# ---- exe_hazard_ctrl ----
==> exe_hazard_ctrl/clock_wires.png <==
The bar under the picture is 20 microns long.
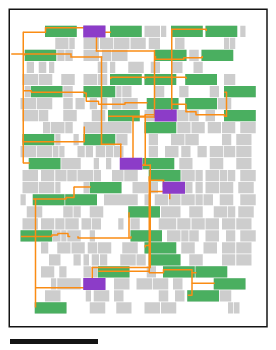

File: config.mk
export PLATFORM = sky130hd
export DESIGN_NAME = exe_hazard_ctrl
export DESIGN_NICKNAME = d
export VERILOG_FILES = /design/src/rtl/exe_hazard_ctrl.sv
export SDC_FILE = /design/constraint.sdc
export NUM_CORES = 1
export LEC_CHECK = 0
export CORE_ASPECT_RATIO = 1.25
export CORE_MARGIN = 2
export CORE_UTILIZATION = 53
export DETAILED_ROUTE_END_ITERATION = 16
export PLACE_DENSITY_LB_ADDON = 0.1
export SLEW_MARGIN = 30
export SYNTH_ARGS = -nofsm -noshare
export SYNTH_HDL_FRONTEND = slang
export SYNTH_SLANG_ARGS = --single-unit
File: constraint.sdc
create_clock -name clk -period 6.35 [get_ports clk]
set_input_delay 1.27 -clock clk [delete_from_list [all_inputs] [get_ports clk]]
set_output_delay 1.27 -clock clk [all_outputs]
set_load 0.01 [all_outputs]
File: src/rtl/exe_hazard_ctrl.sv
// rtl/exe_hazard_ctrl.sv - execute-stage forwarding/stall/flush controller; EXE_FORWARD_EN enables operand bypass
module exe_hazard_ctrl #(
    parameter int CNT_W = 16
) (
    input  logic             clk,
    input  logic             rst,
    input  logic [4:0]       id_src1,
    input  logic [4:0]       id_src2,
    input  logic             id_use_src1,
    input  logic             id_use_src2,
    input  logic             id_imm,
    input  logic [4:0]       id_dest,
    input  logic             id_wb_en,
    input  logic             id_mem_read,
    input  logic             br_taken,
    output logic [1:0]       sel_val1,
    output logic [1:0]       sel_val2,
    output logic [1:0]       sel_imm,
    output logic             stall,
    output logic             flush,
    output logic [CNT_W-1:0] stall_cnt
);

    typedef struct packed {
        logic       valid;
        logic [4:0] src1;
        logic [4:0] src2;
        logic       use1;
        logic       use2;
        logic       imm;
        logic [4:0] dest;
        logic       wb_en;
        logic       mem_read;
    } shadow_t;

    shadow_t          id_e;
    shadow_t          x_q, m_q, w_q, x_d;
    logic [CNT_W-1:0] cnt_q, cnt_d;
    logic             hazard;

    function automatic logic is_writer(input shadow_t e);
        return e.valid && e.wb_en && (e.dest != 5'd0);
    endfunction

    // True when the ID instruction reads the register that entry e will write.
    function automatic logic id_reads(input shadow_t e, input logic [4:0] s1, input logic [4:0] s2,
                                      input logic u1, input logic u2);
        return is_writer(e) && ((u1 && (s1 == e.dest)) || (u2 && (s2 == e.dest)));
    endfunction

`ifdef EXE_FORWARD_EN
    function automatic logic [1:0] fwd(input logic [4:0] s, input logic u,
                                       input shadow_t m, input shadow_t w);
        logic [1:0] sel;
        sel = 2'd0;
        if (u) begin
            if (is_writer(m) && (m.dest == s) && !m.mem_read) begin
                sel = 2'd1;
            end else if (is_writer(w) && (w.dest == s)) begin
                sel = 2'd2;
            end
        end
        return sel;
    endfunction
`endif

    always_comb begin
        id_e     = {1'b1, id_src1, id_src2, id_use_src1, id_use_src2, id_imm,
                    id_dest, id_wb_en, id_mem_read};
        sel_val1 = 2'd0;
        sel_val2 = 2'd0;
        sel_imm  = 2'd0;
        hazard   = 1'b0;
`ifdef EXE_FORWARD_EN
        // Only a load in EXE cannot be bypassed in time; everything else forwards.
        hazard = x_q.mem_read && id_reads(x_q, id_src1, id_src2, id_use_src1, id_use_src2);
        if (rst && x_q.valid) begin
            sel_val1 = fwd(x_q.src1, x_q.use1, m_q, w_q);
            sel_imm  = fwd(x_q.src2, x_q.use2, m_q, w_q);
            sel_val2 = x_q.imm ? 2'd0 : sel_imm;
        end
`else
        // Register file is read in ID and written after WB, so wait out every writer.
        hazard = id_reads(x_q, id_src1, id_src2, id_use_src1, id_use_src2)
              || id_reads(m_q, id_src1, id_src2, id_use_src1, id_use_src2)
              || id_reads(w_q, id_src1, id_src2, id_use_src1, id_use_src2);
`endif
        stall = rst && !br_taken && hazard;
        flush = rst && br_taken;
        x_d   = (stall || br_taken) ? '0 : id_e;
        cnt_d = cnt_q;
        if (stall && (cnt_q != '1)) begin
            cnt_d = cnt_q + 1'b1;
        end
    end

    always_ff @(posedge clk) begin
        if (!rst) begin
            x_q   <= '0;
            m_q   <= '0;
            w_q   <= '0;
            cnt_q <= '0;
        end else begin
            x_q   <= x_d;
            m_q   <= x_q;
            w_q   <= m_q;
            cnt_q <= cnt_d;
        end
    end

    assign stall_cnt = cnt_q;

    logic unused_shadow;
    assign unused_shadow = ^{x_q, m_q, w_q};

endmodule

# ---- rr_arbiter8_flat ----
[src/rtl/rr_arbiter8_if.sv]
// Request/grant bundle between the requesters and the 8-way round-robin arbiter.
//   req         : requester -> arbiter, bit i = requester i
//   grant       : arbiter -> requesters, registered one-hot grant (or all zero)
//   grant_valid : arbiter -> requesters, registered, high when grant is non-zero
// Modports: master = requester side, slave = arbiter side.
interface rr_arbiter8_if;
  logic [7:0] req;
  logic [7:0] grant;
  logic       grant_valid;

  modport master (output req, input grant, input grant_valid);
  modport slave  (input req, output grant, output grant_valid);
endinterface

[src/rtl/rr_arbiter8.sv]
// Registered 8-way round-robin arbiter. Converts a raw request vector into a
// clean one-hot grant (or all zero) suitable for a strictly one-hot encoder.
// An owner keeps the grant while requesting, for at most HOLD_MAX consecutive
// cycles (0 = unlimited), after which arbitration is forced to rotate.
//   clk  : rising-edge clock
//   rst  : synchronous active-high reset
//   bus  : slave side of rr_arbiter8_if (req in, grant / grant_valid out)
module rr_arbiter8 #(
  parameter int unsigned HOLD_MAX = 4
) (
  input  logic          clk,
  input  logic          rst,
  rr_arbiter8_if.slave  bus
);

  typedef enum logic {IDLE, GRANT} state_t;

  // Last hold_cnt value at which the owner may still keep the grant.
  localparam logic [7:0] HOLD_LAST = (HOLD_MAX == 0) ? 8'd0 : 8'(HOLD_MAX - 1);

  state_t     state;
  logic [2:0] ptr;
  logic [2:0] owner;
  logic [7:0] hold_cnt;
  logic [7:0] grant_q;
  logic       grant_valid_q;

  logic       found;
  logic [2:0] winner;
  logic       keep;

  assign bus.grant       = grant_q;
  assign bus.grant_valid = grant_valid_q;

  // Circular priority search starting at ptr. While in GRANT, ptr already
  // equals owner+1, so this same search serves re-arbitration.
  always_comb begin
    logic [2:0] idx;
    found  = 1'b0;
    winner = '0;
    idx    = '0;
    for (int unsigned i = 0; i < 8; i++) begin
      idx = ptr + 3'(i);
      if (!found && bus.req[idx]) begin
        found  = 1'b1;
        winner = idx;
      end
    end
  end

  always_comb begin
    keep = (state == GRANT) && bus.req[owner] &&
           ((HOLD_MAX == 0) || (hold_cnt < HOLD_LAST));
  end

  always_ff @(posedge clk) begin
    if (rst) begin
      state         <= IDLE;
      ptr           <= '0;
      owner         <= '0;
      hold_cnt      <= '0;
      grant_q       <= '0;
      grant_valid_q <= 1'b0;
    end else if (keep) begin
      // Saturate so unlimited hold never wraps the counter.
      if (hold_cnt != 8'hFF) begin
        hold_cnt <= hold_cnt + 8'd1;
      end
    end else if (found) begin
      state         <= GRANT;
      grant_q       <= 8'd1 << winner;
      grant_valid_q <= 1'b1;
      owner         <= winner;
      ptr           <= winner + 3'd1;
      hold_cnt      <= '0;
    end else begin
      state         <= IDLE;
      grant_q       <= '0;
      grant_valid_q <= 1'b0;
    end
  end

endmodule

[src/flat_wrapper.sv]
// flat-port wrapper written by rule: the top's interface ports become plain ports
module rr_arbiter8_flat 
#(
  parameter int unsigned HOLD_MAX = 4
)
  (clk, rst, bus_req, bus_grant, bus_grant_valid);
  rr_arbiter8_if bus_i ();
  input  logic clk;
  input  logic rst;
  input wire logic [$bits(bus_i.req)-1:0] bus_req;
  output wire logic [$bits(bus_i.grant)-1:0] bus_grant;
  output wire logic [$bits(bus_i.grant_valid)-1:0] bus_grant_valid;
  assign bus_i.req = bus_req;
  assign bus_grant = bus_i.grant;
  assign bus_grant_valid = bus_i.grant_valid;
  rr_arbiter8 #(.HOLD_MAX(HOLD_MAX)) u_core (.clk(clk), .rst(rst), .bus(bus_i));
endmodule
[config.mk]
export PLATFORM = sky130hd
export DESIGN_NAME = rr_arbiter8_flat
export DESIGN_NICKNAME = d
export VERILOG_FILES = /design/src/rtl/rr_arbiter8_if.sv /design/src/rtl/rr_arbiter8.sv /design/src/flat_wrapper.sv
export SDC_FILE = /design/constraint.sdc
export NUM_CORES = 1
export LEC_CHECK = 0
export CORE_ASPECT_RATIO = 1.75
export CORE_UTILIZATION = 35
export DETAILED_ROUTE_END_ITERATION = 16
export PLACE_DENSITY = 0.53
export SLEW_MARGIN = 15
export SYNTH_ARGS = -nofsm -noshare
export SYNTH_HDL_FRONTEND = slang
export SYNTH_SLANG_ARGS = --single-unit
[constraint.sdc]
create_clock -name clk -period 10.1 [get_ports clk]
set_input_delay 2.525 -clock clk [delete_from_list [all_inputs] [get_ports clk]]
set_output_delay 2.525 -clock clk [all_outputs]
set_load 0.005 [all_outputs]
# ---- ram_access_master_flat ----
`config.mk`:
```
export PLATFORM = sky130hd
export DESIGN_NAME = ram_access_master_flat
export DESIGN_NICKNAME = d
export VERILOG_FILES = /design/src/rtl/ram_access_master_if.sv /design/src/rtl/ram_access_master.sv /design/src/flat_wrapper.sv
export SDC_FILE = /design/constraint.sdc
export NUM_CORES = 1
export LEC_CHECK = 0
export ABC_CLOCK_PERIOD_IN_PS = 1900
export CORE_MARGIN = 10
export CORE_UTILIZATION = 40
export DETAILED_ROUTE_END_ITERATION = 6
export GPL_TIMING_DRIVEN = 0
export MAX_ROUTING_LAYER = met4
export PLACE_DENSITY_LB_ADDON = 0.2
export SYNTH_ARGS = -nofsm -noshare
export SYNTH_HDL_FRONTEND = slang
export SYNTH_SLANG_ARGS = --single-unit
```
`constraint.sdc`:
```
create_clock -name clk -period 1.9 [get_ports clk]
set_clock_uncertainty 0.15 [all_clocks]
set_input_delay 0.19 -clock clk [delete_from_list [all_inputs] [get_ports clk]]
set_output_delay 0.19 -clock clk [all_outputs]
set_load 0.05 [all_outputs]
```
`src/rtl/ram_access_master_if.sv`:
```
// Request/response handshake between the load/store stage and ram_access_master.
// The pipeline side uses the master modport; the controller uses the slave modport.
interface ram_access_master_if;
   logic        req_valid;
   logic        req_ready;
   logic        req_write;
   logic [1:0]  req_size;
   logic        req_signed;
   logic [31:0] req_addr;
   logic [31:0] req_wdata;
   logic        resp_valid;
   logic [31:0] resp_rdata;
   logic        resp_err;

   modport master (
      output req_valid, req_write, req_size, req_signed, req_addr, req_wdata,
      input  req_ready, resp_valid, resp_rdata, resp_err
   );

   modport slave (
      input  req_valid, req_write, req_size, req_signed, req_addr, req_wdata,
      output req_ready, resp_valid, resp_rdata, resp_err
   );
endinterface

```
`src/rtl/ram_access_master.sv`:
```
// Initiator-side controller for the 4 KB data RAM: range/alignment check, RAM strobes, extended load data.
// Optional macro RAM_MISALIGN_SPLIT_EN turns misaligned half/word accesses into byte sequences (SPLIT state).
module ram_access_master #(
   parameter logic [19:0] BASE_HI      = 20'h00000,
   parameter bit          ERR_ON_SIZE3 = 1'b1
) (
   input  logic                clk,
   input  logic                clr,
   ram_access_master_if.slave  bus,
   output logic                busy,
   output logic [11:0]         ram_addr,
   output logic [31:0]         ram_wdata,
   output logic [1:0]          ram_mode,
   output logic                ram_memwrite,
   output logic                ram_sel,
   output logic                ram_ld,
   input  logic [31:0]         ram_rdata
);

   typedef enum logic [1:0] {
      IDLE,
      ISSUE,
      RESP
`ifdef RAM_MISALIGN_SPLIT_EN
      , SPLIT
`endif
   } state_t;

   state_t      state;
   logic        wr_q;
   logic [1:0]  size_q;
   logic        signed_q;
   logic [11:0] addr_q;
   logic [31:0] wdata_q;
   logic        resp_valid_q;
   logic        resp_err_q;
   logic [31:0] resp_rdata_q;

   logic [1:0]  eff_size;
   logic        range_err;
   logic        size3_err;
   logic        misalign;
   logic        req_err;

   function automatic logic [31:0] extend(input logic [31:0] d, input logic [1:0] sz, input logic sgn);
      case (sz)
         2'b00:   return {{24{sgn & d[7]}}, d[7:0]};
         2'b01:   return {{16{sgn & d[15]}}, d[15:0]};
         default: return d;
      endcase
   endfunction

   // Size 11 behaves as a word whenever it is not rejected outright.
   assign eff_size  = (bus.req_size == 2'b11) ? 2'b10 : bus.req_size;
   assign range_err = (bus.req_addr[31:12] != BASE_HI);
   assign size3_err = ERR_ON_SIZE3 && (bus.req_size == 2'b11);
   assign misalign  = ((eff_size == 2'b01) && bus.req_addr[0]) ||
                      ((eff_size == 2'b10) && (bus.req_addr[1:0] != 2'b00));

`ifdef RAM_MISALIGN_SPLIT_EN
   logic [1:0]  byte_cnt;
   logic [1:0]  last_cnt;
   logic [31:0] split_acc;
   logic [31:0] split_data;
   logic [12:0] last_addr;

   // The carry out of the last byte address flags a sequence running past 0xFFF.
   assign last_addr = {1'b0, bus.req_addr[11:0]} + ((eff_size == 2'b01) ? 13'd1 : 13'd3);
   assign req_err   = range_err | size3_err | (misalign & last_addr[12]);
   assign last_cnt  = (size_q == 2'b01) ? 2'd1 : 2'd3;

   always_comb begin
      split_data = split_acc;
      split_data[{byte_cnt, 3'b000} +: 8] = ram_rdata[7:0];
   end
`else
   assign req_err = range_err | size3_err | misalign;
`endif

   always_ff @(posedge clk) begin
      if (clr) begin
         state        <= IDLE;
         wr_q         <= 1'b0;
         size_q       <= 2'b00;
         signed_q     <= 1'b0;
         addr_q       <= 12'h000;
         wdata_q      <= 32'h0;
         resp_valid_q <= 1'b0;
         resp_err_q   <= 1'b0;
         resp_rdata_q <= 32'h0;
`ifdef RAM_MISALIGN_SPLIT_EN
         byte_cnt     <= 2'd0;
         split_acc    <= 32'h0;
`endif
      end else begin
         case (state)
            IDLE: begin
               if (bus.req_valid) begin
                  wr_q     <= bus.req_write;
                  size_q   <= eff_size;
                  signed_q <= bus.req_signed;
                  addr_q   <= bus.req_addr[11:0];
                  wdata_q  <= bus.req_wdata;
                  if (req_err) begin
                     state        <= RESP;
                     resp_valid_q <= 1'b1;
                     resp_err_q   <= 1'b1;
                     resp_rdata_q <= 32'h0;
`ifdef RAM_MISALIGN_SPLIT_EN
                  end else if (misalign) begin
                     state     <= SPLIT;
                     byte_cnt  <= 2'd0;
                     split_acc <= 32'h0;
`endif
                  end else begin
                     state <= ISSUE;
                  end
               end
            end
            ISSUE: begin
               state        <= RESP;
               resp_valid_q <= 1'b1;
               resp_err_q   <= 1'b0;
               resp_rdata_q <= wr_q ? 32'h0 : extend(ram_rdata, size_q, signed_q);
            end
`ifdef RAM_MISALIGN_SPLIT_EN
            SPLIT: begin
               split_acc <= split_data;
               if (byte_cnt == last_cnt) begin
                  state        <= RESP;
                  resp_valid_q <= 1'b1;
                  resp_err_q   <= 1'b0;
                  resp_rdata_q <= wr_q ? 32'h0 : extend(split_data, size_q, signed_q);
               end else begin
                  byte_cnt <= byte_cnt + 2'd1;
               end
            end
`endif
            RESP: begin
               state        <= IDLE;
               resp_valid_q <= 1'b0;
            end
            default: state <= IDLE;
         endcase
      end
   end

   // Strobes are gated by clr so a store caught by reset never commits.
   always_comb begin
      ram_addr     = addr_q;
      ram_wdata    = wdata_q;
      ram_mode     = size_q;
      ram_sel      = 1'b0;
      ram_memwrite = 1'b0;
      ram_ld       = 1'b0;
      case (state)
         ISSUE: begin
            ram_sel      = ~clr;
            ram_memwrite = wr_q & ~clr;
            ram_ld       = ~wr_q;
         end
`ifdef RAM_MISALIGN_SPLIT_EN
         SPLIT: begin
            ram_addr     = addr_q + {10'b0, byte_cnt};
            ram_wdata    = {24'h0, wdata_q[{byte_cnt, 3'b000} +: 8]};
            ram_mode     = 2'b00;
            ram_sel      = ~clr;
            ram_memwrite = wr_q & ~clr;
            ram_ld       = ~wr_q;
         end
`endif
         default: ;
      endcase
   end

   assign busy           = (state != IDLE);
   assign bus.req_ready  = (state == IDLE);
   assign bus.resp_valid = resp_valid_q;
   assign bus.resp_err   = resp_err_q;
   assign bus.resp_rdata = resp_rdata_q;

endmodule

```
`src/flat_wrapper.sv`:
```
// flat-port wrapper written by rule: the top's interface ports become plain ports
module ram_access_master_flat 
#(
   parameter logic [19:0] BASE_HI      = 20'h00000,
   parameter bit          ERR_ON_SIZE3 = 1'b1
)
  (clk, clr, busy, ram_addr, ram_wdata, ram_mode, ram_memwrite, ram_sel, ram_ld, ram_rdata, bus_req_valid, bus_req_write, bus_req_size, bus_req_signed, bus_req_addr, bus_req_wdata, bus_req_ready, bus_resp_valid, bus_resp_rdata, bus_resp_err);
  ram_access_master_if bus_i ();
  input  logic clk;
  input  logic clr;
  output logic busy;
  output logic [11:0] ram_addr;
  output logic [31:0] ram_wdata;
  output logic [1:0] ram_mode;
  output logic ram_memwrite;
  output logic ram_sel;
  output logic ram_ld;
  input  logic [31:0] ram_rdata;
  input wire logic [$bits(bus_i.req_valid)-1:0] bus_req_valid;
  input wire logic [$bits(bus_i.req_write)-1:0] bus_req_write;
  input wire logic [$bits(bus_i.req_size)-1:0] bus_req_size;
  input wire logic [$bits(bus_i.req_signed)-1:0] bus_req_signed;
  input wire logic [$bits(bus_i.req_addr)-1:0] bus_req_addr;
  input wire logic [$bits(bus_i.req_wdata)-1:0] bus_req_wdata;
  output wire logic [$bits(bus_i.req_ready)-1:0] bus_req_ready;
  output wire logic [$bits(bus_i.resp_valid)-1:0] bus_resp_valid;
  output wire logic [$bits(bus_i.resp_rdata)-1:0] bus_resp_rdata;
  output wire logic [$bits(bus_i.resp_err)-1:0] bus_resp_err;
  assign bus_i.req_valid = bus_req_valid;
  assign bus_i.req_write = bus_req_write;
  assign bus_i.req_size = bus_req_size;
  assign bus_i.req_signed = bus_req_signed;
  assign bus_i.req_addr = bus_req_addr;
  assign bus_i.req_wdata = bus_req_wdata;
  assign bus_req_ready = bus_i.req_ready;
  assign bus_resp_valid = bus_i.resp_valid;
  assign bus_resp_rdata = bus_i.resp_rdata;
  assign bus_resp_err = bus_i.resp_err;
  ram_access_master #(.BASE_HI(BASE_HI), .ERR_ON_SIZE3(ERR_ON_SIZE3)) u_core (.clk(clk), .clr(clr), .bus(bus_i), .busy(busy), .ram_addr(ram_addr), .ram_wdata(ram_wdata), .ram_mode(ram_mode), .ram_memwrite(ram_memwrite), .ram_sel(ram_sel), .ram_ld(ram_ld), .ram_rdata(ram_rdata));
endmodule
```
# ---- round_div_pipe ----
$ cat src/rtl/round_div_pkg.sv
// round_div_pkg -- shared types and constants for the round_div_pipe block.
//   rnd_mode_e : per-transaction rounding mode (2-bit encoding on the mode port)
//   SAT_CNT_W  : width of the optional saturation-event counter (sat_count)
package round_div_pkg;

    typedef enum logic [1:0] {
        TRUNC     = 2'd0,
        HALF_UP   = 2'd1,
        HALF_EVEN = 2'd2,
        CEIL      = 2'd3
    } rnd_mode_e;

    localparam int SAT_CNT_W = 16;

endpackage

$ cat src/rtl/round_div_core.sv
// round_div_core -- combinational divide-by-2**DIV_LOG2 with selectable rounding.
// Ports:
//   din  [IN_WIDTH]  unsigned dividend
//   mode [2]         rounding mode (rnd_mode_e encoding)
//   dout [OUT_WIDTH] rounded quotient, clamped to all ones on overflow
//   sat              rounding increment carried out of OUT_WIDTH bits
module round_div_core
    import round_div_pkg::*;
#(
    parameter int DIV_LOG2  = 3,
    parameter int OUT_WIDTH = 32,
    parameter int IN_WIDTH  = OUT_WIDTH + DIV_LOG2
) (
    input  logic [IN_WIDTH-1:0]  din,
    input  logic [1:0]           mode,
    output logic [OUT_WIDTH-1:0] dout,
    output logic                 sat
);

    logic [OUT_WIDTH:0] q;
    logic [OUT_WIDTH:0] sum;
    logic               g;
    logic               s;
    logic               inc;
    rnd_mode_e          m;

    assign q = (OUT_WIDTH+1)'(din[IN_WIDTH-1:DIV_LOG2]);
    assign g = din[DIV_LOG2-1];

    // With a divisor of 2 there are no bits below the guard bit.
    generate
        if (DIV_LOG2 == 1) begin : g_no_sticky
            assign s = 1'b0;
        end else begin : g_sticky
            assign s = |din[DIV_LOG2-2:0];
        end
    endgenerate

    always_comb begin
        m   = rnd_mode_e'(mode);
        inc = 1'b0;
        case (m)
            TRUNC:     inc = 1'b0;
            HALF_UP:   inc = g;
            HALF_EVEN: inc = g & (s | q[0]);
            CEIL:      inc = g | s;
            default:   inc = 1'b0;
        endcase
    end

    // One extra bit catches the carry produced by rounding up an all-ones quotient.
    assign sum  = q + (OUT_WIDTH+1)'(inc);
    assign sat  = sum[OUT_WIDTH];
    assign dout = sum[OUT_WIDTH] ? {OUT_WIDTH{1'b1}} : sum[OUT_WIDTH-1:0];

endmodule

$ cat src/rtl/round_div_pipe.sv
// round_div_pipe -- two-stage valid/ready pipeline computing a rounded
// quotient din / 2**DIV_LOG2 with saturation on overflow.
// Ports:
//   clk, reset           single clock, synchronous active-high reset
//   in_valid/in_ready    input handshake for din/mode
//   din [IN_WIDTH]       unsigned dividend
//   mode [2]             rounding mode: TRUNC, HALF_UP, HALF_EVEN, CEIL
//   out_valid/out_ready  output handshake for dout/sat
//   dout [OUT_WIDTH]     rounded quotient
//   sat                  result was clamped to all ones
//   sat_count [16]       only with ROUND_DIV_SAT_CNT_EN: delivered saturated
//                        results, sticks at 0xFFFF
// Stage 1 holds the raw operands, the rounding core sits between the stages,
// stage 2 holds the result.
module round_div_pipe
    import round_div_pkg::*;
#(
    parameter int DIV_LOG2  = 3,
    parameter int OUT_WIDTH = 32,
    parameter int IN_WIDTH  = OUT_WIDTH + DIV_LOG2
) (
    input  logic                 clk,
    input  logic                 reset,
    input  logic                 in_valid,
    output logic                 in_ready,
    input  logic [IN_WIDTH-1:0]  din,
    input  logic [1:0]           mode,
    output logic                 out_valid,
    input  logic                 out_ready,
    output logic [OUT_WIDTH-1:0] dout,
    output logic                 sat
`ifdef ROUND_DIV_SAT_CNT_EN
    ,
    output logic [SAT_CNT_W-1:0] sat_count
`endif
);

    logic                 s1_valid;
    logic [IN_WIDTH-1:0]  s1_din;
    logic [1:0]           s1_mode;
    logic                 s2_adv;
    logic [OUT_WIDTH-1:0] core_dout;
    logic                 core_sat;

    // Stage 2 can take new data when empty or being drained this cycle;
    // stage 1 moves forward under the same condition.
    assign s2_adv   = !out_valid || out_ready;
    assign in_ready = !s1_valid || s2_adv;

    always_ff @(posedge clk) begin
        if (reset) begin
            s1_valid <= 1'b0;
            s1_din   <= '0;
            s1_mode  <= '0;
        end else if (in_ready) begin
            s1_valid <= in_valid;
            if (in_valid) begin
                s1_din  <= din;
                s1_mode <= mode;
            end
        end
    end

    round_div_core #(
        .DIV_LOG2  (DIV_LOG2),
        .OUT_WIDTH (OUT_WIDTH),
        .IN_WIDTH  (IN_WIDTH)
    ) u_core (
        .din  (s1_din),
        .mode (s1_mode),
        .dout (core_dout),
        .sat  (core_sat)
    );

    always_ff @(posedge clk) begin
        if (reset) begin
            out_valid <= 1'b0;
            dout      <= '0;
            sat       <= 1'b0;
        end else if (s2_adv) begin
            out_valid <= s1_valid;
            if (s1_valid) begin
                dout <= core_dout;
                sat  <= core_sat;
            end
        end
    end

`ifdef ROUND_DIV_SAT_CNT_EN
    // Counted on the delivering handshake, so a stalled result counts once.
    always_ff @(posedge clk) begin
        if (reset) begin
            sat_count <= '0;
        end else if (out_valid && out_ready && sat && (sat_count != {SAT_CNT_W{1'b1}})) begin
            sat_count <= sat_count + 1'b1;
        end
    end
`endif

endmodule

$ cat config.mk
export PLATFORM = sky130hd
export DESIGN_NAME = round_div_pipe
export DESIGN_NICKNAME = d
export VERILOG_FILES = /design/src/rtl/round_div_pkg.sv /design/src/rtl/round_div_core.sv /design/src/rtl/round_div_pipe.sv
export SDC_FILE = /design/constraint.sdc
export NUM_CORES = 1
export LEC_CHECK = 0
export CAP_MARGIN = 25
export CORE_ASPECT_RATIO = 0.6
export CORE_MARGIN = 1.5
export CORE_UTILIZATION = 45
export DETAILED_ROUTE_END_ITERATION = 8
export MAX_ROUTING_LAYER = met4
export PLACE_DENSITY = 0.81
export SLEW_MARGIN = 20
export SYNTH_ARGS = -nofsm -noshare
export SYNTH_HDL_FRONTEND = slang
export SYNTH_SLANG_ARGS = --single-unit
$ cat constraint.sdc
create_clock -name clk -period 2.4 [get_ports clk]
set_clock_uncertainty 0.2 [all_clocks]
set_input_delay 0.48 -clock clk [delete_from_list [all_inputs] [get_ports clk]]
set_output_delay 0.48 -clock clk [all_outputs]
set_load 0.02 [all_outputs]
==> rr_arbiter8_flat/clock_nets.png <==
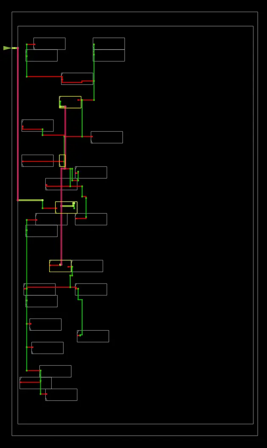
worst-skew pair later-pin latency: 270 ps
setup clock skew after layout: 10.9 ps

==> rr_arbiter8_flat/class_map.png <==
The bar under the picture is 20 microns long.
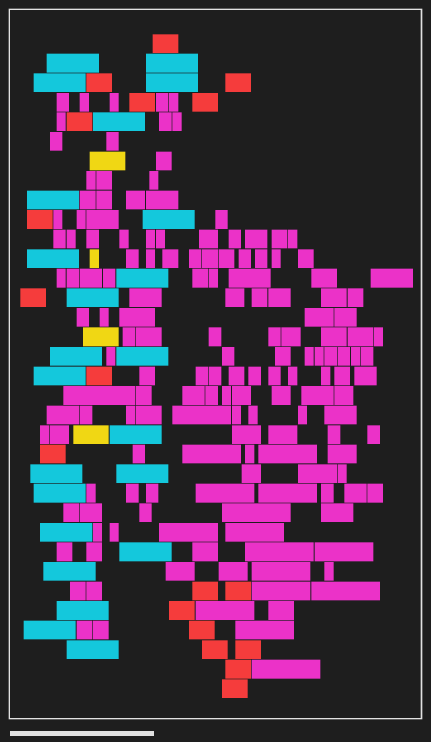
- registers: cyan (cells 23; share of their area 23%)
- remaining logic cells: magenta (cells 158; share of their area 66%)
- remaining buffers and delay cells: red (cells 18; share of their area 9.0%)
- clock drivers and dummy loads: yellow (cells 4; share of their area 2.2%)
Core Util, Final: 0.409
Placeable Area: 0.00506 sq mm
post-route cell area: 0.00207 sq mm
register fraction of the total cell area: 0.222
number of standard-cell rows in the floorplan: 34

==> notes.md, rr_arbiter8_flat <==
Notes on the physical design

The clock tree from TritonCTS is done. Of the total synthesized cell area, the portion taken by AND, OR, NAND and NOR gates is 0.223. The run finished with clean final reports. Yosys instantiated no cell more often than sky130_fd_sc_hd__dfxtp_1. In this run, synthesis produced a sequential element count of 23. Hold analysis lists the worst path endpoint as u_core.bus.grant[6]$_SDFFE_PP0N_. Counting the fill cells in the layout gives 507. Looking at the reg2reg group, the worst path starts from u_core.ptr[1]$_SDFFE_PP0P_. The CTS sink count is 23.

The final timing report derives a shortest allowable period of 5420 ps. The share of synthesized area in the top cell type comes to 0.247. The total clock buffers created by CTS is 3. The combinational-cell power consumption is 0.436 mW. The number of warnings reported in the stage logs is 28.

The worst setup path is captured at a register. Dividing the synthesized area by the synthesized cell count gives 9.65 sq um. The layout summary lists the proportion of cells stronger than drive strength 1 as 0.138. The worst setup path is launched from an input pin.

At the placement stage, the worst setup path has a slack of 4410 ps. The initial antenna violation count is 0. The share of total power consumed by net switching is 0.463. The cell with the largest stage delay on the worst path is sky130_fd_sc_hd__clkdlybuf4s50_1.

Together, buffers and inverters on the worst path number 2. The setup total negative slack is 0 ps. The number of global-route vias before repair is 1,627. The clock root buffer is sky130_fd_sc_hd__clkbuf_8. The number of buffers inserted by hold repair at cts is 0. The fraction of synthesized cell area in xor and xnor cells is 0.0228.

The antenna diode count is 0. The count of cells along the worst hold path is 2. By area, the combinational part of the netlist is dominated by multiplexers.
rr_arbiter8_flat: layout make-up:
| type | count | area share |
|---|---|---|
| repair buffers | 18 | 0.0871 |
| well taps | 54 | 0.0326 |
| multi-input cells | 150 | 0.622 |
| inverters | 8 | 0.0145 |
| clock buffers | 4 | 0.0218 |
| flip-flops and latches | 23 | 0.222 |
rr_arbiter8_flat: per-layer routing:
layer	track usage	share of wire	vias to the layer above
li1	-	-	748
met1	0.186	0.38	752
met2	0.310	0.57	23
met3	0.0118	0.019	9
met4	0.0938	0.033	0
met5	0	0	-
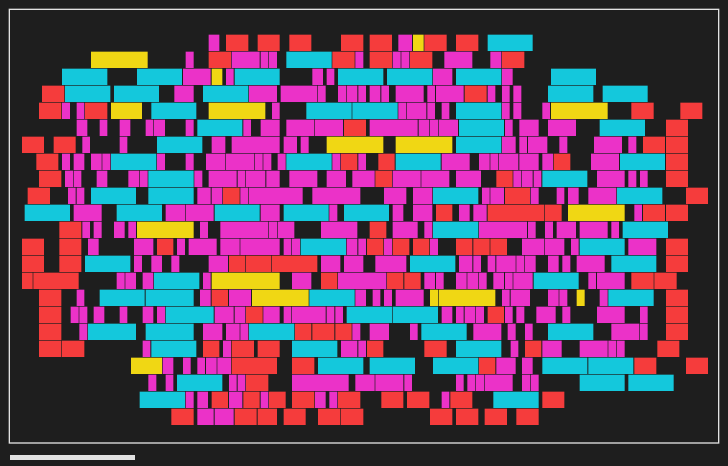
(round_div_pipe/class_map.png)
The bar under the picture is 20 microns long.
- registers: cyan (cells 72; share of their area 31%)
- remaining buffers and delay cells: red (cells 113; share of their area 23%)
- remaining logic cells: magenta (cells 289; share of their area 40%)
- clock drivers and dummy loads: yellow (cells 16; share of their area 6.3%)
post-route cell area: 0.00485 sq mm
Placeable Area: 0.00688 sq mm
Core Util, Final: 0.705
register fraction of the total cell area: 0.298
number of standard-cell rows in the floorplan: 23

==> notes.md, round_div_pipe <==
Notes on the physical design

The flow ran to the end, but the final reports show violations. The checks that failed: negative setup slack. Switching power as a fraction of the total was reported as 0.252. Counting the buffers created by CTS gives 9.

The cell with the most instances after synthesis is sky130_fd_sc_hd__nand2_1. The number of global-route vias before repair is 3,052. The number of sequential storage elements is 72.

The count of flip-flops with a built-in enable after synthesis is 0. The synthesis stat section lists a flop and latch total of 72. After detailed placement, the design holds a cell count of 553. The final timing report lists a max-slew violation count of 0. The share of total power dissipated in the clock network is 0.426.

The worst min-delay path startpoint is s1_mode[0]$_SDFFE_PP0P_. The first-pass GRT wire length is 14,800 microns. The minimum setup slack after placement is -132 ps. Setup repair after global routing could not meet its margin everywhere. The combinational-cell power consumption is 0.478 mW. The share of synthesized registers carrying an async set or reset is 0. The power per standard cell area is 652 mW/mm^2. The final standard cell count with taps included and fillers excluded is 577.

Counting along the longest clock path gives a buffer depth of 2. The critical path class is register to register. The net switching power in the latest report is 0.796 mW. STA lists the startpoint of the worst register-to-register path as s1_din[0]$_SDFFE_PP0P_.

Per the timing report, the biggest fanout along the worst path comes to 5. The sum of buffers and inverters on the critical path is 0. The routed length on met1 is 4400 microns.

Counting I/O delays and the setup requirement, the final critical path takes 2480 ps. The worst slew margin relative to its limit is 0.618. The cell accounting for the most synthesized area is sky130_fd_sc_hd__dfxtp_1. The largest part of the power goes to sequential cells. Once routing completed, OpenROAD measured the worst setup slack at -80.9 ps. The tool warning count for the run is 29.

The most common flop cell mapped by yosys is sky130_fd_sc_hd__dfxtp_1. The count of inserted tapcells is 87. The pin count of the biggest net entering global routing is 73. Looking at the area split, the leading class of cells is multi-input combinational cells. The signal on the critical path passes through o21a_1 > o21ai_2 > nand2_2 > ha_2 > and4_1 > or4b_4 > nor4_4 > xnor2_1 > a211oi_2. Sequential power for this build is 1.34 mW. The clock network power consumption is 1.34 mW.

The final setup violation count is 6. The synthesis area per yosys is 0.00328 sq mm. In the global route stage, met1 resource usage came out at 0.315.
round_div_pipe: kinds of logic (layout without fill, tap and decap cells):
| kind of cell | Yosys count | after routing | share of synthesized area |
|---|---|---|---|
| buf+inv | 31 | 135 | 0.0370 |
| fa+ha+maj | 2 | 2 | 0.00762 |
| simple gates | 176 | 176 | 0.250 |
| compound gates | 75 | 75 | 0.187 |
| flops | 72 | 72 | 0.439 |
| xor+xnor | 30 | 30 | 0.0800 |
round_div_pipe: sequential cells by signal, indices dropped and copies added, names as in the netlist:
register and cells:
dout 32, sat 1, s1_din 35, s1_valid 1, out_valid 1, s1_mode 2
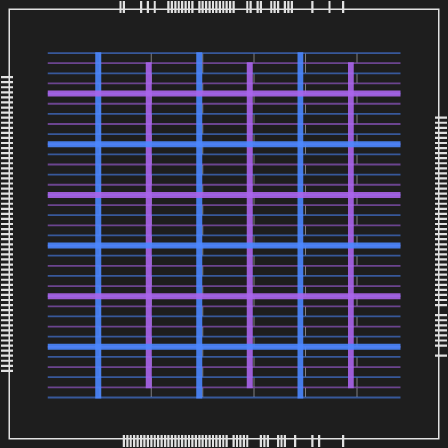
(ram_access_master_flat/floorplan.png)
Pins as bars on the die edge. Tap cells in grey.
- VSS: blue
- VDD: purple
- tap cells: 108
- met1 rails: 35
- met4 straps: 6
Placeable Area: 0.00876 sq mm
maximum vdd drop: 0.467 mV

==> ram_access_master_flat/gates.png <==
The bar under the picture is 20 microns long.
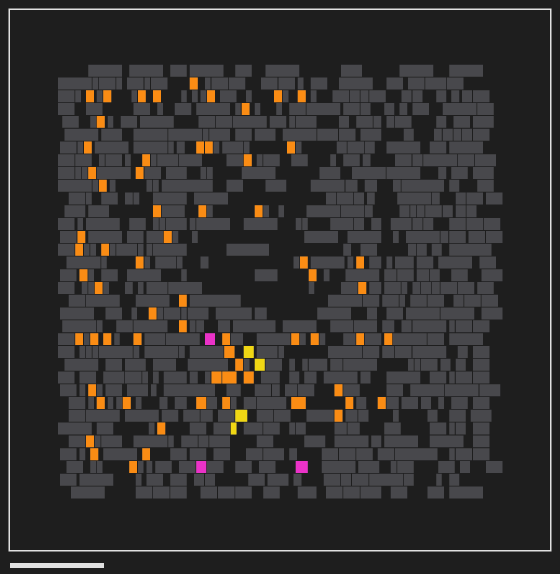
- inv cells: yellow (cells 4)
- and/or cells: magenta (cells 3)
- aoi and oai cells: orange (cells 65)
number of cells in the finished layout apart from fillers: 742
proportion of cell area occupied by multi-input gates: 0.289
leading cell type in the layout, fill and taps excluded: sky130_fd_sc_hd__clkdlybuf4s50_1

==> notes.md, ram_access_master_flat <==
Notes on the physical design

The flow ran to the end, and the final reports show no timing, DRC or antenna violations. The detailed-route DRC error count is 0. Per the OpenROAD power report, switching power amounts to 1.24 mW. For this block, the via count after detailed routing is 3,601. The total congestion overflow after global routing is 0. The violation tally recorded at the end of detailed-routing iteration 0 is 156. The net count reported at finish is 735. The minimum setup slack after placement is -716 ps. Compared with the post-synthesis result, the final layout area differs by 69.8%. The global routing report lists met3 layer usage as 0.0802.

Across all hold checks on the routed design, the worst slack comes to 223 ps. With fillers left out, the area of the finished cells amounts to 0.00612 sq mm. sky130_fd_sc_hd__dfxtp_1 takes more of the synthesized area than any other cell. Per the post-run analysis, buffers plus inverters along the critical path come to 1. Setup repair after global routing could not meet its margin everywhere. The core utilization at floorplan is 0.411.
-- ram_access_master_flat: area by class of cell --
cell class                      count  share of cell area
Timing Repair Buffer              194               0.337
Multi-Input combinational cell    304               0.289
Clock buffer                       10              0.0209
Buffer                             32              0.0331
Tap cell                          108              0.0221
Clock inverter                      6              0.0184
Inverter                            4             0.00388
Sequential cell                    84               0.276
-- ram_access_master_flat: power by group through the flow --
stage	clock network, mW	registers [mW]	logic (mW)
finish	1.53	1.87	1.02
detailed placement	0	1.91	0.986
floorplan	0	2.14	0.318
CTS	1.55	1.87	0.991
global route	1.64	1.88	1.09
global placement	0	1.91	0.980
==> exe_hazard_ctrl/class_map.png <==
The bar under the picture is 20 microns long.
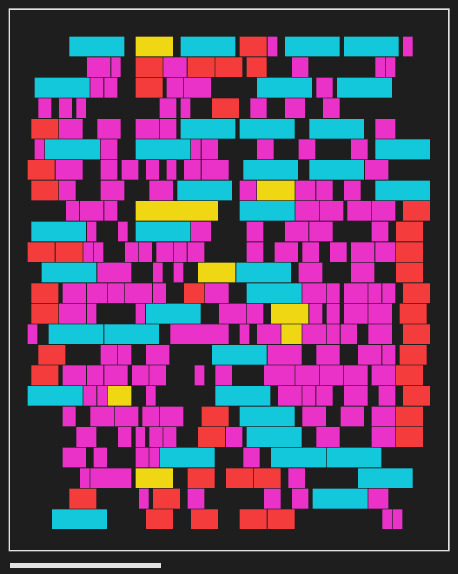
- remaining logic cells: magenta (cells 166; share of their area 47%)
- clock drivers and dummy loads: yellow (cells 8; share of their area 4.8%)
- remaining buffers and delay cells: red (cells 40; share of their area 17%)
- registers: cyan (cells 37; share of their area 31%)
number of standard-cell rows in the floorplan: 24
Core Util, Final: 0.696
register fraction of the total cell area: 0.305

## Picture notes: exe_hazard_ctrl/clock_wires.png
- clock-net drivers: purple (count 5)
- flip-flops: green (count 37)
- clock wires: orange (length 514 microns)
- routed clock nets: 6
worst-skew pair later-pin latency: 300 ps
setup clock skew after layout: 7.48 ps
Clk pwr share: 0.427

==> notes.md, exe_hazard_ctrl <==
Notes on the physical design

The post-synth count of flops with an enable pin is 0. The critical path data arrival time is 3630 ps. The number of buffers outside the clock class in the layout is 40. The startpoint identified for the worst hold timing path is m_q[20]$_SDFF_PN0_. The main area contributors are sky130_fd_sc_hd__dfxtp_1 38%, sky130_fd_sc_hd__xor2_1 11%, sky130_fd_sc_hd__and2_1 7.1%, sky130_fd_sc_hd__nand3_1 3.9%, sky130_fd_sc_hd__and4_1 3.2%.

The first-pass GRT wire length is 6820 microns. Buffers inserted to repair hold after CTS numbered 0. Of the total synthesized cell area, the portion taken by XOR and XNOR cells is 0.136.

The count of H-tree levels built during CTS is 2. The flow ran to the end, and the final reports show no timing, DRC or antenna violations. The placeable core region is 0.00348 sq mm. Between the synthesized netlist and the finished layout, the area growth was recorded as 25.7%. After synthesis, the most frequently instantiated cells are 37 x sky130_fd_sc_hd__dfxtp_1, 24 x sky130_fd_sc_hd__xor2_1, 22 x sky130_fd_sc_hd__and2_1.

The area of all sequential standard cells is 741 sq um. The number of hold-slack violations in the final timing report is 0. The yosys stat cell total is 209.

The critical path endpoint category is a primary output. Per the final report, the share of cell area in non-clock buffers is 0.163. Setup repair after global routing left no endpoint under its margin. The routed length on met3 is 174 microns. The class of the most critical hold timing path is register to register. According to the Yosys statistics, the synthesized design has a chip area of 0.00193 sq mm. The simple-gate portion of the synthesized area is 0.267. The count of inserted tapcells is 39.

The endpoint of the worst hold path is w_q[20]$_SDFF_PN0_.
[exe_hazard_ctrl: registers in the layout, summed over array words and instances, names as in the netlist]
name,flops
m_q,7
stall_cnt,16
w_q,7
x_q,7
[exe_hazard_ctrl: critical path, delay by kind of cell]
kind / cells / cell delay, ps
buffers and inverters: 3 / 1300
AND-OR/OR-AND: 2 / 480
AND/OR/NAND/NOR: 2 / 390
XOR/XNOR: 1 / 200

# ---- nubus_mem_arbiter ----
==> nubus_mem_arbiter/floorplan.png <==
Pins as bars on the die edge. Tap cells in grey.
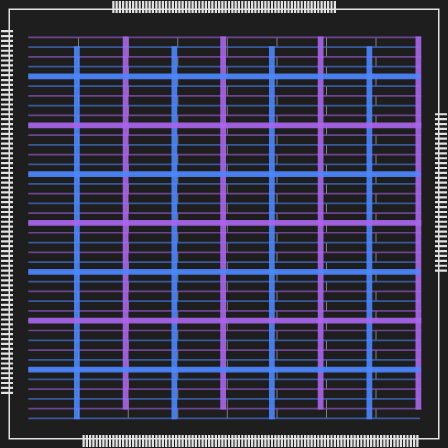

### config.mk
export PLATFORM = sky130hd
export DESIGN_NAME = nubus_mem_arbiter
export DESIGN_NICKNAME = d
export VERILOG_FILES = /design/src/rtl/nubus_pkg.sv /design/src/rtl/nubus_wait_timer.sv /design/src/rtl/nubus_mem_arbiter.sv
export SDC_FILE = /design/constraint.sdc
export NUM_CORES = 1
export LEC_CHECK = 0
export CAP_MARGIN = 10
export CORE_MARGIN = 5
export CORE_UTILIZATION = 37
export CTS_CLUSTER_DIAMETER = 150
export CTS_CLUSTER_SIZE = 10
export DETAILED_ROUTE_END_ITERATION = 6
export PLACE_DENSITY = 0.81
export RECOVER_POWER = 100
export SLEW_MARGIN = 20
export SYNTH_ARGS = -nofsm -noshare
export SYNTH_HDL_FRONTEND = slang
export SYNTH_SLANG_ARGS = --single-unit
### constraint.sdc
create_clock -name clk -period 3.33 [get_ports clk]
set_input_delay 0.666 -clock clk [delete_from_list [all_inputs] [get_ports clk]]
set_output_delay 0.666 -clock clk [all_outputs]
set_load 0.02 [all_outputs]
### src/rtl/nubus_pkg.sv
// Shared NuBus definitions: arbiter state encoding, port indices and the tie-break helper.
package nubus_pkg;

  localparam logic [1:0] IDLE   = 2'd0;
  localparam logic [1:0] GRANT0 = 2'd1;
  localparam logic [1:0] GRANT1 = 2'd2;
  localparam logic [1:0] DONE   = 2'd3;

  localparam logic PORT0 = 1'b0;  // NuBus slave
  localparam logic PORT1 = 1'b1;  // local CPU

  // Winner when both ports request together; round-robin favours the port not served last.
  function automatic logic tie_winner(input logic port1_priority, input logic last_served);
    return port1_priority ? PORT1 : ~last_served;
  endfunction

endpackage

### src/rtl/nubus_wait_timer.sv
// 16-bit wait counter: cleared by clear, advanced by enable, flags expiry when count hits limit.
module nubus_wait_timer (
  input  logic        clk,
  input  logic        reset,
  input  logic        clear,
  input  logic        enable,
  input  logic [15:0] limit,
  output logic        expired
);

  logic [15:0] count_q;
  logic [15:0] count_d;

  always_comb begin
    count_d = count_q;
    if (clear) begin
      count_d = '0;
    end else if (enable) begin
      count_d = count_q + 16'd1;
    end
  end

  // NOTE: state registers use non-blocking assignments so every flop samples pre-edge values.
  always_ff @(posedge clk or posedge reset) begin
    if (reset) begin
      count_q <= '0;
    end else begin
      count_q <= count_d;
    end
  end

  // Expiry only counts on a cycle that would otherwise keep waiting.
  assign expired = enable && (count_q == limit);

endmodule

### src/rtl/nubus_mem_arbiter.sv
// Two-port arbiter in front of the shared card memory: NuBus slave (port 0) and local CPU (port 1).
module nubus_mem_arbiter
  import nubus_pkg::*;
#(
  parameter int TIMEOUT_CYCLES = 255,
  parameter bit PORT1_PRIORITY = 1'b0
) (
  input  logic        clk,
  input  logic        reset,
  input  logic        s0_valid,
  input  logic [3:0]  s0_write,
  input  logic [31:0] s0_addr,
  input  logic [31:0] s0_wdata,
  output logic        s0_ready,
  output logic        s0_timeout,
  input  logic        s1_valid,
  input  logic [3:0]  s1_write,
  input  logic [31:0] s1_addr,
  input  logic [31:0] s1_wdata,
  output logic        s1_ready,
  output logic        s1_timeout,
  output logic [31:0] s_rdata,
  output logic        m_valid,
  output logic [3:0]  m_write,
  output logic [31:0] m_addr,
  output logic [31:0] m_wdata,
  input  logic        m_ready,
  input  logic [31:0] m_rdata
);

  localparam logic [15:0] WAIT_LIMIT = 16'(TIMEOUT_CYCLES - 1);

  logic [1:0]  state_q, state_d;
  logic        last_q, last_d;
  logic [3:0]  m_write_q, m_write_d;
  logic [31:0] m_addr_q, m_addr_d;
  logic [31:0] m_wdata_q, m_wdata_d;

  logic in_grant;
  logic grant_port;
  logic next_port;
  logic wait_expired;

  assign in_grant   = (state_q == GRANT0) || (state_q == GRANT1);
  assign grant_port = (state_q == GRANT1) ? PORT1 : PORT0;

  nubus_wait_timer u_wait_timer (
    .clk     (clk),
    .reset   (reset),
    .clear   (!in_grant),
    .enable  (in_grant && !m_ready),
    .limit   (WAIT_LIMIT),
    .expired (wait_expired)
  );

  always_comb begin
    // NOTE: every output of this block gets a default first, so no path can infer a latch.
    state_d    = state_q;
    last_d     = last_q;
    m_write_d  = m_write_q;
    m_addr_d   = m_addr_q;
    m_wdata_d  = m_wdata_q;
    next_port  = PORT0;
    s0_ready   = 1'b0;
    s1_ready   = 1'b0;
    s0_timeout = 1'b0;
    s1_timeout = 1'b0;
    s_rdata    = '0;

    case (state_q)
      IDLE: begin
        if (s0_valid || s1_valid) begin
          if (s0_valid && s1_valid) begin
            next_port = tie_winner(PORT1_PRIORITY, last_q);
          end else begin
            next_port = s1_valid ? PORT1 : PORT0;
          end
          state_d   = (next_port == PORT1) ? GRANT1 : GRANT0;
          m_write_d = (next_port == PORT1) ? s1_write : s0_write;
          m_addr_d  = (next_port == PORT1) ? s1_addr  : s0_addr;
          m_wdata_d = (next_port == PORT1) ? s1_wdata : s0_wdata;
        end
      end

      GRANT0, GRANT1: begin
        // Completion is checked first so it wins over a coinciding timeout.
        if (m_ready) begin
          s0_ready = (grant_port == PORT0);
          s1_ready = (grant_port == PORT1);
          s_rdata  = m_rdata;
          last_d   = grant_port;
          state_d  = DONE;
        end else if (wait_expired) begin
          s0_timeout = (grant_port == PORT0);
          s1_timeout = (grant_port == PORT1);
          last_d     = grant_port;
          state_d    = DONE;
        end
      end

      default: begin
        state_d = IDLE;
      end
    endcase
  end

  always_ff @(posedge clk or posedge reset) begin
    if (reset) begin
      state_q   <= IDLE;
      last_q    <= PORT1;
      m_write_q <= '0;
      m_addr_q  <= '0;
      m_wdata_q <= '0;
    end else begin
      state_q   <= state_d;
      last_q    <= last_d;
      m_write_q <= m_write_d;
      m_addr_q  <= m_addr_d;
      m_wdata_q <= m_wdata_d;
    end
  end

  assign m_valid = in_grant;
  assign m_write = m_write_q;
  assign m_addr  = m_addr_q;
  assign m_wdata = m_wdata_q;

endmodule

# ---- voice_alloc ----
<file path="src/rtl/voice_alloc_pkg.sv">
// Shared types and widths for the voice allocator and its voice table.
// Slot width is shared with the synth2 voice engine's c_byte0 address.
package voice_alloc_pkg;

    localparam int unsigned SLOT_W = 8;
    localparam int unsigned NOTE_W = 7;
    localparam int unsigned VEL_W  = 7;
    localparam int unsigned CHAN_W = 4;
    localparam int unsigned CNT_W  = 9;

    typedef enum logic [1:0] {
        ST_IDLE  = 2'd0,
        ST_SCAN  = 2'd1,
        ST_ISSUE = 2'd2
    } state_t;

    typedef struct packed {
        logic              active;
        logic [NOTE_W-1:0] note;
        logic [CHAN_W-1:0] channel;
    } voice_entry_t;

    // MIDI convention: a note-on with velocity 0 is a note-off.
    function automatic logic is_key_down(input logic is_on, input logic [VEL_W-1:0] vel);
        return is_on && (vel != '0);
    endfunction

endpackage

</file>
<file path="src/rtl/voice_table.sv">
// Per-slot voice store: active flag, note and channel.
// One combinational read port for the scan, one synchronous write port.
module voice_table
    import voice_alloc_pkg::*;
#(
    parameter int unsigned NUM_VOICES = 32,
    parameter int unsigned IDX_W      = 5
) (
    input  logic               i_clk,
    input  logic               i_rst,
    input  logic [IDX_W-1:0]   i_rd_idx,
    output voice_entry_t       o_rd_entry,
    input  logic               i_wr_en,
    input  logic [IDX_W-1:0]   i_wr_idx,
    input  voice_entry_t       i_wr_entry
);

    voice_entry_t r_tbl [NUM_VOICES];

    // Only the active flags need a reset; note/channel are don't-care when inactive.
    always_ff @(posedge i_clk) begin
        if (i_rst) begin
            for (int unsigned i = 0; i < NUM_VOICES; i++) begin
                r_tbl[i].active <= 1'b0;
            end
        end else if (i_wr_en) begin
            r_tbl[i_wr_idx] <= i_wr_entry;
        end
    end

    assign o_rd_entry = r_tbl[i_rd_idx];

endmodule

</file>
<file path="src/rtl/voice_alloc.sv">
// Voice allocator: maps note-on/off events to voice slots with retrigger,
// free-slot search and round-robin stealing; fixed NUM_VOICES+2 latency.
module voice_alloc
    import voice_alloc_pkg::*;
#(
    parameter int unsigned NUM_VOICES = 32
) (
    input  logic              clk32,
    input  logic              rst,
    input  logic              ev_valid,
    output logic              ev_ready,
    input  logic              ev_is_on,
    input  logic [NOTE_W-1:0] ev_note,
    input  logic [VEL_W-1:0]  ev_velocity,
    input  logic [CHAN_W-1:0] ev_channel,
    output logic              note_pressed,
    output logic              note_released,
    output logic [NOTE_W-1:0] note_interface,
    output logic [VEL_W-1:0]  velocity,
    output logic [CHAN_W-1:0] channel,
    output logic [SLOT_W-1:0] slot,
    output logic              stolen,
    output logic [CNT_W-1:0]  voices_active
);

    localparam int unsigned IW = (NUM_VOICES > 1) ? $clog2(NUM_VOICES) : 1;

    state_t r_state;
    state_t w_next_state;

    logic [IW-1:0]     r_k;
    logic [IW-1:0]     r_rr;
    logic              r_ev_on;
    logic [NOTE_W-1:0] r_ev_note;
    logic [VEL_W-1:0]  r_ev_vel;
    logic [CHAN_W-1:0] r_ev_ch;
    logic              r_match_found;
    logic [IW-1:0]     r_match_idx;
    logic              r_free_found;
    logic [IW-1:0]     r_free_idx;
    logic              r_cool;
    logic              r_pressed;
    logic              r_released;
    logic [NOTE_W-1:0] r_note_out;
    logic [VEL_W-1:0]  r_vel_out;
    logic [CHAN_W-1:0] r_ch_out;
    logic [SLOT_W-1:0] r_slot;
    logic              r_stolen;
    logic [CNT_W-1:0]  r_active_cnt;

    logic              w_accept;
    logic [IW:0]       w_scan_sum;
    logic [IW-1:0]     w_scan_idx;
    voice_entry_t      w_rd_entry;
    logic [IW-1:0]     w_target;
    logic [IW:0]       w_rr_inc;
    logic              w_wr_en;
    voice_entry_t      w_wr_entry;

    // r_cool keeps ready low for the pulse cycle that follows ISSUE.
    assign ev_ready = (r_state == ST_IDLE) && !r_cool && !rst;
    assign w_accept = ev_valid && ev_ready;

    assign w_scan_sum = {1'b0, r_rr} + {1'b0, r_k};
    assign w_scan_idx = (w_scan_sum >= (IW+1)'(NUM_VOICES)) ?
                        IW'(w_scan_sum - (IW+1)'(NUM_VOICES)) : IW'(w_scan_sum);

    assign w_target = r_match_found ? r_match_idx :
                      r_free_found  ? r_free_idx  : r_rr;
    assign w_rr_inc = {1'b0, w_target} + {{IW{1'b0}}, 1'b1};

    assign w_wr_en    = (r_state == ST_ISSUE) && (r_ev_on || r_match_found);
    assign w_wr_entry = '{active: r_ev_on, note: r_ev_note, channel: r_ev_ch};

    voice_table #(
        .NUM_VOICES (NUM_VOICES),
        .IDX_W      (IW)
    ) u_table (
        .i_clk      (clk32),
        .i_rst      (rst),
        .i_rd_idx   (w_scan_idx),
        .o_rd_entry (w_rd_entry),
        .i_wr_en    (w_wr_en),
        .i_wr_idx   (w_target),
        .i_wr_entry (w_wr_entry)
    );

    always_ff @(posedge clk32) begin
        if (rst) r_state <= ST_IDLE;
        else     r_state <= w_next_state;
    end

    always_comb begin
        w_next_state = r_state;
        case (r_state)
            ST_IDLE:  if (w_accept) w_next_state = ST_SCAN;
            ST_SCAN:  if (r_k == IW'(NUM_VOICES - 1)) w_next_state = ST_ISSUE;
            ST_ISSUE: w_next_state = ST_IDLE;
            default:  w_next_state = ST_IDLE;
        endcase
    end

    always_ff @(posedge clk32) begin
        if (rst) begin
            r_k           <= '0;
            r_rr          <= '0;
            r_ev_on       <= 1'b0;
            r_ev_note     <= '0;
            r_ev_vel      <= '0;
            r_ev_ch       <= '0;
            r_match_found <= 1'b0;
            r_match_idx   <= '0;
            r_free_found  <= 1'b0;
            r_free_idx    <= '0;
            r_cool        <= 1'b0;
            r_pressed     <= 1'b0;
            r_released    <= 1'b0;
            r_note_out    <= '0;
            r_vel_out     <= '0;
            r_ch_out      <= '0;
            r_slot        <= '0;
            r_stolen      <= 1'b0;
            r_active_cnt  <= '0;
        end else begin
            r_pressed  <= 1'b0;
            r_released <= 1'b0;
            r_cool     <= 1'b0;
            case (r_state)
                ST_IDLE: begin
                    if (w_accept) begin
                        r_ev_on       <= is_key_down(ev_is_on, ev_velocity);
                        r_ev_note     <= ev_note;
                        r_ev_vel      <= ev_velocity;
                        r_ev_ch       <= ev_channel;
                        r_k           <= '0;
                        r_match_found <= 1'b0;
                        r_free_found  <= 1'b0;
                    end
                end
                ST_SCAN: begin
                    r_k <= r_k + 1'b1;
                    if (!r_match_found && w_rd_entry.active &&
                        w_rd_entry.note == r_ev_note && w_rd_entry.channel == r_ev_ch) begin
                        r_match_found <= 1'b1;
                        r_match_idx   <= w_scan_idx;
                    end
                    if (!r_free_found && !w_rd_entry.active) begin
                        r_free_found <= 1'b1;
                        r_free_idx   <= w_scan_idx;
                    end
                end
                ST_ISSUE: begin
                    r_cool <= 1'b1;
                    if (r_ev_on) begin
                        r_pressed  <= 1'b1;
                        r_slot     <= SLOT_W'(w_target);
                        r_stolen   <= !r_match_found && !r_free_found;
                        r_note_out <= r_ev_note;
                        r_vel_out  <= r_ev_vel;
                        r_ch_out   <= r_ev_ch;
                        r_rr       <= (w_rr_inc == (IW+1)'(NUM_VOICES)) ? '0 : IW'(w_rr_inc);
                        if (!r_match_found && r_free_found)
                            r_active_cnt <= r_active_cnt + 1'b1;
                    end else if (r_match_found) begin
                        r_released   <= 1'b1;
                        r_slot       <= SLOT_W'(r_match_idx);
                        r_stolen     <= 1'b0;
                        r_note_out   <= r_ev_note;
                        r_vel_out    <= r_ev_vel;
                        r_ch_out     <= r_ev_ch;
                        r_active_cnt <= r_active_cnt - 1'b1;
                    end
                end
                default: ;
            endcase
        end
    end

    assign note_pressed   = r_pressed;
    assign note_released  = r_released;
    assign note_interface = r_note_out;
    assign velocity       = r_vel_out;
    assign channel        = r_ch_out;
    assign slot           = r_slot;
    assign stolen         = r_stolen;
    assign voices_active  = r_active_cnt;

endmodule
</file>
<file path="config.mk">
export PLATFORM = sky130hd
export DESIGN_NAME = voice_alloc
export DESIGN_NICKNAME = d
export VERILOG_FILES = /design/src/rtl/voice_alloc_pkg.sv /design/src/rtl/voice_table.sv /design/src/rtl/voice_alloc.sv
export SDC_FILE = /design/constraint.sdc
export NUM_CORES = 1
export LEC_CHECK = 0
export CAP_MARGIN = 5
export CORE_UTILIZATION = 30
export DETAILED_ROUTE_END_ITERATION = 12
export GPL_ROUTABILITY_DRIVEN = 0
export SYNTH_ARGS = -nofsm -noshare
export SYNTH_HDL_FRONTEND = slang
export SYNTH_SLANG_ARGS = --single-unit
</file>
<file path="constraint.sdc">
create_clock -name clk32 -period 3.5 [get_ports clk32]
set_clock_uncertainty 0.15 [all_clocks]
set_input_delay 0.35 -clock clk32 [delete_from_list [all_inputs] [get_ports clk32]]
set_output_delay 0.35 -clock clk32 [all_outputs]
set_load 0.1 [all_outputs]
</file>
# ---- grid_access_arbiter_flat ----
### src/rtl/grid_access_arbiter_pkg.sv
// Shared definitions for the placement-grid access arbiter: the EMPTY cell
// marker, engine opcode encodings and the arbiter FSM state codes.
package grid_access_arbiter_pkg;

    localparam logic [31:0] GRID_EMPTY = 32'hFFFF_FFFF;

    typedef enum logic [1:0] {
        OP_READ    = 2'b00,
        OP_WRITE   = 2'b01,
        OP_CLAIM   = 2'b10,
        OP_RELEASE = 2'b11
    } op_e;

    typedef enum logic [2:0] {
        ST_IDLE,
        ST_ADDR,
        ST_RD,
        ST_RDWAIT,
        ST_DECIDE,
        ST_WR,
        ST_RESP
    } state_e;

endpackage

### src/rtl/grid_access_arbiter_if.sv
// Bundle of engine request/response signals and the grid RAM port.
// slave: the arbiter's view; master: the engines plus memory side.
interface grid_access_arbiter_if #(
    parameter int NREQ = 4
);
    logic [NREQ-1:0]      req;
    logic [2*NREQ-1:0]    op;
    logic [32*NREQ-1:0]   x;
    logic [32*NREQ-1:0]   y;
    logic [32*NREQ-1:0]   wdata;
    logic [NREQ-1:0]      gnt;
    logic                 done;
    logic                 ok;
    logic [31:0]          rdata;
    logic                 mem_re;
    logic                 mem_we;
    logic [31:0]          mem_addr;
    logic [31:0]          mem_din;
    logic [31:0]          mem_dout;
    logic                 busy;

    modport slave (
        input  req, op, x, y, wdata, mem_dout,
        output gnt, done, ok, rdata, mem_re, mem_we, mem_addr, mem_din, busy
    );

    modport master (
        output req, op, x, y, wdata, mem_dout,
        input  gnt, done, ok, rdata, mem_re, mem_we, mem_addr, mem_din, busy
    );

endinterface

### src/rtl/grid_access_arbiter_rr_arbiter.sv
// Round-robin picker: searches upward from ptr+1 (wrapping) and returns the
// first requesting engine as a one-hot grant plus its index.
module grid_access_arbiter_rr_arbiter #(
    parameter int NREQ  = 4,
    parameter int IDX_W = 2
) (
    input  logic [NREQ-1:0]  req,
    input  logic [IDX_W-1:0] ptr,
    output logic [NREQ-1:0]  gnt,
    output logic [IDX_W-1:0] idx,
    output logic             found
);
    localparam logic [IDX_W:0] NREQ_V = (IDX_W + 1)'(NREQ);

    // Walk the candidates in priority order, keep the first one requesting.
    always_comb begin : pick_first
        logic [IDX_W:0]   sum;
        logic [IDX_W-1:0] cand;
        gnt   = '0;
        idx   = '0;
        found = 1'b0;
        sum   = '0;
        cand  = '0;
        for (int i = 1; i <= NREQ; i++) begin
            sum = {1'b0, ptr} + (IDX_W + 1)'(i);
            if (sum >= NREQ_V) begin
                sum = sum - NREQ_V;
            end
            cand = sum[IDX_W-1:0];
            if (!found && req[cand]) begin
                found     = 1'b1;
                gnt[cand] = 1'b1;
                idx       = cand;
            end
        end
    end

endmodule

### src/rtl/grid_access_arbiter.sv
// Shares the single placement-grid RAM port among NREQ engines. One
// transaction at a time: READ, WRITE, atomic CLAIM (test-and-set on EMPTY)
// or RELEASE. All outputs are registered.
module grid_access_arbiter
    import grid_access_arbiter_pkg::*;
#(
    parameter int NREQ   = 4,
    parameter int GRID_N = 6,
    parameter int RD_LAT = 1
) (
    input  logic clk,
    input  logic reset,
    grid_access_arbiter_if.slave bus
);
    localparam int IDX_W = (NREQ > 1) ? $clog2(NREQ) : 1;
    localparam int CNT_W = (RD_LAT > 1) ? $clog2(RD_LAT) : 1;
    localparam logic signed [31:0] GRID_N_S  = GRID_N;
    localparam logic [IDX_W-1:0]   PTR_RST   = IDX_W'(NREQ - 1);
    localparam logic [CNT_W-1:0]   WAIT_LOAD = CNT_W'(RD_LAT - 1);

    function automatic logic coord_ok(input logic signed [31:0] c);
        return (c >= 0) && (c < GRID_N_S);
    endfunction

    state_e                state;
    logic [IDX_W-1:0]      ptr;
    logic [IDX_W-1:0]      cur_idx;
    logic [CNT_W-1:0]      wait_cnt;
    logic [NREQ-1:0]       arb_gnt;
    logic [IDX_W-1:0]      arb_idx;
    logic                  arb_found;
    op_e                   cur_op;
    logic signed [31:0]    cur_x;
    logic signed [31:0]    cur_y;
    logic [31:0]           cur_wdata;
    logic signed [31:0]    addr_calc;

    assign addr_calc = cur_x * GRID_N_S + cur_y;

    grid_access_arbiter_rr_arbiter #(
        .NREQ  (NREQ),
        .IDX_W (IDX_W)
    ) u_rr (
        .req   (bus.req),
        .ptr   (ptr),
        .gnt   (arb_gnt),
        .idx   (arb_idx),
        .found (arb_found)
    );

    // Capture the winning engine's command when it is granted.
    always_ff @(posedge clk) begin
        if (state == ST_IDLE && arb_found) begin
            cur_op    <= op_e'(bus.op[arb_idx*2 +: 2]);
            cur_x     <= bus.x[arb_idx*32 +: 32];
            cur_y     <= bus.y[arb_idx*32 +: 32];
            cur_wdata <= bus.wdata[arb_idx*32 +: 32];
        end
    end

    // Transaction FSM with registered grant, memory strobes and result.
    always_ff @(posedge clk or negedge reset) begin
        if (!reset) begin
            state        <= ST_IDLE;
            ptr          <= PTR_RST;
            cur_idx      <= '0;
            wait_cnt     <= '0;
            bus.gnt      <= '0;
            bus.done     <= 1'b0;
            bus.ok       <= 1'b0;
            bus.rdata    <= '0;
            bus.mem_re   <= 1'b0;
            bus.mem_we   <= 1'b0;
            bus.mem_addr <= '0;
            bus.mem_din  <= '0;
            bus.busy     <= 1'b0;
        end else begin
            case (state)
                ST_IDLE: begin
                    if (arb_found) begin
                        bus.gnt  <= arb_gnt;
                        cur_idx  <= arb_idx;
                        bus.busy <= 1'b1;
                        state    <= ST_ADDR;
                    end
                end
                ST_ADDR: begin
                    bus.mem_addr <= addr_calc;
                    if (!coord_ok(cur_x) || !coord_ok(cur_y)) begin
                        // Off-grid coordinates never touch memory.
                        bus.ok   <= 1'b0;
                        bus.done <= 1'b1;
                        state    <= ST_RESP;
                    end else if (cur_op == OP_READ || cur_op == OP_CLAIM) begin
                        bus.mem_re <= 1'b1;
                        state      <= ST_RD;
                    end else begin
                        bus.mem_we  <= 1'b1;
                        bus.mem_din <= (cur_op == OP_RELEASE) ? GRID_EMPTY : cur_wdata;
                        state       <= ST_WR;
                    end
                end
                ST_RD: begin
                    bus.mem_re <= 1'b0;
                    wait_cnt   <= WAIT_LOAD;
                    state      <= ST_RDWAIT;
                end
                ST_RDWAIT: begin
                    if (wait_cnt == '0) begin
                        state <= ST_DECIDE;
                    end else begin
                        wait_cnt <= wait_cnt - CNT_W'(1);
                    end
                end
                ST_DECIDE: begin
                    if (cur_op == OP_READ) begin
                        bus.rdata <= bus.mem_dout;
                        bus.ok    <= 1'b1;
                        bus.done  <= 1'b1;
                        state     <= ST_RESP;
                    end else if (bus.mem_dout == GRID_EMPTY) begin
                        bus.mem_we  <= 1'b1;
                        bus.mem_din <= cur_wdata;
                        state       <= ST_WR;
                    end else begin
                        // Cell taken: report the occupant, leave it untouched.
                        bus.rdata <= bus.mem_dout;
                        bus.ok    <= 1'b0;
                        bus.done  <= 1'b1;
                        state     <= ST_RESP;
                    end
                end
                ST_WR: begin
                    bus.mem_we <= 1'b0;
                    bus.ok     <= 1'b1;
                    bus.done   <= 1'b1;
                    state      <= ST_RESP;
                end
                ST_RESP: begin
                    bus.done <= 1'b0;
                    bus.ok   <= 1'b0;
                    bus.gnt  <= '0;
                    bus.busy <= 1'b0;
                    ptr      <= cur_idx;
                    state    <= ST_IDLE;
                end
                default: begin
                    state <= ST_IDLE;
                end
            endcase
        end
    end

endmodule

### src/flat_wrapper.sv
// flat-port wrapper written by rule: the top's interface ports become plain ports
module grid_access_arbiter_flat import grid_access_arbiter_pkg::*;
#(
    parameter int NREQ   = 4,
    parameter int GRID_N = 6,
    parameter int RD_LAT = 1
)
  (clk, reset, bus_req, bus_op, bus_x, bus_y, bus_wdata, bus_mem_dout, bus_gnt, bus_done, bus_ok, bus_rdata, bus_mem_re, bus_mem_we, bus_mem_addr, bus_mem_din, bus_busy);
  grid_access_arbiter_if #(.NREQ(NREQ)) bus_i ();
  input  logic clk;
  input  logic reset;
  input wire logic [$bits(bus_i.req)-1:0] bus_req;
  input wire logic [$bits(bus_i.op)-1:0] bus_op;
  input wire logic [$bits(bus_i.x)-1:0] bus_x;
  input wire logic [$bits(bus_i.y)-1:0] bus_y;
  input wire logic [$bits(bus_i.wdata)-1:0] bus_wdata;
  input wire logic [$bits(bus_i.mem_dout)-1:0] bus_mem_dout;
  output wire logic [$bits(bus_i.gnt)-1:0] bus_gnt;
  output wire logic [$bits(bus_i.done)-1:0] bus_done;
  output wire logic [$bits(bus_i.ok)-1:0] bus_ok;
  output wire logic [$bits(bus_i.rdata)-1:0] bus_rdata;
  output wire logic [$bits(bus_i.mem_re)-1:0] bus_mem_re;
  output wire logic [$bits(bus_i.mem_we)-1:0] bus_mem_we;
  output wire logic [$bits(bus_i.mem_addr)-1:0] bus_mem_addr;
  output wire logic [$bits(bus_i.mem_din)-1:0] bus_mem_din;
  output wire logic [$bits(bus_i.busy)-1:0] bus_busy;
  assign bus_i.req = bus_req;
  assign bus_i.op = bus_op;
  assign bus_i.x = bus_x;
  assign bus_i.y = bus_y;
  assign bus_i.wdata = bus_wdata;
  assign bus_i.mem_dout = bus_mem_dout;
  assign bus_gnt = bus_i.gnt;
  assign bus_done = bus_i.done;
  assign bus_ok = bus_i.ok;
  assign bus_rdata = bus_i.rdata;
  assign bus_mem_re = bus_i.mem_re;
  assign bus_mem_we = bus_i.mem_we;
  assign bus_mem_addr = bus_i.mem_addr;
  assign bus_mem_din = bus_i.mem_din;
  assign bus_busy = bus_i.busy;
  grid_access_arbiter #(.NREQ(NREQ), .GRID_N(GRID_N), .RD_LAT(RD_LAT)) u_core (.clk(clk), .reset(reset), .bus(bus_i));
endmodule
### config.mk
export PLATFORM = sky130hd
export DESIGN_NAME = grid_access_arbiter_flat
export DESIGN_NICKNAME = d
export VERILOG_FILES = /design/src/rtl/grid_access_arbiter_pkg.sv /design/src/rtl/grid_access_arbiter_if.sv /design/src/rtl/grid_access_arbiter_rr_arbiter.sv /design/src/rtl/grid_access_arbiter.sv /design/src/flat_wrapper.sv
export SDC_FILE = /design/constraint.sdc
export NUM_CORES = 1
export LEC_CHECK = 0
export CORE_AREA = 2 2 205 207
export CTS_CLUSTER_DIAMETER = 100
export DETAILED_ROUTE_END_ITERATION = 10
export DIE_AREA = 0 0 207 209
export SLEW_MARGIN = 10
export SYNTH_ARGS = -nofsm -noshare
export SYNTH_HDL_FRONTEND = slang
export SYNTH_SLANG_ARGS = --single-unit
### constraint.sdc
create_clock -name clk -period 14.9 [get_ports clk]
set_input_delay 1.49 -clock clk [delete_from_list [all_inputs] [get_ports clk]]
set_output_delay 1.49 -clock clk [all_outputs]
set_load 0.005 [all_outputs]
==> voice_alloc/clock_nets.png <==
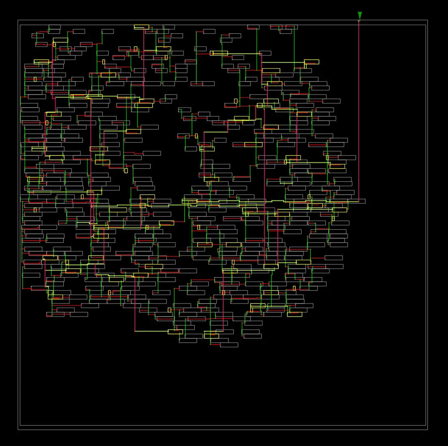
number of sinks driven by the clock tree: 463
clkbuf count: 65

==> voice_alloc/gates.png <==
The bar under the picture is 100 microns long.
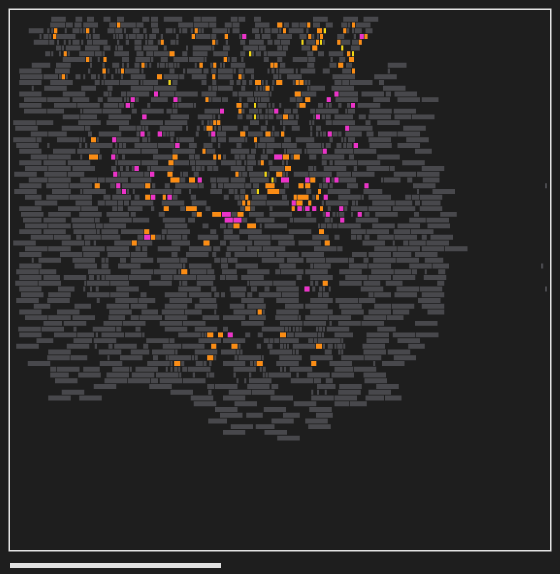
- and/or cells: magenta (cells 52)
- inv cells: yellow (cells 12; where top middle)
- aoi and oai cells: orange (cells 124)
number of cells in the finished layout apart from fillers: 2,378
proportion of cell area occupied by multi-input gates: 0.248
leading cell type in the layout, fill and taps excluded: sky130_fd_sc_hd__edfxtp_1

==> notes.md, voice_alloc <==
Notes on the physical design

The run finished, with violations left. The final reports fail on negative setup slack. The largest delay contributor family on the critical path is multiplexers. The area recorded from the Yosys report for this design is 0.0194 sq mm.

The worst-case setup margin in the final layout is -471 ps. According to the floorplan log, the row count is 92. The cell with the most instances after synthesis is sky130_fd_sc_hd__edfxtp_1. The power per standard cell area is 496 mW/mm^2.

The clock transition at the registers of the reported paths is 60 ps. The count of inserted tapcells is 846. The global router's overall resource usage is 0.157. The worst reg2reg path endpoint is r_match_idx[2]$_SDFFE_PP0P_. The number of warning messages in the yosys log is 0. In this run the post-CTS setup repair buffer count came out at 21.

The synthesized instance count is 1,291. The share of synthesized area in the top cell type comes to 0.596. According to the cell report, flip-flops and latches in the layout number 463.

The die boundary width is 256 microns. The number of fillers in the final layout is 5,880. Per the layout area report, the combinational gate area comes to 0.00593 sq mm.

The violation tally recorded at the end of detailed-routing iteration 0 is 1,121. The final setup violation count is 12. The number of flip-flops and latches in the synthesized netlist is 463. The most common flop cell mapped by yosys is sky130_fd_sc_hd__edfxtp_1. Per STA, the highest per-stage delay on the worst path measures 790 ps. The sequential cells in the finished layout cover a total of 0.0131 sq mm. Setup repair after global routing could not meet its margin everywhere.
-- voice_alloc: sequential cells by signal (all words and copies together) (netlist names), 4 cells and up --
name / flops
voices_active: 9
slot: 5
r_ev_vel: 7
r_match_idx: 5
r_rr: 5
r_ev_ch: 4
note_interface: 7
u_table.r_tbl: 384
velocity: 7
r_free_idx: 5
r_ev_note: 7
channel: 4
r_k: 5
-- voice_alloc: power by group --
part           internal (mW)  leakage, nW  total (mW)  switching, mW
clock                   3.11        0.782        5.21           2.10
sequential              6.02         4.19        6.07         0.0533
combinational          0.234         3.05       0.565          0.331
total                   9.36         8.02        11.8           2.49
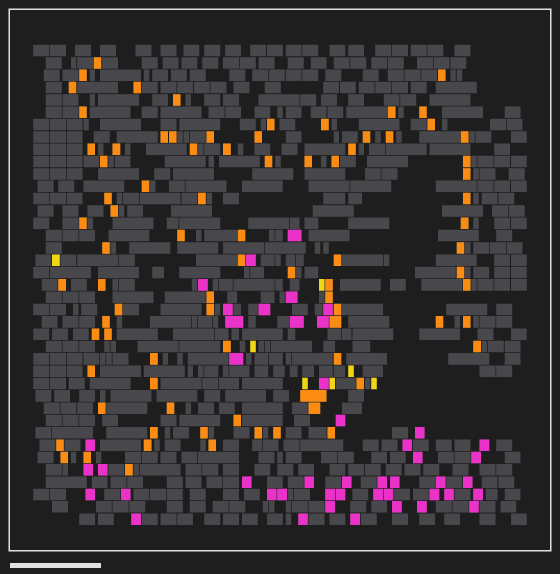
(nubus_mem_arbiter/gates.png)
The bar under the picture is 20 microns long.
- aoi and oai cells: orange (cells 83)
- inv cells: yellow (cells 7)
- and/or cells: magenta (cells 46)
proportion of cell area occupied by multi-input gates: 0.272
number of cells in the finished layout apart from fillers: 864
leading cell type in the layout, fill and taps excluded: sky130_fd_sc_hd__clkdlybuf4s50_1

==> nubus_mem_arbiter/clock_wires.png <==
The bar under the picture is 20 microns long.
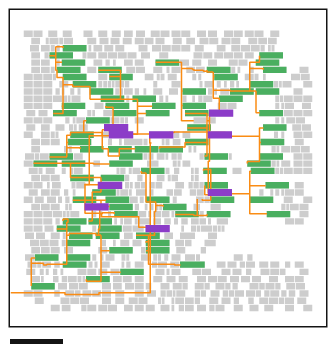
- clock wires: orange (length 1,040 microns)
- flip-flops: green (count 87)
- clock-net drivers: purple (count 9)
- routed clock nets: 10
Clk. pwr: 0.932 mW
setup clock skew after layout: 7.36 ps
worst-skew pair later-pin latency: 330 ps
Clk pwr share: 0.165

Notes on nubus_mem_arbiter/floorplan.png above:
- VDD: purple
- VSS: blue
- signal pins: 278
- met5 straps: 7
- tap cells: 143
- met4 straps: 8
- met1 rails: 40
maximum vdd drop: 0.428 mV
Placeable Area: 0.0116 sq mm
Die Y-Extent: 119 microns

==> notes.md, nubus_mem_arbiter <==
Notes on the physical design

In this run the count of I/O pins placed on the die edge is 278. In the Yosys report the total cell count is 451. Once the clock tree was built, the resizer swapped 0 gates to a different size. For reference, the top cells by area after synthesis are sky130_fd_sc_hd__dfrtp_1 49%, sky130_fd_sc_hd__mux2i_1 16%, sky130_fd_sc_hd__o21ai_0 8.3%, sky130_fd_sc_hd__nand2_1 6.5%, sky130_fd_sc_hd__and3_1 5.0%. Counting distinct cell types in the post-synthesis netlist gives 38.

The max-cap check violation count is 1. The number of flip-flops and latches in the synthesized netlist is 87. Per the cell usage report, the commonest logic cells after layout are 172 x sky130_fd_sc_hd__clkdlybuf4s50_1, 105 x sky130_fd_sc_hd__dlygate4sd3_1, 86 x sky130_fd_sc_hd__dfrtp_1.

In the final layout, flip-flops and latches occupy 0.00218 sq mm. The number of warning messages in the yosys log is 0. The clock root buffer is sky130_fd_sc_hd__clkbuf_16. The final reports fail on max-capacitance violations, max-slew violations.

The final timing report lists a max-slew violation count of 49. The script extracted a net switching power of 2.35 mW. The internal power summed over all cells is 3.31 mW.

Looking at the critical path, the highest net fanout was 43. The cell-mix breakdown from Yosys lists the adder-cell area share as 0.0142. Measured against the total synthesized area, the mux share comes to 0.162.

The endpoint identified for the worst register-to-register timing path is m_wdata[0]$_DFFE_PP0P_. Once detailed placement completed, the half-perimeter wirelength came to 11,400 microns. The total sequential power is 1.70 mW. Per the detail_route report, the via count comes to 4,207.

The detailed-route DRC error count is 0. The post-route fraction of the period consumed by the critical path is 0.938. Based on the critical path, the design can be clocked at up to 0.320 GHz. The run finished, with violations left. The class occupying the most area after layout is reported as non-clock buffers. The cell area after placement is 0.00733 sq mm. The total clock buffers created by CTS is 9.
## nubus_mem_arbiter: registers in the layout, summed over array words and instances (netlist names)
name / flops
u_wait_timer.count_q: 16
m_wdata: 32
last_q: 1
m_addr: 32
m_write: 4
state_q: 2
## nubus_mem_arbiter: routing by layer
| metal | track usage | vias up |
|---|---|---|
| met3 | 0.0555 | 18 |
| li1 | - | 2107 |
| met5 | 0 | - |
| met1 | 0.230 | 1935 |
| met2 | 0.348 | 147 |
| met4 | 0.0608 | 0 |
==> grid_access_arbiter_flat/class_map.png <==
The bar under the picture is 50 microns long.
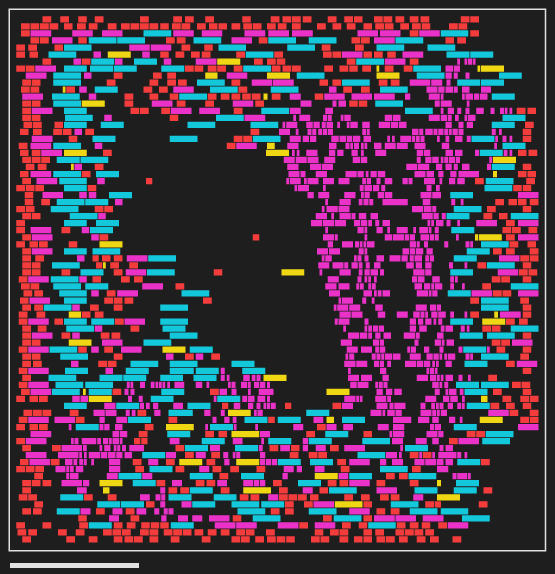
- remaining buffers and delay cells: red (cells 543; share of their area 27%)
- registers: cyan (cells 210; share of their area 29%)
- remaining logic cells: magenta (cells 836; share of their area 39%)
- clock drivers and dummy loads: yellow (cells 46; share of their area 4.3%)
Placeable Area: 0.0413 sq mm
post-route cell area: 0.0204 sq mm

==> notes.md, grid_access_arbiter_flat <==
Notes on the physical design

The critical path class is register to register. The post-cts sizing count is 0. The net switching power figure is 2.86 mW. The depth of the most critical reg-to-reg path is 20.

The share of the Yosys chip area taken by registers is 0.420. In the finished layout, the clock tree contains a buffer count of 31. The smallest hold slack is 457 ps. The routed length on met3 is 2900 microns. The worst reg2reg path endpoint is u_core.bus.mem_addr[24]$_DFFE_PN0P_.

Sorting the synthesized cells by area gives the leading types as sky130_fd_sc_hd__edfxtp_1 21%, sky130_fd_sc_hd__dfrtp_1 20%, sky130_fd_sc_hd__mux4_2 17%, sky130_fd_sc_hd__ha_1 11%, sky130_fd_sc_hd__mux2_2 3.2%. The flow ran to the end, and the final reports show no timing, DRC or antenna violations. In the global route stage, met3 resource usage came out at 0.0461.

The cell with the largest stage delay on the worst path is sky130_fd_sc_hd__a2111oi_0. Across the run, the number of max-cap violations was 0. On the final layout, the worst clock skew is 23.9 ps. The utilization after layout is 0.494. Counting flops and latches in the post-synthesis netlist gives 210.

The share of synthesized registers carrying an async set or reset is 0.533. The count of cells along the worst hold path is 1. The critical path goes through ha_1 > ha_1 > fa_1 > a211oi_1 > o21ai_0 > a31oi_1 > o21ai_0 > a21o_1 > a21oi_1 > xnor2_1 > ha_1 > a21o_1 > a21oi_1 > nor2_1 > o41ai_1 > o21ai_1 > a2111oi_0 > o21bai_1 > xnor2_1 > o21ai_0. For the worst reg-to-reg path, the startpoint reported by OpenROAD is u_core.cur_x[1]$_DFFE_PP_. The logic gate fraction of the total cell area is 0.368.
==> grid_access_arbiter_flat: cells by family after synthesis <==
kind of cell / synth area share
AND/OR/NAND/NOR: 0.0715
AND-OR/OR-AND: 0.134
multiplexers: 0.199
adder cells (fa/ha/maj): 0.109
flip-flops: 0.420
buffers and inverters: 0.0325
XOR/XNOR: 0.0345

# ---- axi_xbar_map_ctrl ----
==> axi_xbar_map_ctrl/clock_nets.png <==
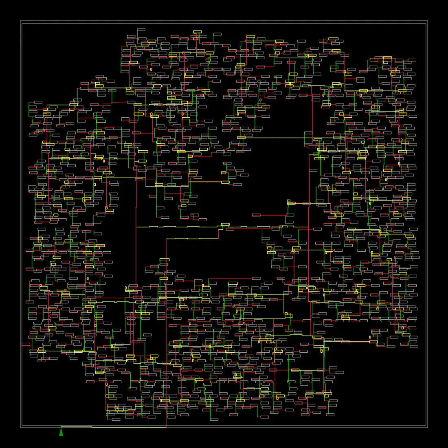

==> config.mk <==
export PLATFORM = sky130hd
export DESIGN_NAME = axi_xbar_map_ctrl
export DESIGN_NICKNAME = d
export VERILOG_FILES = /design/src/rtl/axi_xbar_map_ctrl.sv
export SDC_FILE = /design/constraint.sdc
export NUM_CORES = 2
export LEC_CHECK = 0
export ABC_AREA = 1
export CAP_MARGIN = 20
export CORE_MARGIN = 1.5
export CORE_UTILIZATION = 25
export CTS_CLUSTER_SIZE = 30
export DETAILED_ROUTE_END_ITERATION = 10
export PLACE_DENSITY = 0.46
export SYNTH_ARGS = -nofsm -noshare
export SYNTH_HDL_FRONTEND = slang
export SYNTH_SLANG_ARGS = --single-unit
==> constraint.sdc <==
create_clock -name clk_i -period 58.7 [get_ports clk_i]
set_input_delay 11.74 -clock clk_i [delete_from_list [all_inputs] [get_ports clk_i]]
set_output_delay 11.74 -clock clk_i [all_outputs]
set_load 0.01 [all_outputs]
==> src/rtl/axi_xbar_map_ctrl.sv <==
// Runtime controller for the crossbar address map: shadow rule table, drain-then-swap commit.
// Optional drain timeout is enabled by defining AXI_XBAR_MAP_CTRL_TIMEOUT_EN.
module axi_xbar_map_ctrl #(
    parameter int unsigned NoSlvPorts    = 4,
    parameter int unsigned NoAddrRules   = 4,
    parameter int unsigned CntWidth      = 8,
    parameter int unsigned TimeoutCycles = 1024,
    // Rule packing matches axi_pkg::xbar_rule_64_t: {idx[31:0], start_addr[63:0], end_addr[63:0]}
    parameter logic [NoAddrRules-1:0][159:0] DefaultMap = '0
) (
    input  logic                            clk_i,
    input  logic                            rst_i,
    input  logic                            cfg_req_i,
    input  logic                            cfg_we_i,
    input  logic [11:0]                     cfg_addr_i,
    input  logic [31:0]                     cfg_wdata_i,
    output logic                            cfg_gnt_o,
    output logic                            cfg_rvalid_o,
    output logic [31:0]                     cfg_rdata_o,
    input  logic [NoSlvPorts-1:0]           aw_hs_i,
    input  logic [NoSlvPorts-1:0]           ar_hs_i,
    input  logic [NoSlvPorts-1:0]           b_hs_i,
    input  logic [NoSlvPorts-1:0]           r_last_hs_i,
    output logic                            block_o,
    output logic                            busy_o,
    output logic [NoAddrRules-1:0][159:0]   addr_map_o
);

    typedef enum logic [1:0] {StIdle, StDrain, StSwap} state_e;

    localparam int unsigned SelW = (NoAddrRules > 1) ? $clog2(NoAddrRules) : 1;
    localparam int unsigned SumW = CntWidth + 2 * NoSlvPorts;

    state_e                        r_state, w_state_d;
    logic                          r_block, r_rvalid;
    logic [31:0]                   r_rdata, w_rdata;
    logic [CntWidth-1:0]           r_cnt, w_cnt_d;
    logic [NoAddrRules-1:0][159:0] r_shadow, r_map;
    logic [9:0]                    w_off;
    logic                          w_rd, w_wr, w_commit, w_rule_hit, w_timeout_err;
    logic [SelW-1:0]               w_rule_sel;
    logic [7:0]                    w_rule_lsb;
    logic [SumW-1:0]               w_inc, w_dec;
    logic signed [SumW-1:0]        w_sum;
    logic                          w_underflow, w_overflow;

`ifdef AXI_XBAR_MAP_CTRL_TIMEOUT_EN
    localparam int unsigned TimeoutW = $clog2(TimeoutCycles + 1);
    logic [TimeoutW-1:0] r_to_cnt;
    logic                r_timeout_err, w_timeout;
`endif

    assign w_off     = cfg_addr_i[11:2];
    assign cfg_gnt_o = cfg_req_i & (~cfg_we_i | (r_state == StIdle));
    assign w_rd      = cfg_gnt_o & ~cfg_we_i;
    assign w_wr      = cfg_gnt_o & cfg_we_i;
    assign w_commit  = w_wr & (w_off == 10'd0) & cfg_wdata_i[0];

    // Rule words: word 8+8r holds idx, then start_lo, start_hi, end_lo, end_hi.
    always_comb begin
        w_rule_hit = 1'b0;
        w_rule_sel = '0;
        for (int r = 0; r < NoAddrRules; r++) begin
            if (w_off[9:3] == 7'(r + 1) && w_off[2:0] < 3'd5) begin
                w_rule_hit = 1'b1;
                w_rule_sel = SelW'(r);
            end
        end
        case (w_off[2:0])
            3'd0:    w_rule_lsb = 8'd128;
            3'd1:    w_rule_lsb = 8'd64;
            3'd2:    w_rule_lsb = 8'd96;
            3'd4:    w_rule_lsb = 8'd32;
            default: w_rule_lsb = 8'd0;
        endcase
    end

    always_comb begin
        w_rdata = '0;
        if (w_rule_hit) begin
            w_rdata = r_shadow[w_rule_sel][w_rule_lsb +: 32];
        end else if (w_off == 10'd1) begin
            w_rdata = {30'd0, w_timeout_err, busy_o};
        end else if (w_off == 10'd2) begin
            w_rdata = 32'(r_cnt);
        end
    end

    always_comb begin
        w_inc = '0;
        w_dec = '0;
        for (int p = 0; p < NoSlvPorts; p++) begin
            w_inc = w_inc + SumW'(aw_hs_i[p] | ar_hs_i[p]);
            w_dec = w_dec + SumW'(b_hs_i[p] | r_last_hs_i[p]);
        end
        w_sum       = $signed(SumW'(r_cnt)) + $signed(w_inc) - $signed(w_dec);
        w_underflow = w_sum[SumW-1];
        w_overflow  = w_sum > $signed(SumW'({CntWidth{1'b1}}));
        w_cnt_d     = w_underflow ? '0 : (w_overflow ? '1 : w_sum[CntWidth-1:0]);
    end

    always_comb begin
        w_state_d = r_state;
`ifdef AXI_XBAR_MAP_CTRL_TIMEOUT_EN
        w_timeout = 1'b0;
`endif
        case (r_state)
            StIdle: if (w_commit) w_state_d = StDrain;
            StDrain: begin
                if (r_block && r_cnt == '0) begin
                    w_state_d = StSwap;
`ifdef AXI_XBAR_MAP_CTRL_TIMEOUT_EN
                end else if (r_to_cnt == TimeoutW'(TimeoutCycles - 1)) begin
                    w_state_d = StIdle;
                    w_timeout = 1'b1;
`endif
                end
            end
            StSwap:  w_state_d = StIdle;
            default: w_state_d = StIdle;
        endcase
    end

    always_ff @(posedge clk_i or posedge rst_i) begin
        if (rst_i) begin
            r_state  <= StIdle;
            r_block  <= 1'b0;
            r_cnt    <= '0;
            r_rvalid <= 1'b0;
            r_rdata  <= '0;
            r_shadow <= DefaultMap;
            r_map    <= DefaultMap;
        end else begin
            r_state  <= w_state_d;
            // Block stays up through SWAP so no AW/AR sees a half-updated map.
            r_block  <= (w_state_d != StIdle);
            r_cnt    <= w_cnt_d;
            r_rvalid <= w_rd;
            if (w_rd) r_rdata <= w_rdata;
            if (w_wr && w_rule_hit) r_shadow[w_rule_sel][w_rule_lsb +: 32] <= cfg_wdata_i;
            if (r_state == StSwap) r_map <= r_shadow;
        end
    end

`ifdef AXI_XBAR_MAP_CTRL_TIMEOUT_EN
    always_ff @(posedge clk_i or posedge rst_i) begin
        if (rst_i) begin
            r_to_cnt      <= '0;
            r_timeout_err <= 1'b0;
        end else begin
            r_to_cnt <= (r_state == StDrain) ? r_to_cnt + 1'b1 : '0;
            if (w_commit) begin
                r_timeout_err <= 1'b0;
            end else if (w_timeout) begin
                r_timeout_err <= 1'b1;
            end
        end
    end
    assign w_timeout_err = r_timeout_err;
`else
    assign w_timeout_err = 1'b0;
`endif

    assign block_o      = r_block;
    assign busy_o       = (r_state != StIdle);
    assign cfg_rvalid_o = r_rvalid;
    assign cfg_rdata_o  = r_rdata;
    assign addr_map_o   = r_map;

`ifndef SYNTHESIS
    a_cnt_underflow: assert property (@(posedge clk_i) disable iff (rst_i) !w_underflow);
    a_cnt_overflow:  assert property (@(posedge clk_i) disable iff (rst_i) !w_overflow);
    a_addr_aligned:  assert property (@(posedge clk_i) disable iff (rst_i)
                                      cfg_req_i |-> cfg_addr_i[1:0] == 2'b00);
    a_params:        assert property (@(posedge clk_i)
                                      NoAddrRules >= 1 && NoAddrRules <= 16 && TimeoutCycles >= 1);
`endif

endmodule

# ---- mc_control_fsm ----
<file path="config.mk">
export PLATFORM = sky130hd
export DESIGN_NAME = mc_control_fsm
export DESIGN_NICKNAME = d
export VERILOG_FILES = /design/src/rtl/mc_control_fsm.sv
export SDC_FILE = /design/constraint.sdc
export NUM_CORES = 1
export LEC_CHECK = 0
export ABC_AREA = 1
export CAP_MARGIN = 20
export CORE_ASPECT_RATIO = 1.75
export CORE_MARGIN = 8
export CORE_UTILIZATION = 42
export DETAILED_ROUTE_END_ITERATION = 7
export PLACE_DENSITY = 0.75
export SLEW_MARGIN = 20
export SYNTH_ARGS = -nofsm -noshare
export SYNTH_HDL_FRONTEND = slang
export SYNTH_SLANG_ARGS = --single-unit
</file>
<file path="constraint.sdc">
create_clock -name clk -period 1.52 [get_ports clk]
set_clock_uncertainty 0.2 [all_clocks]
set_input_delay 0.152 -clock clk [delete_from_list [all_inputs] [get_ports clk]]
set_output_delay 0.152 -clock clk [all_outputs]
set_load 0.05 [all_outputs]
</file>
<file path="src/rtl/mc_control_fsm.sv">
// ---------------------------------------------------------------------------
// mc_control_fsm
//
// Multi-cycle MIPS main control unit. A Moore FSM steps each instruction
// through fetch / decode / execute / memory / writeback and drives the
// datapath mux selects and register enables from the registered state.
// Memory states (FETCH, MEMRD, MEMWR) stall on mem_ready. A bounded wait
// counter turns a stuck memory into a sticky bus error.
//
// Optional feature macro: ILLEGAL_TRAP_EN
//   defined   : unknown opcode in DECODE -> TRAP, illegal_op port present
//   undefined : unknown opcode is a NOP (DECODE -> FETCH, instr_done=1)
//
// Parameters:
//   MEM_TIMEOUT  max cycles a memory state waits on mem_ready (2..256)
//   CNT_W        wait-counter width, 2**CNT_W >= MEM_TIMEOUT
//   STATE_W      width of the state debug output
//
// Ports:
//   clk, reset        clock (rising edge), async active-high reset
//   opcode            IR[31:26], sampled in DECODE and MEMADR only
//   mem_ready         memory completes the current access this cycle
//   pc_write          unconditional PC load
//   pc_write_cond     PC load if ALU zero
//   pc_src            00 ALU, 01 ALUOut, 10 jump target
//   iord              0 = PC address, 1 = ALUOut address
//   mem_read          memory read strobe
//   mem_write         memory write strobe
//   ir_write          IR load enable
//   mem_to_reg        writeback source: 1 = MDR, 0 = ALUOut
//   reg_dst           1 = rd, 0 = rt
//   reg_write         register file write enable
//   alu_src_a         0 = PC, 1 = A
//   alu_src_b         00 B, 01 4, 10 imm, 11 imm<<2
//   alu_op            00 add, 01 sub, 10 funct-decoded
//   instr_done        high in the final state of each instruction
//   bus_error         sticky memory-timeout flag
//   illegal_op        (ILLEGAL_TRAP_EN only) high in TRAP
//   state             current state encoding (debug)
// ---------------------------------------------------------------------------
module mc_control_fsm #(
    parameter int MEM_TIMEOUT = 16,
    parameter int CNT_W       = 8,
    parameter int STATE_W     = 4
) (
    input  logic               clk,
    input  logic               reset,
    input  logic [5:0]         opcode,
    input  logic               mem_ready,
    output logic               pc_write,
    output logic               pc_write_cond,
    output logic [1:0]         pc_src,
    output logic               iord,
    output logic               mem_read,
    output logic               mem_write,
    output logic               ir_write,
    output logic               mem_to_reg,
    output logic               reg_dst,
    output logic               reg_write,
    output logic               alu_src_a,
    output logic [1:0]         alu_src_b,
    output logic [1:0]         alu_op,
    output logic               instr_done,
    output logic               bus_error,
`ifdef ILLEGAL_TRAP_EN
    output logic               illegal_op,
`endif
    output logic [STATE_W-1:0] state
);

    // State encodings
    localparam logic [3:0] S_INIT   = 4'd0;
    localparam logic [3:0] S_FETCH  = 4'd1;
    localparam logic [3:0] S_DECODE = 4'd2;
    localparam logic [3:0] S_MEMADR = 4'd3;
    localparam logic [3:0] S_MEMRD  = 4'd4;
    localparam logic [3:0] S_MEMWB  = 4'd5;
    localparam logic [3:0] S_MEMWR  = 4'd6;
    localparam logic [3:0] S_EXEC   = 4'd7;
    localparam logic [3:0] S_ALUWB  = 4'd8;
    localparam logic [3:0] S_BRANCH = 4'd9;
    localparam logic [3:0] S_JUMP   = 4'd10;
    localparam logic [3:0] S_ADDIEX = 4'd11;
    localparam logic [3:0] S_ADDIWB = 4'd12;
    localparam logic [3:0] S_ERROR  = 4'd13;
    localparam logic [3:0] S_TRAP   = 4'd14;

    // Opcodes
    localparam logic [5:0] OP_RTYPE = 6'b000000;
    localparam logic [5:0] OP_LW    = 6'b100011;
    localparam logic [5:0] OP_SW    = 6'b101011;
    localparam logic [5:0] OP_BEQ   = 6'b000100;
    localparam logic [5:0] OP_J     = 6'b000010;
    localparam logic [5:0] OP_ADDI  = 6'b001000;

    // Last counter value before a wait times out.
    localparam logic [CNT_W-1:0] WAIT_LAST = CNT_W'(MEM_TIMEOUT - 1);

    logic [3:0]       state_q,     state_d;
    logic [CNT_W-1:0] wait_cnt_q,  wait_cnt_d;
    logic             bus_error_q, bus_error_d;

    logic             op_known;
    logic [3:0]       decode_next;
    logic             wait_expired;

    // -----------------------------------------------------------------------
    // Opcode dispatch out of DECODE
    // -----------------------------------------------------------------------
    always_comb begin
        op_known    = 1'b1;
        decode_next = S_FETCH;
        case (opcode)
            OP_RTYPE:      decode_next = S_EXEC;
            OP_LW, OP_SW:  decode_next = S_MEMADR;
            OP_BEQ:        decode_next = S_BRANCH;
            OP_J:          decode_next = S_JUMP;
            OP_ADDI:       decode_next = S_ADDIEX;
            default: begin
                op_known = 1'b0;
`ifdef ILLEGAL_TRAP_EN
                decode_next = S_TRAP;
`else
                decode_next = S_FETCH;
`endif
            end
        endcase
    end

    assign wait_expired = (wait_cnt_q == WAIT_LAST);

    // -----------------------------------------------------------------------
    // Next-state, wait counter and sticky error
    // The counter defaults to zero, so it clears on any state change and
    // on mem_ready; it only counts while a memory state is being held.
    // -----------------------------------------------------------------------
    always_comb begin
        state_d     = state_q;
        wait_cnt_d  = '0;
        bus_error_d = bus_error_q;
        case (state_q)
            S_INIT:   state_d = S_FETCH;
            S_FETCH, S_MEMRD, S_MEMWR: begin
                if (mem_ready) begin
                    // A ready on the last allowed cycle still completes.
                    if (state_q == S_FETCH)      state_d = S_DECODE;
                    else if (state_q == S_MEMRD) state_d = S_MEMWB;
                    else                         state_d = S_FETCH;
                end else if (wait_expired) begin
                    state_d     = S_ERROR;
                    bus_error_d = 1'b1;
                end else begin
                    wait_cnt_d = wait_cnt_q + 1'b1;
                end
            end
            S_DECODE: state_d = decode_next;
            S_MEMADR: state_d = (opcode == OP_LW) ? S_MEMRD : S_MEMWR;
            S_MEMWB:  state_d = S_FETCH;
            S_EXEC:   state_d = S_ALUWB;
            S_ALUWB:  state_d = S_FETCH;
            S_BRANCH: state_d = S_FETCH;
            S_JUMP:   state_d = S_FETCH;
            S_ADDIEX: state_d = S_ADDIWB;
            S_ADDIWB: state_d = S_FETCH;
            S_ERROR:  state_d = S_ERROR;
`ifdef ILLEGAL_TRAP_EN
            S_TRAP:   state_d = S_TRAP;
`endif
            // Unused encodings recover through INIT.
            default:  state_d = S_INIT;
        endcase
    end

    always_ff @(posedge clk or posedge reset) begin
        if (reset) begin
            state_q     <= S_INIT;
            wait_cnt_q  <= '0;
            bus_error_q <= 1'b0;
        end else begin
            state_q     <= state_d;
            wait_cnt_q  <= wait_cnt_d;
            bus_error_q <= bus_error_d;
        end
    end

    // -----------------------------------------------------------------------
    // Output decode from the registered state. FETCH ir/pc load and the
    // MEMWR completion flag are qualified by mem_ready so a stalled access
    // never commits.
    // -----------------------------------------------------------------------
    always_comb begin
        pc_write      = 1'b0;
        pc_write_cond = 1'b0;
        pc_src        = 2'b00;
        iord          = 1'b0;
        mem_read      = 1'b0;
        mem_write     = 1'b0;
        ir_write      = 1'b0;
        mem_to_reg    = 1'b0;
        reg_dst       = 1'b0;
        reg_write     = 1'b0;
        alu_src_a     = 1'b0;
        alu_src_b     = 2'b00;
        alu_op        = 2'b00;
        instr_done    = 1'b0;
        case (state_q)
            S_FETCH: begin
                mem_read  = 1'b1;
                alu_src_b = 2'b01;
                ir_write  = mem_ready;
                pc_write  = mem_ready;
            end
            S_DECODE: begin
                alu_src_b = 2'b11;
`ifndef ILLEGAL_TRAP_EN
                // Unknown opcode retires here as a NOP.
                instr_done = ~op_known;
`endif
            end
            S_MEMADR, S_ADDIEX: begin
                alu_src_a = 1'b1;
                alu_src_b = 2'b10;
            end
            S_MEMRD: begin
                mem_read = 1'b1;
                iord     = 1'b1;
            end
            S_MEMWB: begin
                reg_write  = 1'b1;
                mem_to_reg = 1'b1;
                instr_done = 1'b1;
            end
            S_MEMWR: begin
                mem_write  = 1'b1;
                iord       = 1'b1;
                instr_done = mem_ready;
            end
            S_EXEC: begin
                alu_src_a = 1'b1;
                alu_op    = 2'b10;
            end
            S_ALUWB: begin
                reg_write  = 1'b1;
                reg_dst    = 1'b1;
                instr_done = 1'b1;
            end
            S_BRANCH: begin
                alu_src_a     = 1'b1;
                alu_op        = 2'b01;
                pc_write_cond = 1'b1;
                pc_src        = 2'b01;
                instr_done    = 1'b1;
            end
            S_JUMP: begin
                pc_write   = 1'b1;
                pc_src     = 2'b10;
                instr_done = 1'b1;
            end
            S_ADDIWB: begin
                reg_write  = 1'b1;
                instr_done = 1'b1;
            end
            default: ;
        endcase
    end

    assign bus_error = bus_error_q;
    assign state     = STATE_W'(state_q);

`ifdef ILLEGAL_TRAP_EN
    assign illegal_op = (state_q == S_TRAP);
`else
    // op_known only feeds the NOP completion flag in this build.
`endif

endmodule

</file>
# ---- intr_flag_ctrl ----
**src/rtl/rat_intr_pkg.sv**
```systemverilog
// ---------------------------------------------------------------------------
// rat_intr_pkg : shared types and defaults for the interrupt/flag-context stage
// Rev 1.0 : initial release
// ---------------------------------------------------------------------------
`default_nettype none

package rat_intr_pkg;

  typedef enum logic [1:0] {
    IDLE    = 2'd0,
    PEND    = 2'd1,
    SERVICE = 2'd2
  } intr_state_t;

  localparam int DEFAULT_CNT_W = 4;

endpackage

`default_nettype wire

```
**src/rtl/intr_edge_sync.sv**
```systemverilog
// ---------------------------------------------------------------------------
// intr_edge_sync : rising-edge detector with optional 2-flop input
//                  synchronizer (enabled by defining INTR_SYNC_EN)
// Rev 1.0 : initial release
// ---------------------------------------------------------------------------
`default_nettype none

module intr_edge_sync (
  input  logic CLK,
  input  logic RST_N,
  input  logic INTR,
  output logic EDGE
);

  logic w_intr_s;
  logic r_intr_prev;

`ifdef INTR_SYNC_EN
  logic r_sync1;
  logic r_sync2;

  always_ff @(posedge CLK or negedge RST_N) begin
    if (!RST_N) begin
      r_sync1 <= 1'b0;
      r_sync2 <= 1'b0;
    end else begin
      r_sync1 <= INTR;
      r_sync2 <= r_sync1;
    end
  end

  assign w_intr_s = r_sync2;
`else
  assign w_intr_s = INTR;
`endif

  always_ff @(posedge CLK or negedge RST_N) begin
    if (!RST_N) begin
      r_intr_prev <= 1'b0;
    end else begin
      r_intr_prev <= w_intr_s;
    end
  end

  assign EDGE = w_intr_s & ~r_intr_prev;

endmodule

`default_nettype wire

```
**src/rtl/intr_flag_ctrl.sv**
```systemverilog
// ---------------------------------------------------------------------------
// intr_flag_ctrl : interrupt request FSM, I flag, C/Z shadow context and
//                  dropped-edge counter (INTR_SYNC_EN adds input synchronizer)
// Rev 1.0 : initial release
// ---------------------------------------------------------------------------
`default_nettype none

module intr_flag_ctrl
  import rat_intr_pkg::*;
#(
  parameter int CNT_W = DEFAULT_CNT_W
) (
  input  logic             CLK,
  input  logic             RST_N,
  input  logic             INTR,
  input  logic             I_SET,
  input  logic             I_CLR,
  input  logic             INT_ACK,
  input  logic             RETI,
  input  logic             I_RESTORE,
  input  logic             C_FLG,
  input  logic             Z_FLG,
  output logic             INT_REQ,
  output logic             I_FLG,
  output logic             SHAD_C,
  output logic             SHAD_Z,
  output logic             FLG_RESTORE,
  output logic [CNT_W-1:0] DROP_CNT
);

  localparam logic [CNT_W-1:0] c_cnt_max = '1;
  localparam logic [CNT_W-1:0] c_cnt_one = CNT_W'(1);

  intr_state_t      r_state;
  intr_state_t      w_state_nxt;
  logic             w_edge;
  logic             w_clr_eff;
  logic             w_take_ack;
  logic             w_take_reti;
  logic             w_in_service;
  logic             w_int_req;
  logic             r_pending;
  logic             r_i_flg;
  logic             r_shad_c;
  logic             r_shad_z;
  logic             r_flg_restore;
  logic [CNT_W-1:0] r_drop_cnt;

  intr_edge_sync u_edge (
    .CLK   (CLK),
    .RST_N (RST_N),
    .INTR  (INTR),
    .EDGE  (w_edge)
  );

  // SEI wins over CLI, so a clear only counts when set is absent
  assign w_clr_eff = I_CLR & ~I_SET;

  always_ff @(posedge CLK or negedge RST_N) begin
    if (!RST_N) begin
      r_state <= IDLE;
    end else begin
      r_state <= w_state_nxt;
    end
  end

  always_comb begin
    w_state_nxt = r_state;
    case (r_state)
      IDLE:    if (r_pending && r_i_flg) w_state_nxt = PEND;
      PEND: begin
        if (INT_ACK)        w_state_nxt = SERVICE;
        else if (w_clr_eff) w_state_nxt = IDLE;
      end
      SERVICE: if (RETI) w_state_nxt = IDLE;
      default: w_state_nxt = IDLE;
    endcase
  end

  always_comb begin
    w_int_req    = 1'b0;
    w_take_ack   = 1'b0;
    w_take_reti  = 1'b0;
    w_in_service = 1'b0;
    case (r_state)
      PEND: begin
        w_int_req  = 1'b1;
        w_take_ack = INT_ACK;
      end
      SERVICE: begin
        w_in_service = 1'b1;
        w_take_reti  = RETI;
      end
      default: ;
    endcase
  end

  always_ff @(posedge CLK or negedge RST_N) begin
    if (!RST_N) begin
      r_pending     <= 1'b0;
      r_i_flg       <= 1'b0;
      r_shad_c      <= 1'b0;
      r_shad_z      <= 1'b0;
      r_flg_restore <= 1'b0;
      r_drop_cnt    <= '0;
    end else begin
      // An edge coinciding with the acknowledge lands after the clear
      if (w_edge)          r_pending <= 1'b1;
      else if (w_take_ack) r_pending <= 1'b0;

      if (w_edge && r_pending && !w_take_ack && (r_drop_cnt != c_cnt_max))
        r_drop_cnt <= r_drop_cnt + c_cnt_one;

      if (w_take_ack) begin
        r_shad_c <= C_FLG;
        r_shad_z <= Z_FLG;
      end

      r_flg_restore <= w_take_reti;

      if (w_take_ack)        r_i_flg <= 1'b0;
      else if (w_in_service) r_i_flg <= w_take_reti ? I_RESTORE : 1'b0;
      else if (I_SET)        r_i_flg <= 1'b1;
      else if (I_CLR)        r_i_flg <= 1'b0;
    end
  end

  assign INT_REQ     = w_int_req;
  assign I_FLG       = r_i_flg;
  assign SHAD_C      = r_shad_c;
  assign SHAD_Z      = r_shad_z;
  assign FLG_RESTORE = r_flg_restore;
  assign DROP_CNT    = r_drop_cnt;

endmodule

`default_nettype wire

```
**config.mk**
```make
export PLATFORM = sky130hd
export DESIGN_NAME = intr_flag_ctrl
export DESIGN_NICKNAME = d
export VERILOG_FILES = /design/src/rtl/rat_intr_pkg.sv /design/src/rtl/intr_edge_sync.sv /design/src/rtl/intr_flag_ctrl.sv
export SDC_FILE = /design/constraint.sdc
export NUM_CORES = 1
export LEC_CHECK = 0
export CAP_MARGIN = 40
export CORE_AREA = 3 3 40 42
export DETAILED_ROUTE_END_ITERATION = 8
export DIE_AREA = 0 0 43 45
export DONT_BUFFER_PORTS = 1
export PLACE_DENSITY_LB_ADDON = 0.2
export SLEW_MARGIN = 5
export SYNTH_ARGS = -nofsm -noshare
export SYNTH_HDL_FRONTEND = slang
export SYNTH_SLANG_ARGS = --single-unit
```
**constraint.sdc**
```tcl
create_clock -name CLK -period 1.8 [get_ports CLK]
set_input_delay 0.36 -clock CLK [delete_from_list [all_inputs] [get_ports CLK]]
set_output_delay 0.36 -clock CLK [all_outputs]
set_load 0.01 [all_outputs]
```
# ---- data_memory_decoder ----
## config.mk

```make
export PLATFORM = sky130hd
export DESIGN_NAME = data_memory_decoder
export DESIGN_NICKNAME = d
export VERILOG_FILES = /design/src/rtl/data_memory_decoder.sv
export SDC_FILE = /design/constraint.sdc
export NUM_CORES = 1
export LEC_CHECK = 0
export ABC_AREA = 0
export CAP_MARGIN = 20
export CORE_MARGIN = 5
export CORE_UTILIZATION = 40
export DETAILED_ROUTE_END_ITERATION = 7
export GPL_TIMING_DRIVEN = 0
export PLACE_DENSITY = 0.82
export SLEW_MARGIN = 10
export SYNTH_ARGS = -nofsm -noshare
export SYNTH_HDL_FRONTEND = slang
export SYNTH_SLANG_ARGS = --single-unit
```

## constraint.sdc

```tcl
create_clock -name clk -period 3.4 [get_ports clk]
set_input_delay 0.34 -clock clk [delete_from_list [all_inputs] [get_ports clk]]
set_output_delay 0.34 -clock clk [all_outputs]
set_load 0.02 [all_outputs]
```

## src/rtl/data_memory_decoder.sv

```systemverilog
// Data-bus decoder and strobe sequencer for SRAM banks and peripherals.
// Ports: clk, nRESET, address/read/write/req in; CE_n/OE_n/WE_n, selects, busy/ready/bus_err out.
module data_memory_decoder #(
  parameter int          N           = 32,
  parameter int          NUM_SRAM    = 2,
  parameter int unsigned SRAM_BASE   = 'h10000,
  parameter int unsigned SRAM_STRIDE = 'h04000,
  parameter int unsigned CTRL_UB     = 'h44E10,
  parameter int unsigned UART_UB     = 'h48022,
  parameter int unsigned WAIT_SRAM   = 2,
  parameter int unsigned WAIT_PERIPH = 1
) (
  input  logic                clk,
  input  logic                nRESET,
  input  logic [N-1:0]        address,
  input  logic                read,
  input  logic                write,
  input  logic                req,
  output logic [NUM_SRAM-1:0] CE_n,
  output logic [NUM_SRAM-1:0] OE_n,
  output logic [NUM_SRAM-1:0] WE_n,
  output logic                CTRL_SEL_n,
  output logic                UART_SEL_n,
  output logic                busy,
  output logic                ready,
  output logic                bus_err
);

  typedef enum logic [2:0] {
    IDLE, SETUP, STROBE, HOLD, ERR
  } state_t;

  state_t state, state_nx;
  logic [3:0] cnt, cnt_nx;
  logic [NUM_SRAM-1:0] bank, bank_nx;
  logic ctrl, ctrl_nx;
  logic uart, uart_nx;
  logic rd, rd_nx;

  logic [N-13:0] ub;
  logic [NUM_SRAM-1:0] hit;
  logic hit_c, hit_u, found;
  logic unused_lo;

  assign ub = address[N-1:12];
  assign unused_lo = ^address[11:0];

  // Lowest bank wins, then control module, then UART.
  always_comb begin
    hit   = '0;
    hit_c = 1'b0;
    hit_u = 1'b0;
    found = 1'b0;
    for (int i = 0; i < NUM_SRAM; i++) begin
      if (!found &&
          ub == (N-12)'(SRAM_BASE + i * SRAM_STRIDE)) begin
        hit[i] = 1'b1;
        found  = 1'b1;
      end
    end
    if (!found) begin
      if (ub == (N-12)'(CTRL_UB))
        hit_c = 1'b1;
      else if (ub == (N-12)'(UART_UB))
        hit_u = 1'b1;
    end
  end

  always_comb begin
    state_nx = state;
    cnt_nx   = cnt;
    bank_nx  = bank;
    ctrl_nx  = ctrl;
    uart_nx  = uart;
    rd_nx    = rd;
    unique case (state)
      IDLE: begin
        if (req && (read || write)) begin
          if ((read && write) ||
              !(|hit || hit_c || hit_u)) begin
            state_nx = ERR;
          end else begin
            state_nx = SETUP;
            bank_nx  = hit;
            ctrl_nx  = hit_c;
            uart_nx  = hit_u;
            rd_nx    = read;
          end
        end
      end
      SETUP: begin
        state_nx = STROBE;
        cnt_nx   = |bank ? 4'(WAIT_SRAM)
                         : 4'(WAIT_PERIPH);
      end
      STROBE: begin
        if (cnt == 4'd0)
          state_nx = HOLD;
        else
          cnt_nx = cnt - 4'd1;
      end
      HOLD:    state_nx = IDLE;
      ERR:     state_nx = IDLE;
      default: state_nx = IDLE;
    endcase
  end

  // Outputs are computed from the next state so they register with it.
  logic [NUM_SRAM-1:0] ce_nx, oe_nx, we_nx;
  logic cs_nx, us_nx, busy_nx, rdy_nx, err_nx;

  always_comb begin
    ce_nx   = '1;
    oe_nx   = '1;
    we_nx   = '1;
    cs_nx   = 1'b1;
    us_nx   = 1'b1;
    busy_nx = 1'b0;
    rdy_nx  = 1'b0;
    err_nx  = 1'b0;
    unique case (state_nx)
      SETUP, STROBE, HOLD: begin
        ce_nx   = ~bank_nx;
        cs_nx   = ~ctrl_nx;
        us_nx   = ~uart_nx;
        busy_nx = 1'b1;
        if (state_nx == STROBE) begin
          if (rd_nx)
            oe_nx = ~bank_nx;
          else
            we_nx = ~bank_nx;
        end
        if (state_nx == HOLD)
          rdy_nx = 1'b1;
      end
      ERR: begin
        busy_nx = 1'b1;
        rdy_nx  = 1'b1;
        err_nx  = 1'b1;
      end
      default: ;
    endcase
  end

  always_ff @(posedge clk or negedge nRESET) begin
    if (!nRESET) begin
      state      <= IDLE;
      cnt        <= 4'd0;
      bank       <= '0;
      ctrl       <= 1'b0;
      uart       <= 1'b0;
      rd         <= 1'b0;
      CE_n       <= '1;
      OE_n       <= '1;
      WE_n       <= '1;
      CTRL_SEL_n <= 1'b1;
      UART_SEL_n <= 1'b1;
      busy       <= 1'b0;
      ready      <= 1'b0;
      bus_err    <= 1'b0;
    end else begin
      state      <= state_nx;
      cnt        <= cnt_nx;
      bank       <= bank_nx;
      ctrl       <= ctrl_nx;
      uart       <= uart_nx;
      rd         <= rd_nx;
      CE_n       <= ce_nx;
      OE_n       <= oe_nx;
      WE_n       <= we_nx;
      CTRL_SEL_n <= cs_nx;
      UART_SEL_n <= us_nx;
      busy       <= busy_nx;
      ready      <= rdy_nx;
      bus_err    <= err_nx;
    end
  end

endmodule

```

==> data_memory_decoder/gates.png <==
The bar under the picture is 20 microns long.
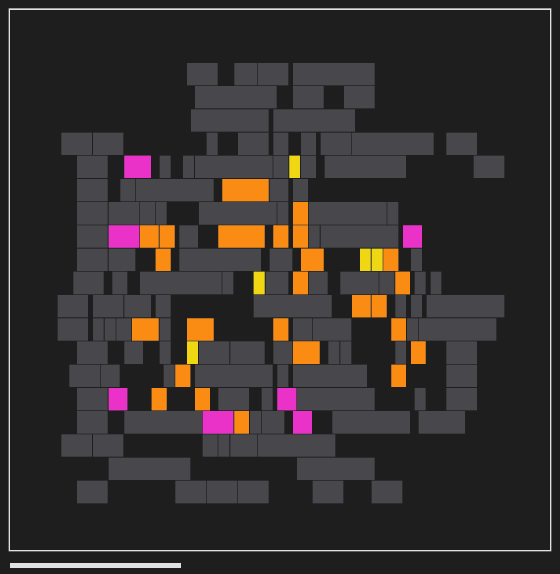
- and/or cells: magenta (cells 7)
- inv cells: yellow (cells 5; where middle)
- aoi and oai cells: orange (cells 25; where middle)
leading cell type in the layout, fill and taps excluded: sky130_fd_sc_hd__clkdlybuf4s50_1
number of cells in the finished layout apart from fillers: 186
proportion of cell area occupied by multi-input gates: 0.337

==> data_memory_decoder/clock_nets.png <==
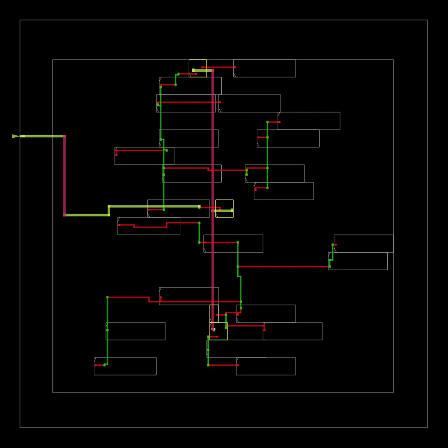
clkbuf count: 4
Clk. pwr: 0.129 mW

==> notes.md, data_memory_decoder <==
Notes on the physical design

The cell accounting for the most synthesized area is sky130_fd_sc_hd__dfrtp_1. The power report lists cell-internal power as 0.420 mW. The post-layout minimum cycle time is 2130 ps.

In the final layout, excluding clock inverters the inverter count is 5. The end of the critical path is OE_n[0]$_DFF_PN1_. The max-cap check violation count is 0.

According to the timing report, the arrival time at the worst endpoint equals 2360 ps. The endpoint required time on the critical path is 3630 ps. Of all flip-flops after synthesis, the portion carrying an async set or reset was 1.00. Per the OpenROAD power report, switching power amounts to 0.187 mW. The die is 63.3 microns wide. The worst path meets setup with 1270 ps of slack. The critical path endpoint category is a register.

Of the total power, combinational logic draws 0.261. The critical path class is register to register. The global routing report lists met2 layer usage as 0.267.

In the final layout, excluding clock buffers the buffer count is 37. The sequential share of power is 0.525. The run finished with clean final reports. The minimum setup slack after placement is 920 ps.

The timing report gives the biggest stage delay along the critical path as 380 ps. The largest delay contributor family on the critical path is simple AND/OR/NAND/NOR gates. Dividing the detail-routed wire length by the instance count gives 14.3 microns. The synthesis log from Yosys contains 0 warnings. The layout buffering overhead excluding clock cells is 0.236. The combinational-cell power consumption is 0.159 mW.

After detailed routing, no signal wire sits above met4.
data_memory_decoder: logic make-up (layout without fill, tap and decap cells):
group / Yosys count / count (layout) / share of synthesized area
AND/OR/NAND/NOR: 55 / 55 / 0.267
AND-OR/OR-AND: 26 / 26 / 0.149
flip-flops: 23 / 23 / 0.516
buffers and inverters: 6 / 46 / 0.0198
adder cells (fa/ha/maj): 3 / 3 / 0.0320
XOR/XNOR: 1 / 1 / 0.00772
multiplexers: 1 / 1 / 0.00882
data_memory_decoder: state kept, by name, indices dropped and copies added, names as in the netlist, 2 cells and up:
register	count
state	3
CE_n	2
OE_n	2
bank	2
WE_n	2
cnt	4
==> intr_flag_ctrl/clock_nets.png <==
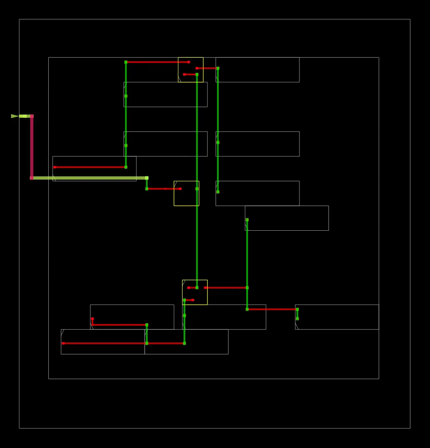
number of sinks driven by the clock tree: 12
Clk. pwr: 0.152 mW

==> notes.md, intr_flag_ctrl <==
Notes on the physical design

The synthesis report lists the most area-consuming cells as sky130_fd_sc_hd__dfrtp_1 55%, sky130_fd_sc_hd__a21oi_1 4.6%, sky130_fd_sc_hd__mux2_2 4.2%, sky130_fd_sc_hd__nand4_4 3.9%, sky130_fd_sc_hd__nand3b_4 3.7%. In this run, the synthesized area fraction spent on xor and xnor cells is recorded as 0.0485. The number of flip-flops and latches in the synthesized netlist is 12. The routed length on met1 is 347 microns.

The class of the most critical hold timing path is input pin to register. Headroom to the max-slew limit came out at 0.641. The initial antenna violation count is 0.

TritonCTS built the clock tree. Once placement completed, the tool counted placed cells totaling 58. The longest incremental delay of any stage on the critical path is reported as 460 ps. The top cell types in the final layout, fill and taps aside, are 12 x sky130_fd_sc_hd__dfrtp_1, 5 x sky130_fd_sc_hd__a21oi_1, 4 x sky130_fd_sc_hd__inv_1.

The wire length after detailed routing is 886 microns. The final timing summary puts the cycle share of the worst path at 0.781. The die is 43 microns wide. STA puts the critical path data required time at 1950 ps.

Routing resource usage on met2 recorded by global route was 0.174. The synthesis-to-finish area growth is 9.47%. The clock latency on the worst-skew pair is 260 ps. The commonest register cell is sky130_fd_sc_hd__dfrtp_1. After technology mapping, the gate count stands at 43. The cell-mix breakdown from Yosys lists the compound-gate area share as 0.0993.

The worst-case setup margin in the final layout is 395 ps. The utilization after layout is 0.462. The timing report shows that the slowest cell on the worst path is sky130_fd_sc_hd__dfrtp_1. For this run, the register share of the synthesized area comes to 0.554. The count of cells along the worst hold path is 0. The count of warning messages emitted by the tools is 26. The number of global-route vias before repair came to 354. The final setup violation count is 0. The flip-flop count of the largest register after layout is 4. The dominant kind of combinational cell is simple AND/OR/NAND/NOR gates. The combinational gate area is 226 sq um. The run finished with clean final reports.

The count of H-tree levels built during CTS is 1. The timing report notes that buffer and inverter cells on the critical path total 0. The final timing report lists clock skew as 2.98 ps. The pin count of the biggest net entering global routing is 13. The post-layout minimum cycle time is 1410 ps. The synthesized netlist contains 21 unique library cells. The maximum clock frequency is 0.712 GHz. For reference, the mux area share after synthesis is 0.0693. In this run the core area contains 13 standard-cell rows. The average instance in the mapped netlist occupies 12.6 sq um. The critical path ends at DROP_CNT[1]$_DFFE_PN0P_.

Looking at the VDD voltage map, the peak drop is 0.805 mV. Counting the buffers created by CTS gives 3. STA classifies the critical path endpoint as a register. The cell count along the critical path is 4. The number of top-level design ports is 19.
[intr_flag_ctrl: final cells by class]
type | count | area share
well taps | 15 | 0.0316
clock buffers | 3 | 0.0380
repair buffers | 1 | 0.0169
multi-input cells | 27 | 0.382
flip-flops and latches | 12 | 0.506
inverters | 4 | 0.0253
[intr_flag_ctrl: power breakdown]
part           internal (mW)  switching [mW]  total, mW
registers              0.385           0.170      0.555
logic                  0.153           0.104      0.257
clock network         0.0771          0.0745      0.152
total                  0.615           0.348      0.963
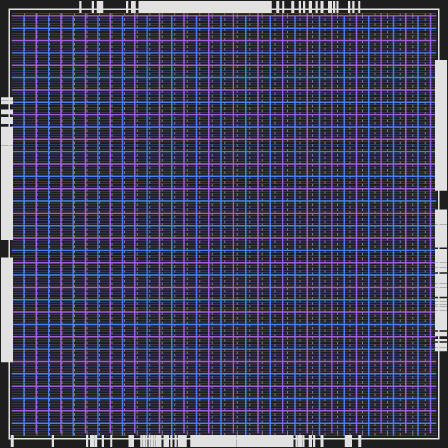
(axi_xbar_map_ctrl/floorplan.png)
Pins as bars on the die edge. Tap cells in grey.
- VDD: purple
- VSS: blue
- rows: 171
- met1 rails: 172
maximum vdd drop: 0.0287 mV
Die Y-Extent: 472 microns
width of the die: 472 microns
Placeable Area: 0.218 sq mm

About axi_xbar_map_ctrl/clock_nets.png:
Clk. pwr: 1.01 mW
clkbuf count: 231
Num CTS Buffers: 157
setup clock skew after layout: 56.6 ps

==> notes.md, axi_xbar_map_ctrl <==
Notes on the physical design

The initial antenna violation count is 31. The run finished with clean final reports. Total global-route track usage over all layers is 0.234.

The congestion estimate from routability-driven global placement came to 0.875. The area of all sequential standard cells is 0.0331 sq mm. In this run the worst path has a maximum fanout of 3. The most used routing layer in global routing is met2. The simple-gate portion of the synthesized area is 0.145.

The first global-routing pass estimated 363,000 microns of wire. The count of warning messages emitted by the tools is 53. The critical path's slowest stage uses the library cell sky130_fd_sc_hd__clkdlybuf4s50_1. The residual antenna-violating net count after detailed routing is 0. The cell type that accounts for the most area after synthesis is sky130_fd_sc_hd__dfrtp_1. The buffer_ports step reported a buffer count of 737.

After synthesis, the cell types taking the most area are sky130_fd_sc_hd__dfrtp_1 60%, sky130_fd_sc_hd__nand2_1 10%, sky130_fd_sc_hd__o21ai_0 9.0%, sky130_fd_sc_hd__mux2_2 5.3%, sky130_fd_sc_hd__inv_1 3.2%. CTS reports a maximum clock tree buffer depth of 3. Once routing completed, OpenROAD measured the worst setup slack at 33,870 ps. The final standard cell count with taps included and fillers excluded is 9,375. The script parses the final routing iteration and logs DRC violations as 0.

Setup repair after global routing left no endpoint under its margin.
## axi_xbar_map_ctrl: registers in the layout, summed over array words and instances (netlist names)
signal / count
addr_map_o: 640
r_shadow: 640
cfg_rdata_o: 32
r_cnt: 8
r_state: 2
block_o: 1
cfg_rvalid_o: 1
## axi_xbar_map_ctrl: final cells by class
cell class                      instances  share of cell area
Sequential cell                      1324               0.470
Clock buffer                          231              0.0654
Timing Repair Buffer                  827               0.116
Tap cell                             2854              0.0506
Antenna cell                           16            0.000568
Multi-Input combinational cell       3589               0.262
Inverter                              482              0.0260
Clock inverter                         52              0.0102
==> mc_control_fsm/gates.png <==
The bar under the picture is 20 microns long.
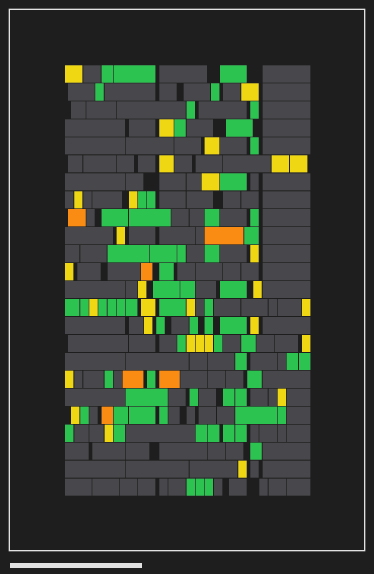
- inv cells: yellow (cells 30)
- aoi and oai cells: orange (cells 6)
- nand cells: green (cells 67)
leading cell type in the layout, fill and taps excluded: sky130_fd_sc_hd__buf_4
proportion of cell area occupied by multi-input gates: 0.340
number of cells in the finished layout apart from fillers: 269

==> notes.md, mc_control_fsm <==
Notes on the physical design

The largest single stage delay on the critical path is 470 ps. The count of flip-flops with a built-in enable after synthesis is 0. Setup repair after global routing could not meet its margin everywhere. The global router's overall resource usage is 0.225. The final reports fail on negative setup slack. The distinct cell type count of the synthesized netlist is 24. The die boundary width is 53.6 microns.

The fraction of synthesized cell area in xor and xnor cells is 0.00843. The net switching power figure is 0.173 mW. The residual antenna-violating net count after detailed routing is 0. The largest vdd supply drop is 0.575 mV. The cell with the largest stage delay on the worst path is sky130_fd_sc_hd__dfrtp_2. Of all the cell area in the finished design, the clock network holds 0.0195.

The number of top-level design ports is 31. The area taken by multi-input combinational cells is reported as 786 sq um. Power attributed to combinational cells is 0.0692 mW. Looking at the area split, the leading class of cells is non-clock buffers. The minimum setup slack after placement is -251 ps.

The clock root buffer is sky130_fd_sc_hd__clkbuf_8. Counting every sink on the clock net gives 13. Of the total synthesized cell area, the portion taken by full adders, half adders and majority gates is 0.0120. Dividing the synthesized area by the synthesized cell count gives 6.41 sq um. From synthesis to final layout, the design area changed by 123%. The total power is 0.739 mW. Across all setup checks in the final design, the least slack found is -507 ps.

In the final report, the number of hold violations comes to 0. The clock transition at the registers of the reported paths is 60 ps. The synthesis report lists the Yosys warning total as 0.

The start point of the critical path is state[2]$_DFFE_PP0P_. Counting buffers and inverters, the worst setup path is 8 cells deep. The number of cells on the worst reg-to-reg path is 12. Counting both buffers and inverters, the worst setup path holds a total of 3. The run finished, with violations left. The share of total power dissipated in combinational logic is 0.094.

Counting I/O delays and the setup requirement, the final critical path takes 2030 ps. The critical path class is register to primary output. Synthesis handed over a netlist of 162 instances. The finished layout cell area is 0.00231 sq mm. The core utilization at floorplan is 0.427. Counting along the longest clock path gives a buffer depth of 2. The final setup violation count is 32. The synthesis run identifies the leading combinational cell family as simple AND/OR/NAND/NOR gates. Recorded from the global router log, the overflow total was 0. The reg2reg setup slack is -480 ps. Per the detail_route report, routed wire per instance is 21.3 microns.

The number of pins with negative max-slew slack in the final report is 0. The internal power summed over all cells is 0.566 mW. The simple-gate portion of the synthesized area is 0.501.
[mc_control_fsm: sequential cells by signal, indices dropped and copies added (netlist names)]
register / cells
state: 4
wait_cnt_q: 8
bus_error: 1
[mc_control_fsm: routing by layer]
layer  vias to the layer above  global-route usage  part of all wire
li1                        660                   -                 -
met1                       727               0.191              0.33
met2                        97               0.420              0.53
met3                        44              0.0399             0.057
met4                         0               0.190             0.076
met5                         -                   0                 0
[mc_control_fsm: timing repair]
item                                    4_1_cts  5_1_grt
setup buffers                                 8       10
gates resized                                33       19
endpoints found under the setup margin       30       32
pin swaps                                    13       12
hold buffers                                  0        0


==> notes/layouts.md <==
Pictures saved along the way, in no particular order.

Clock routing.
shot_01.png
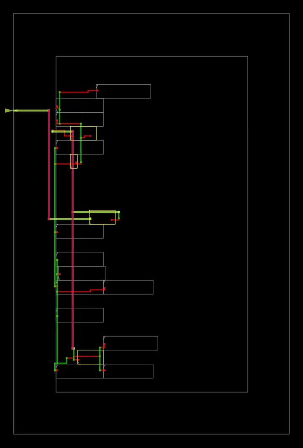
shot_02.png
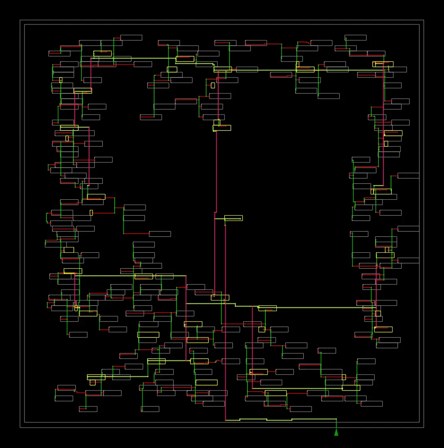
shot_03.png
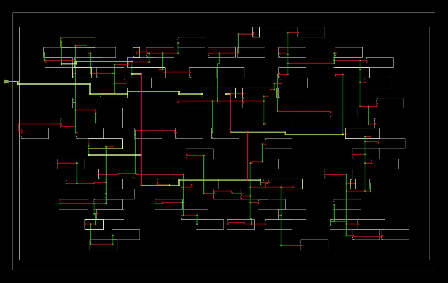
shot_04.png
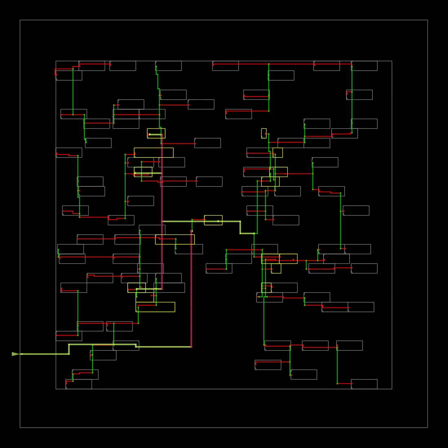
shot_05.png
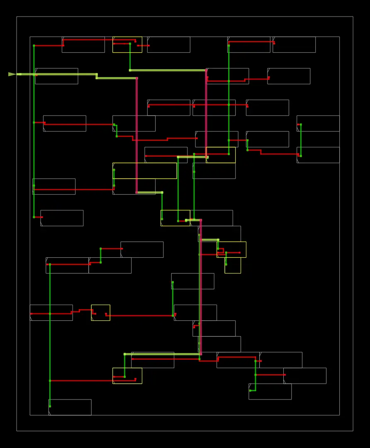
shot_06.png
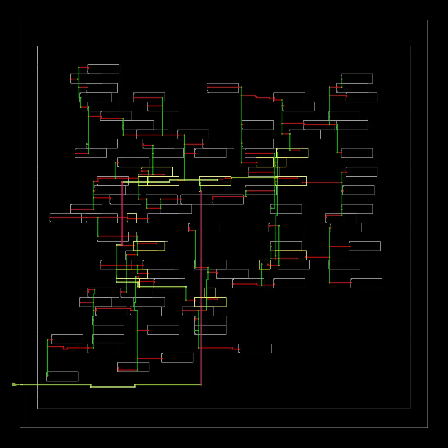
- shot_06.png = nubus_mem_arbiter
- shot_01.png = mc_control_fsm
- shot_03.png = round_div_pipe
- shot_05.png = exe_hazard_ctrl
- shot_04.png = ram_access_master_flat
- shot_02.png = grid_access_arbiter_flat
The one with the most clock buffers is shot_02.png.


==> notes/layouts.md <==
Pictures saved along the way, in no particular order.

Power grid.
Pins as bars on the die edge. Tap cells in grey.
Plate I
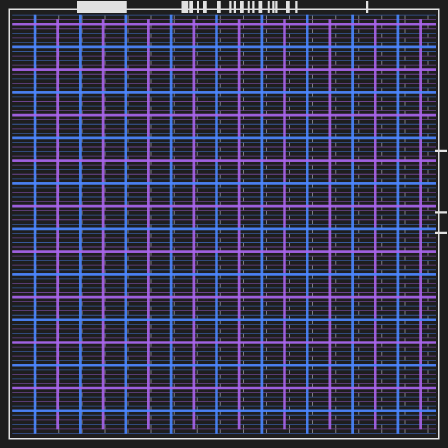
Plate II
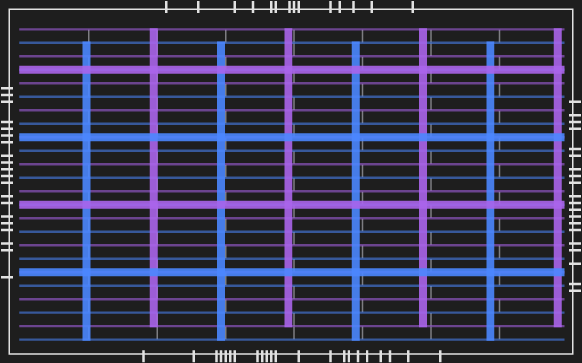
Plate III
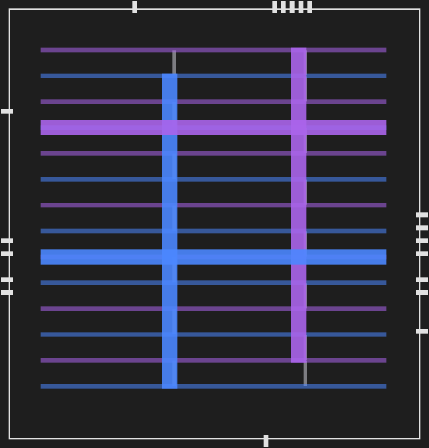
Plate IV
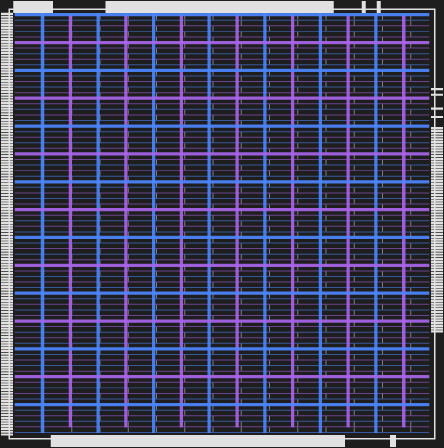
Plate V
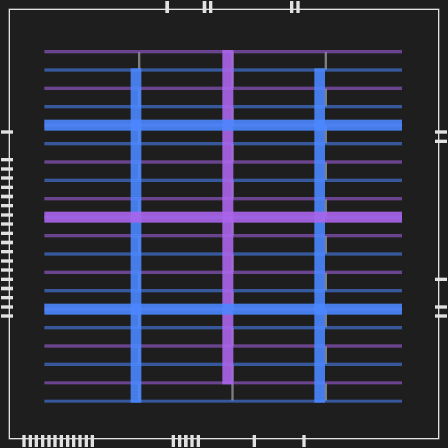
Plate VI
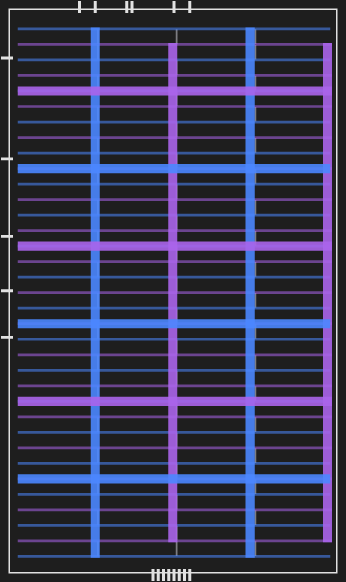
- grid_access_arbiter_flat = Plate IV
- round_div_pipe = Plate II
- data_memory_decoder = Plate V
- voice_alloc = Plate I
- rr_arbiter8_flat = Plate VI
- intr_flag_ctrl = Plate III
Of these, smallest die: Plate III

Key to Plate I:
- VSS: blue
- VDD: purple
- met4 straps: 18
- met1 rails: 93

No activity file was given, so power comes from the tool's default toggle rates.
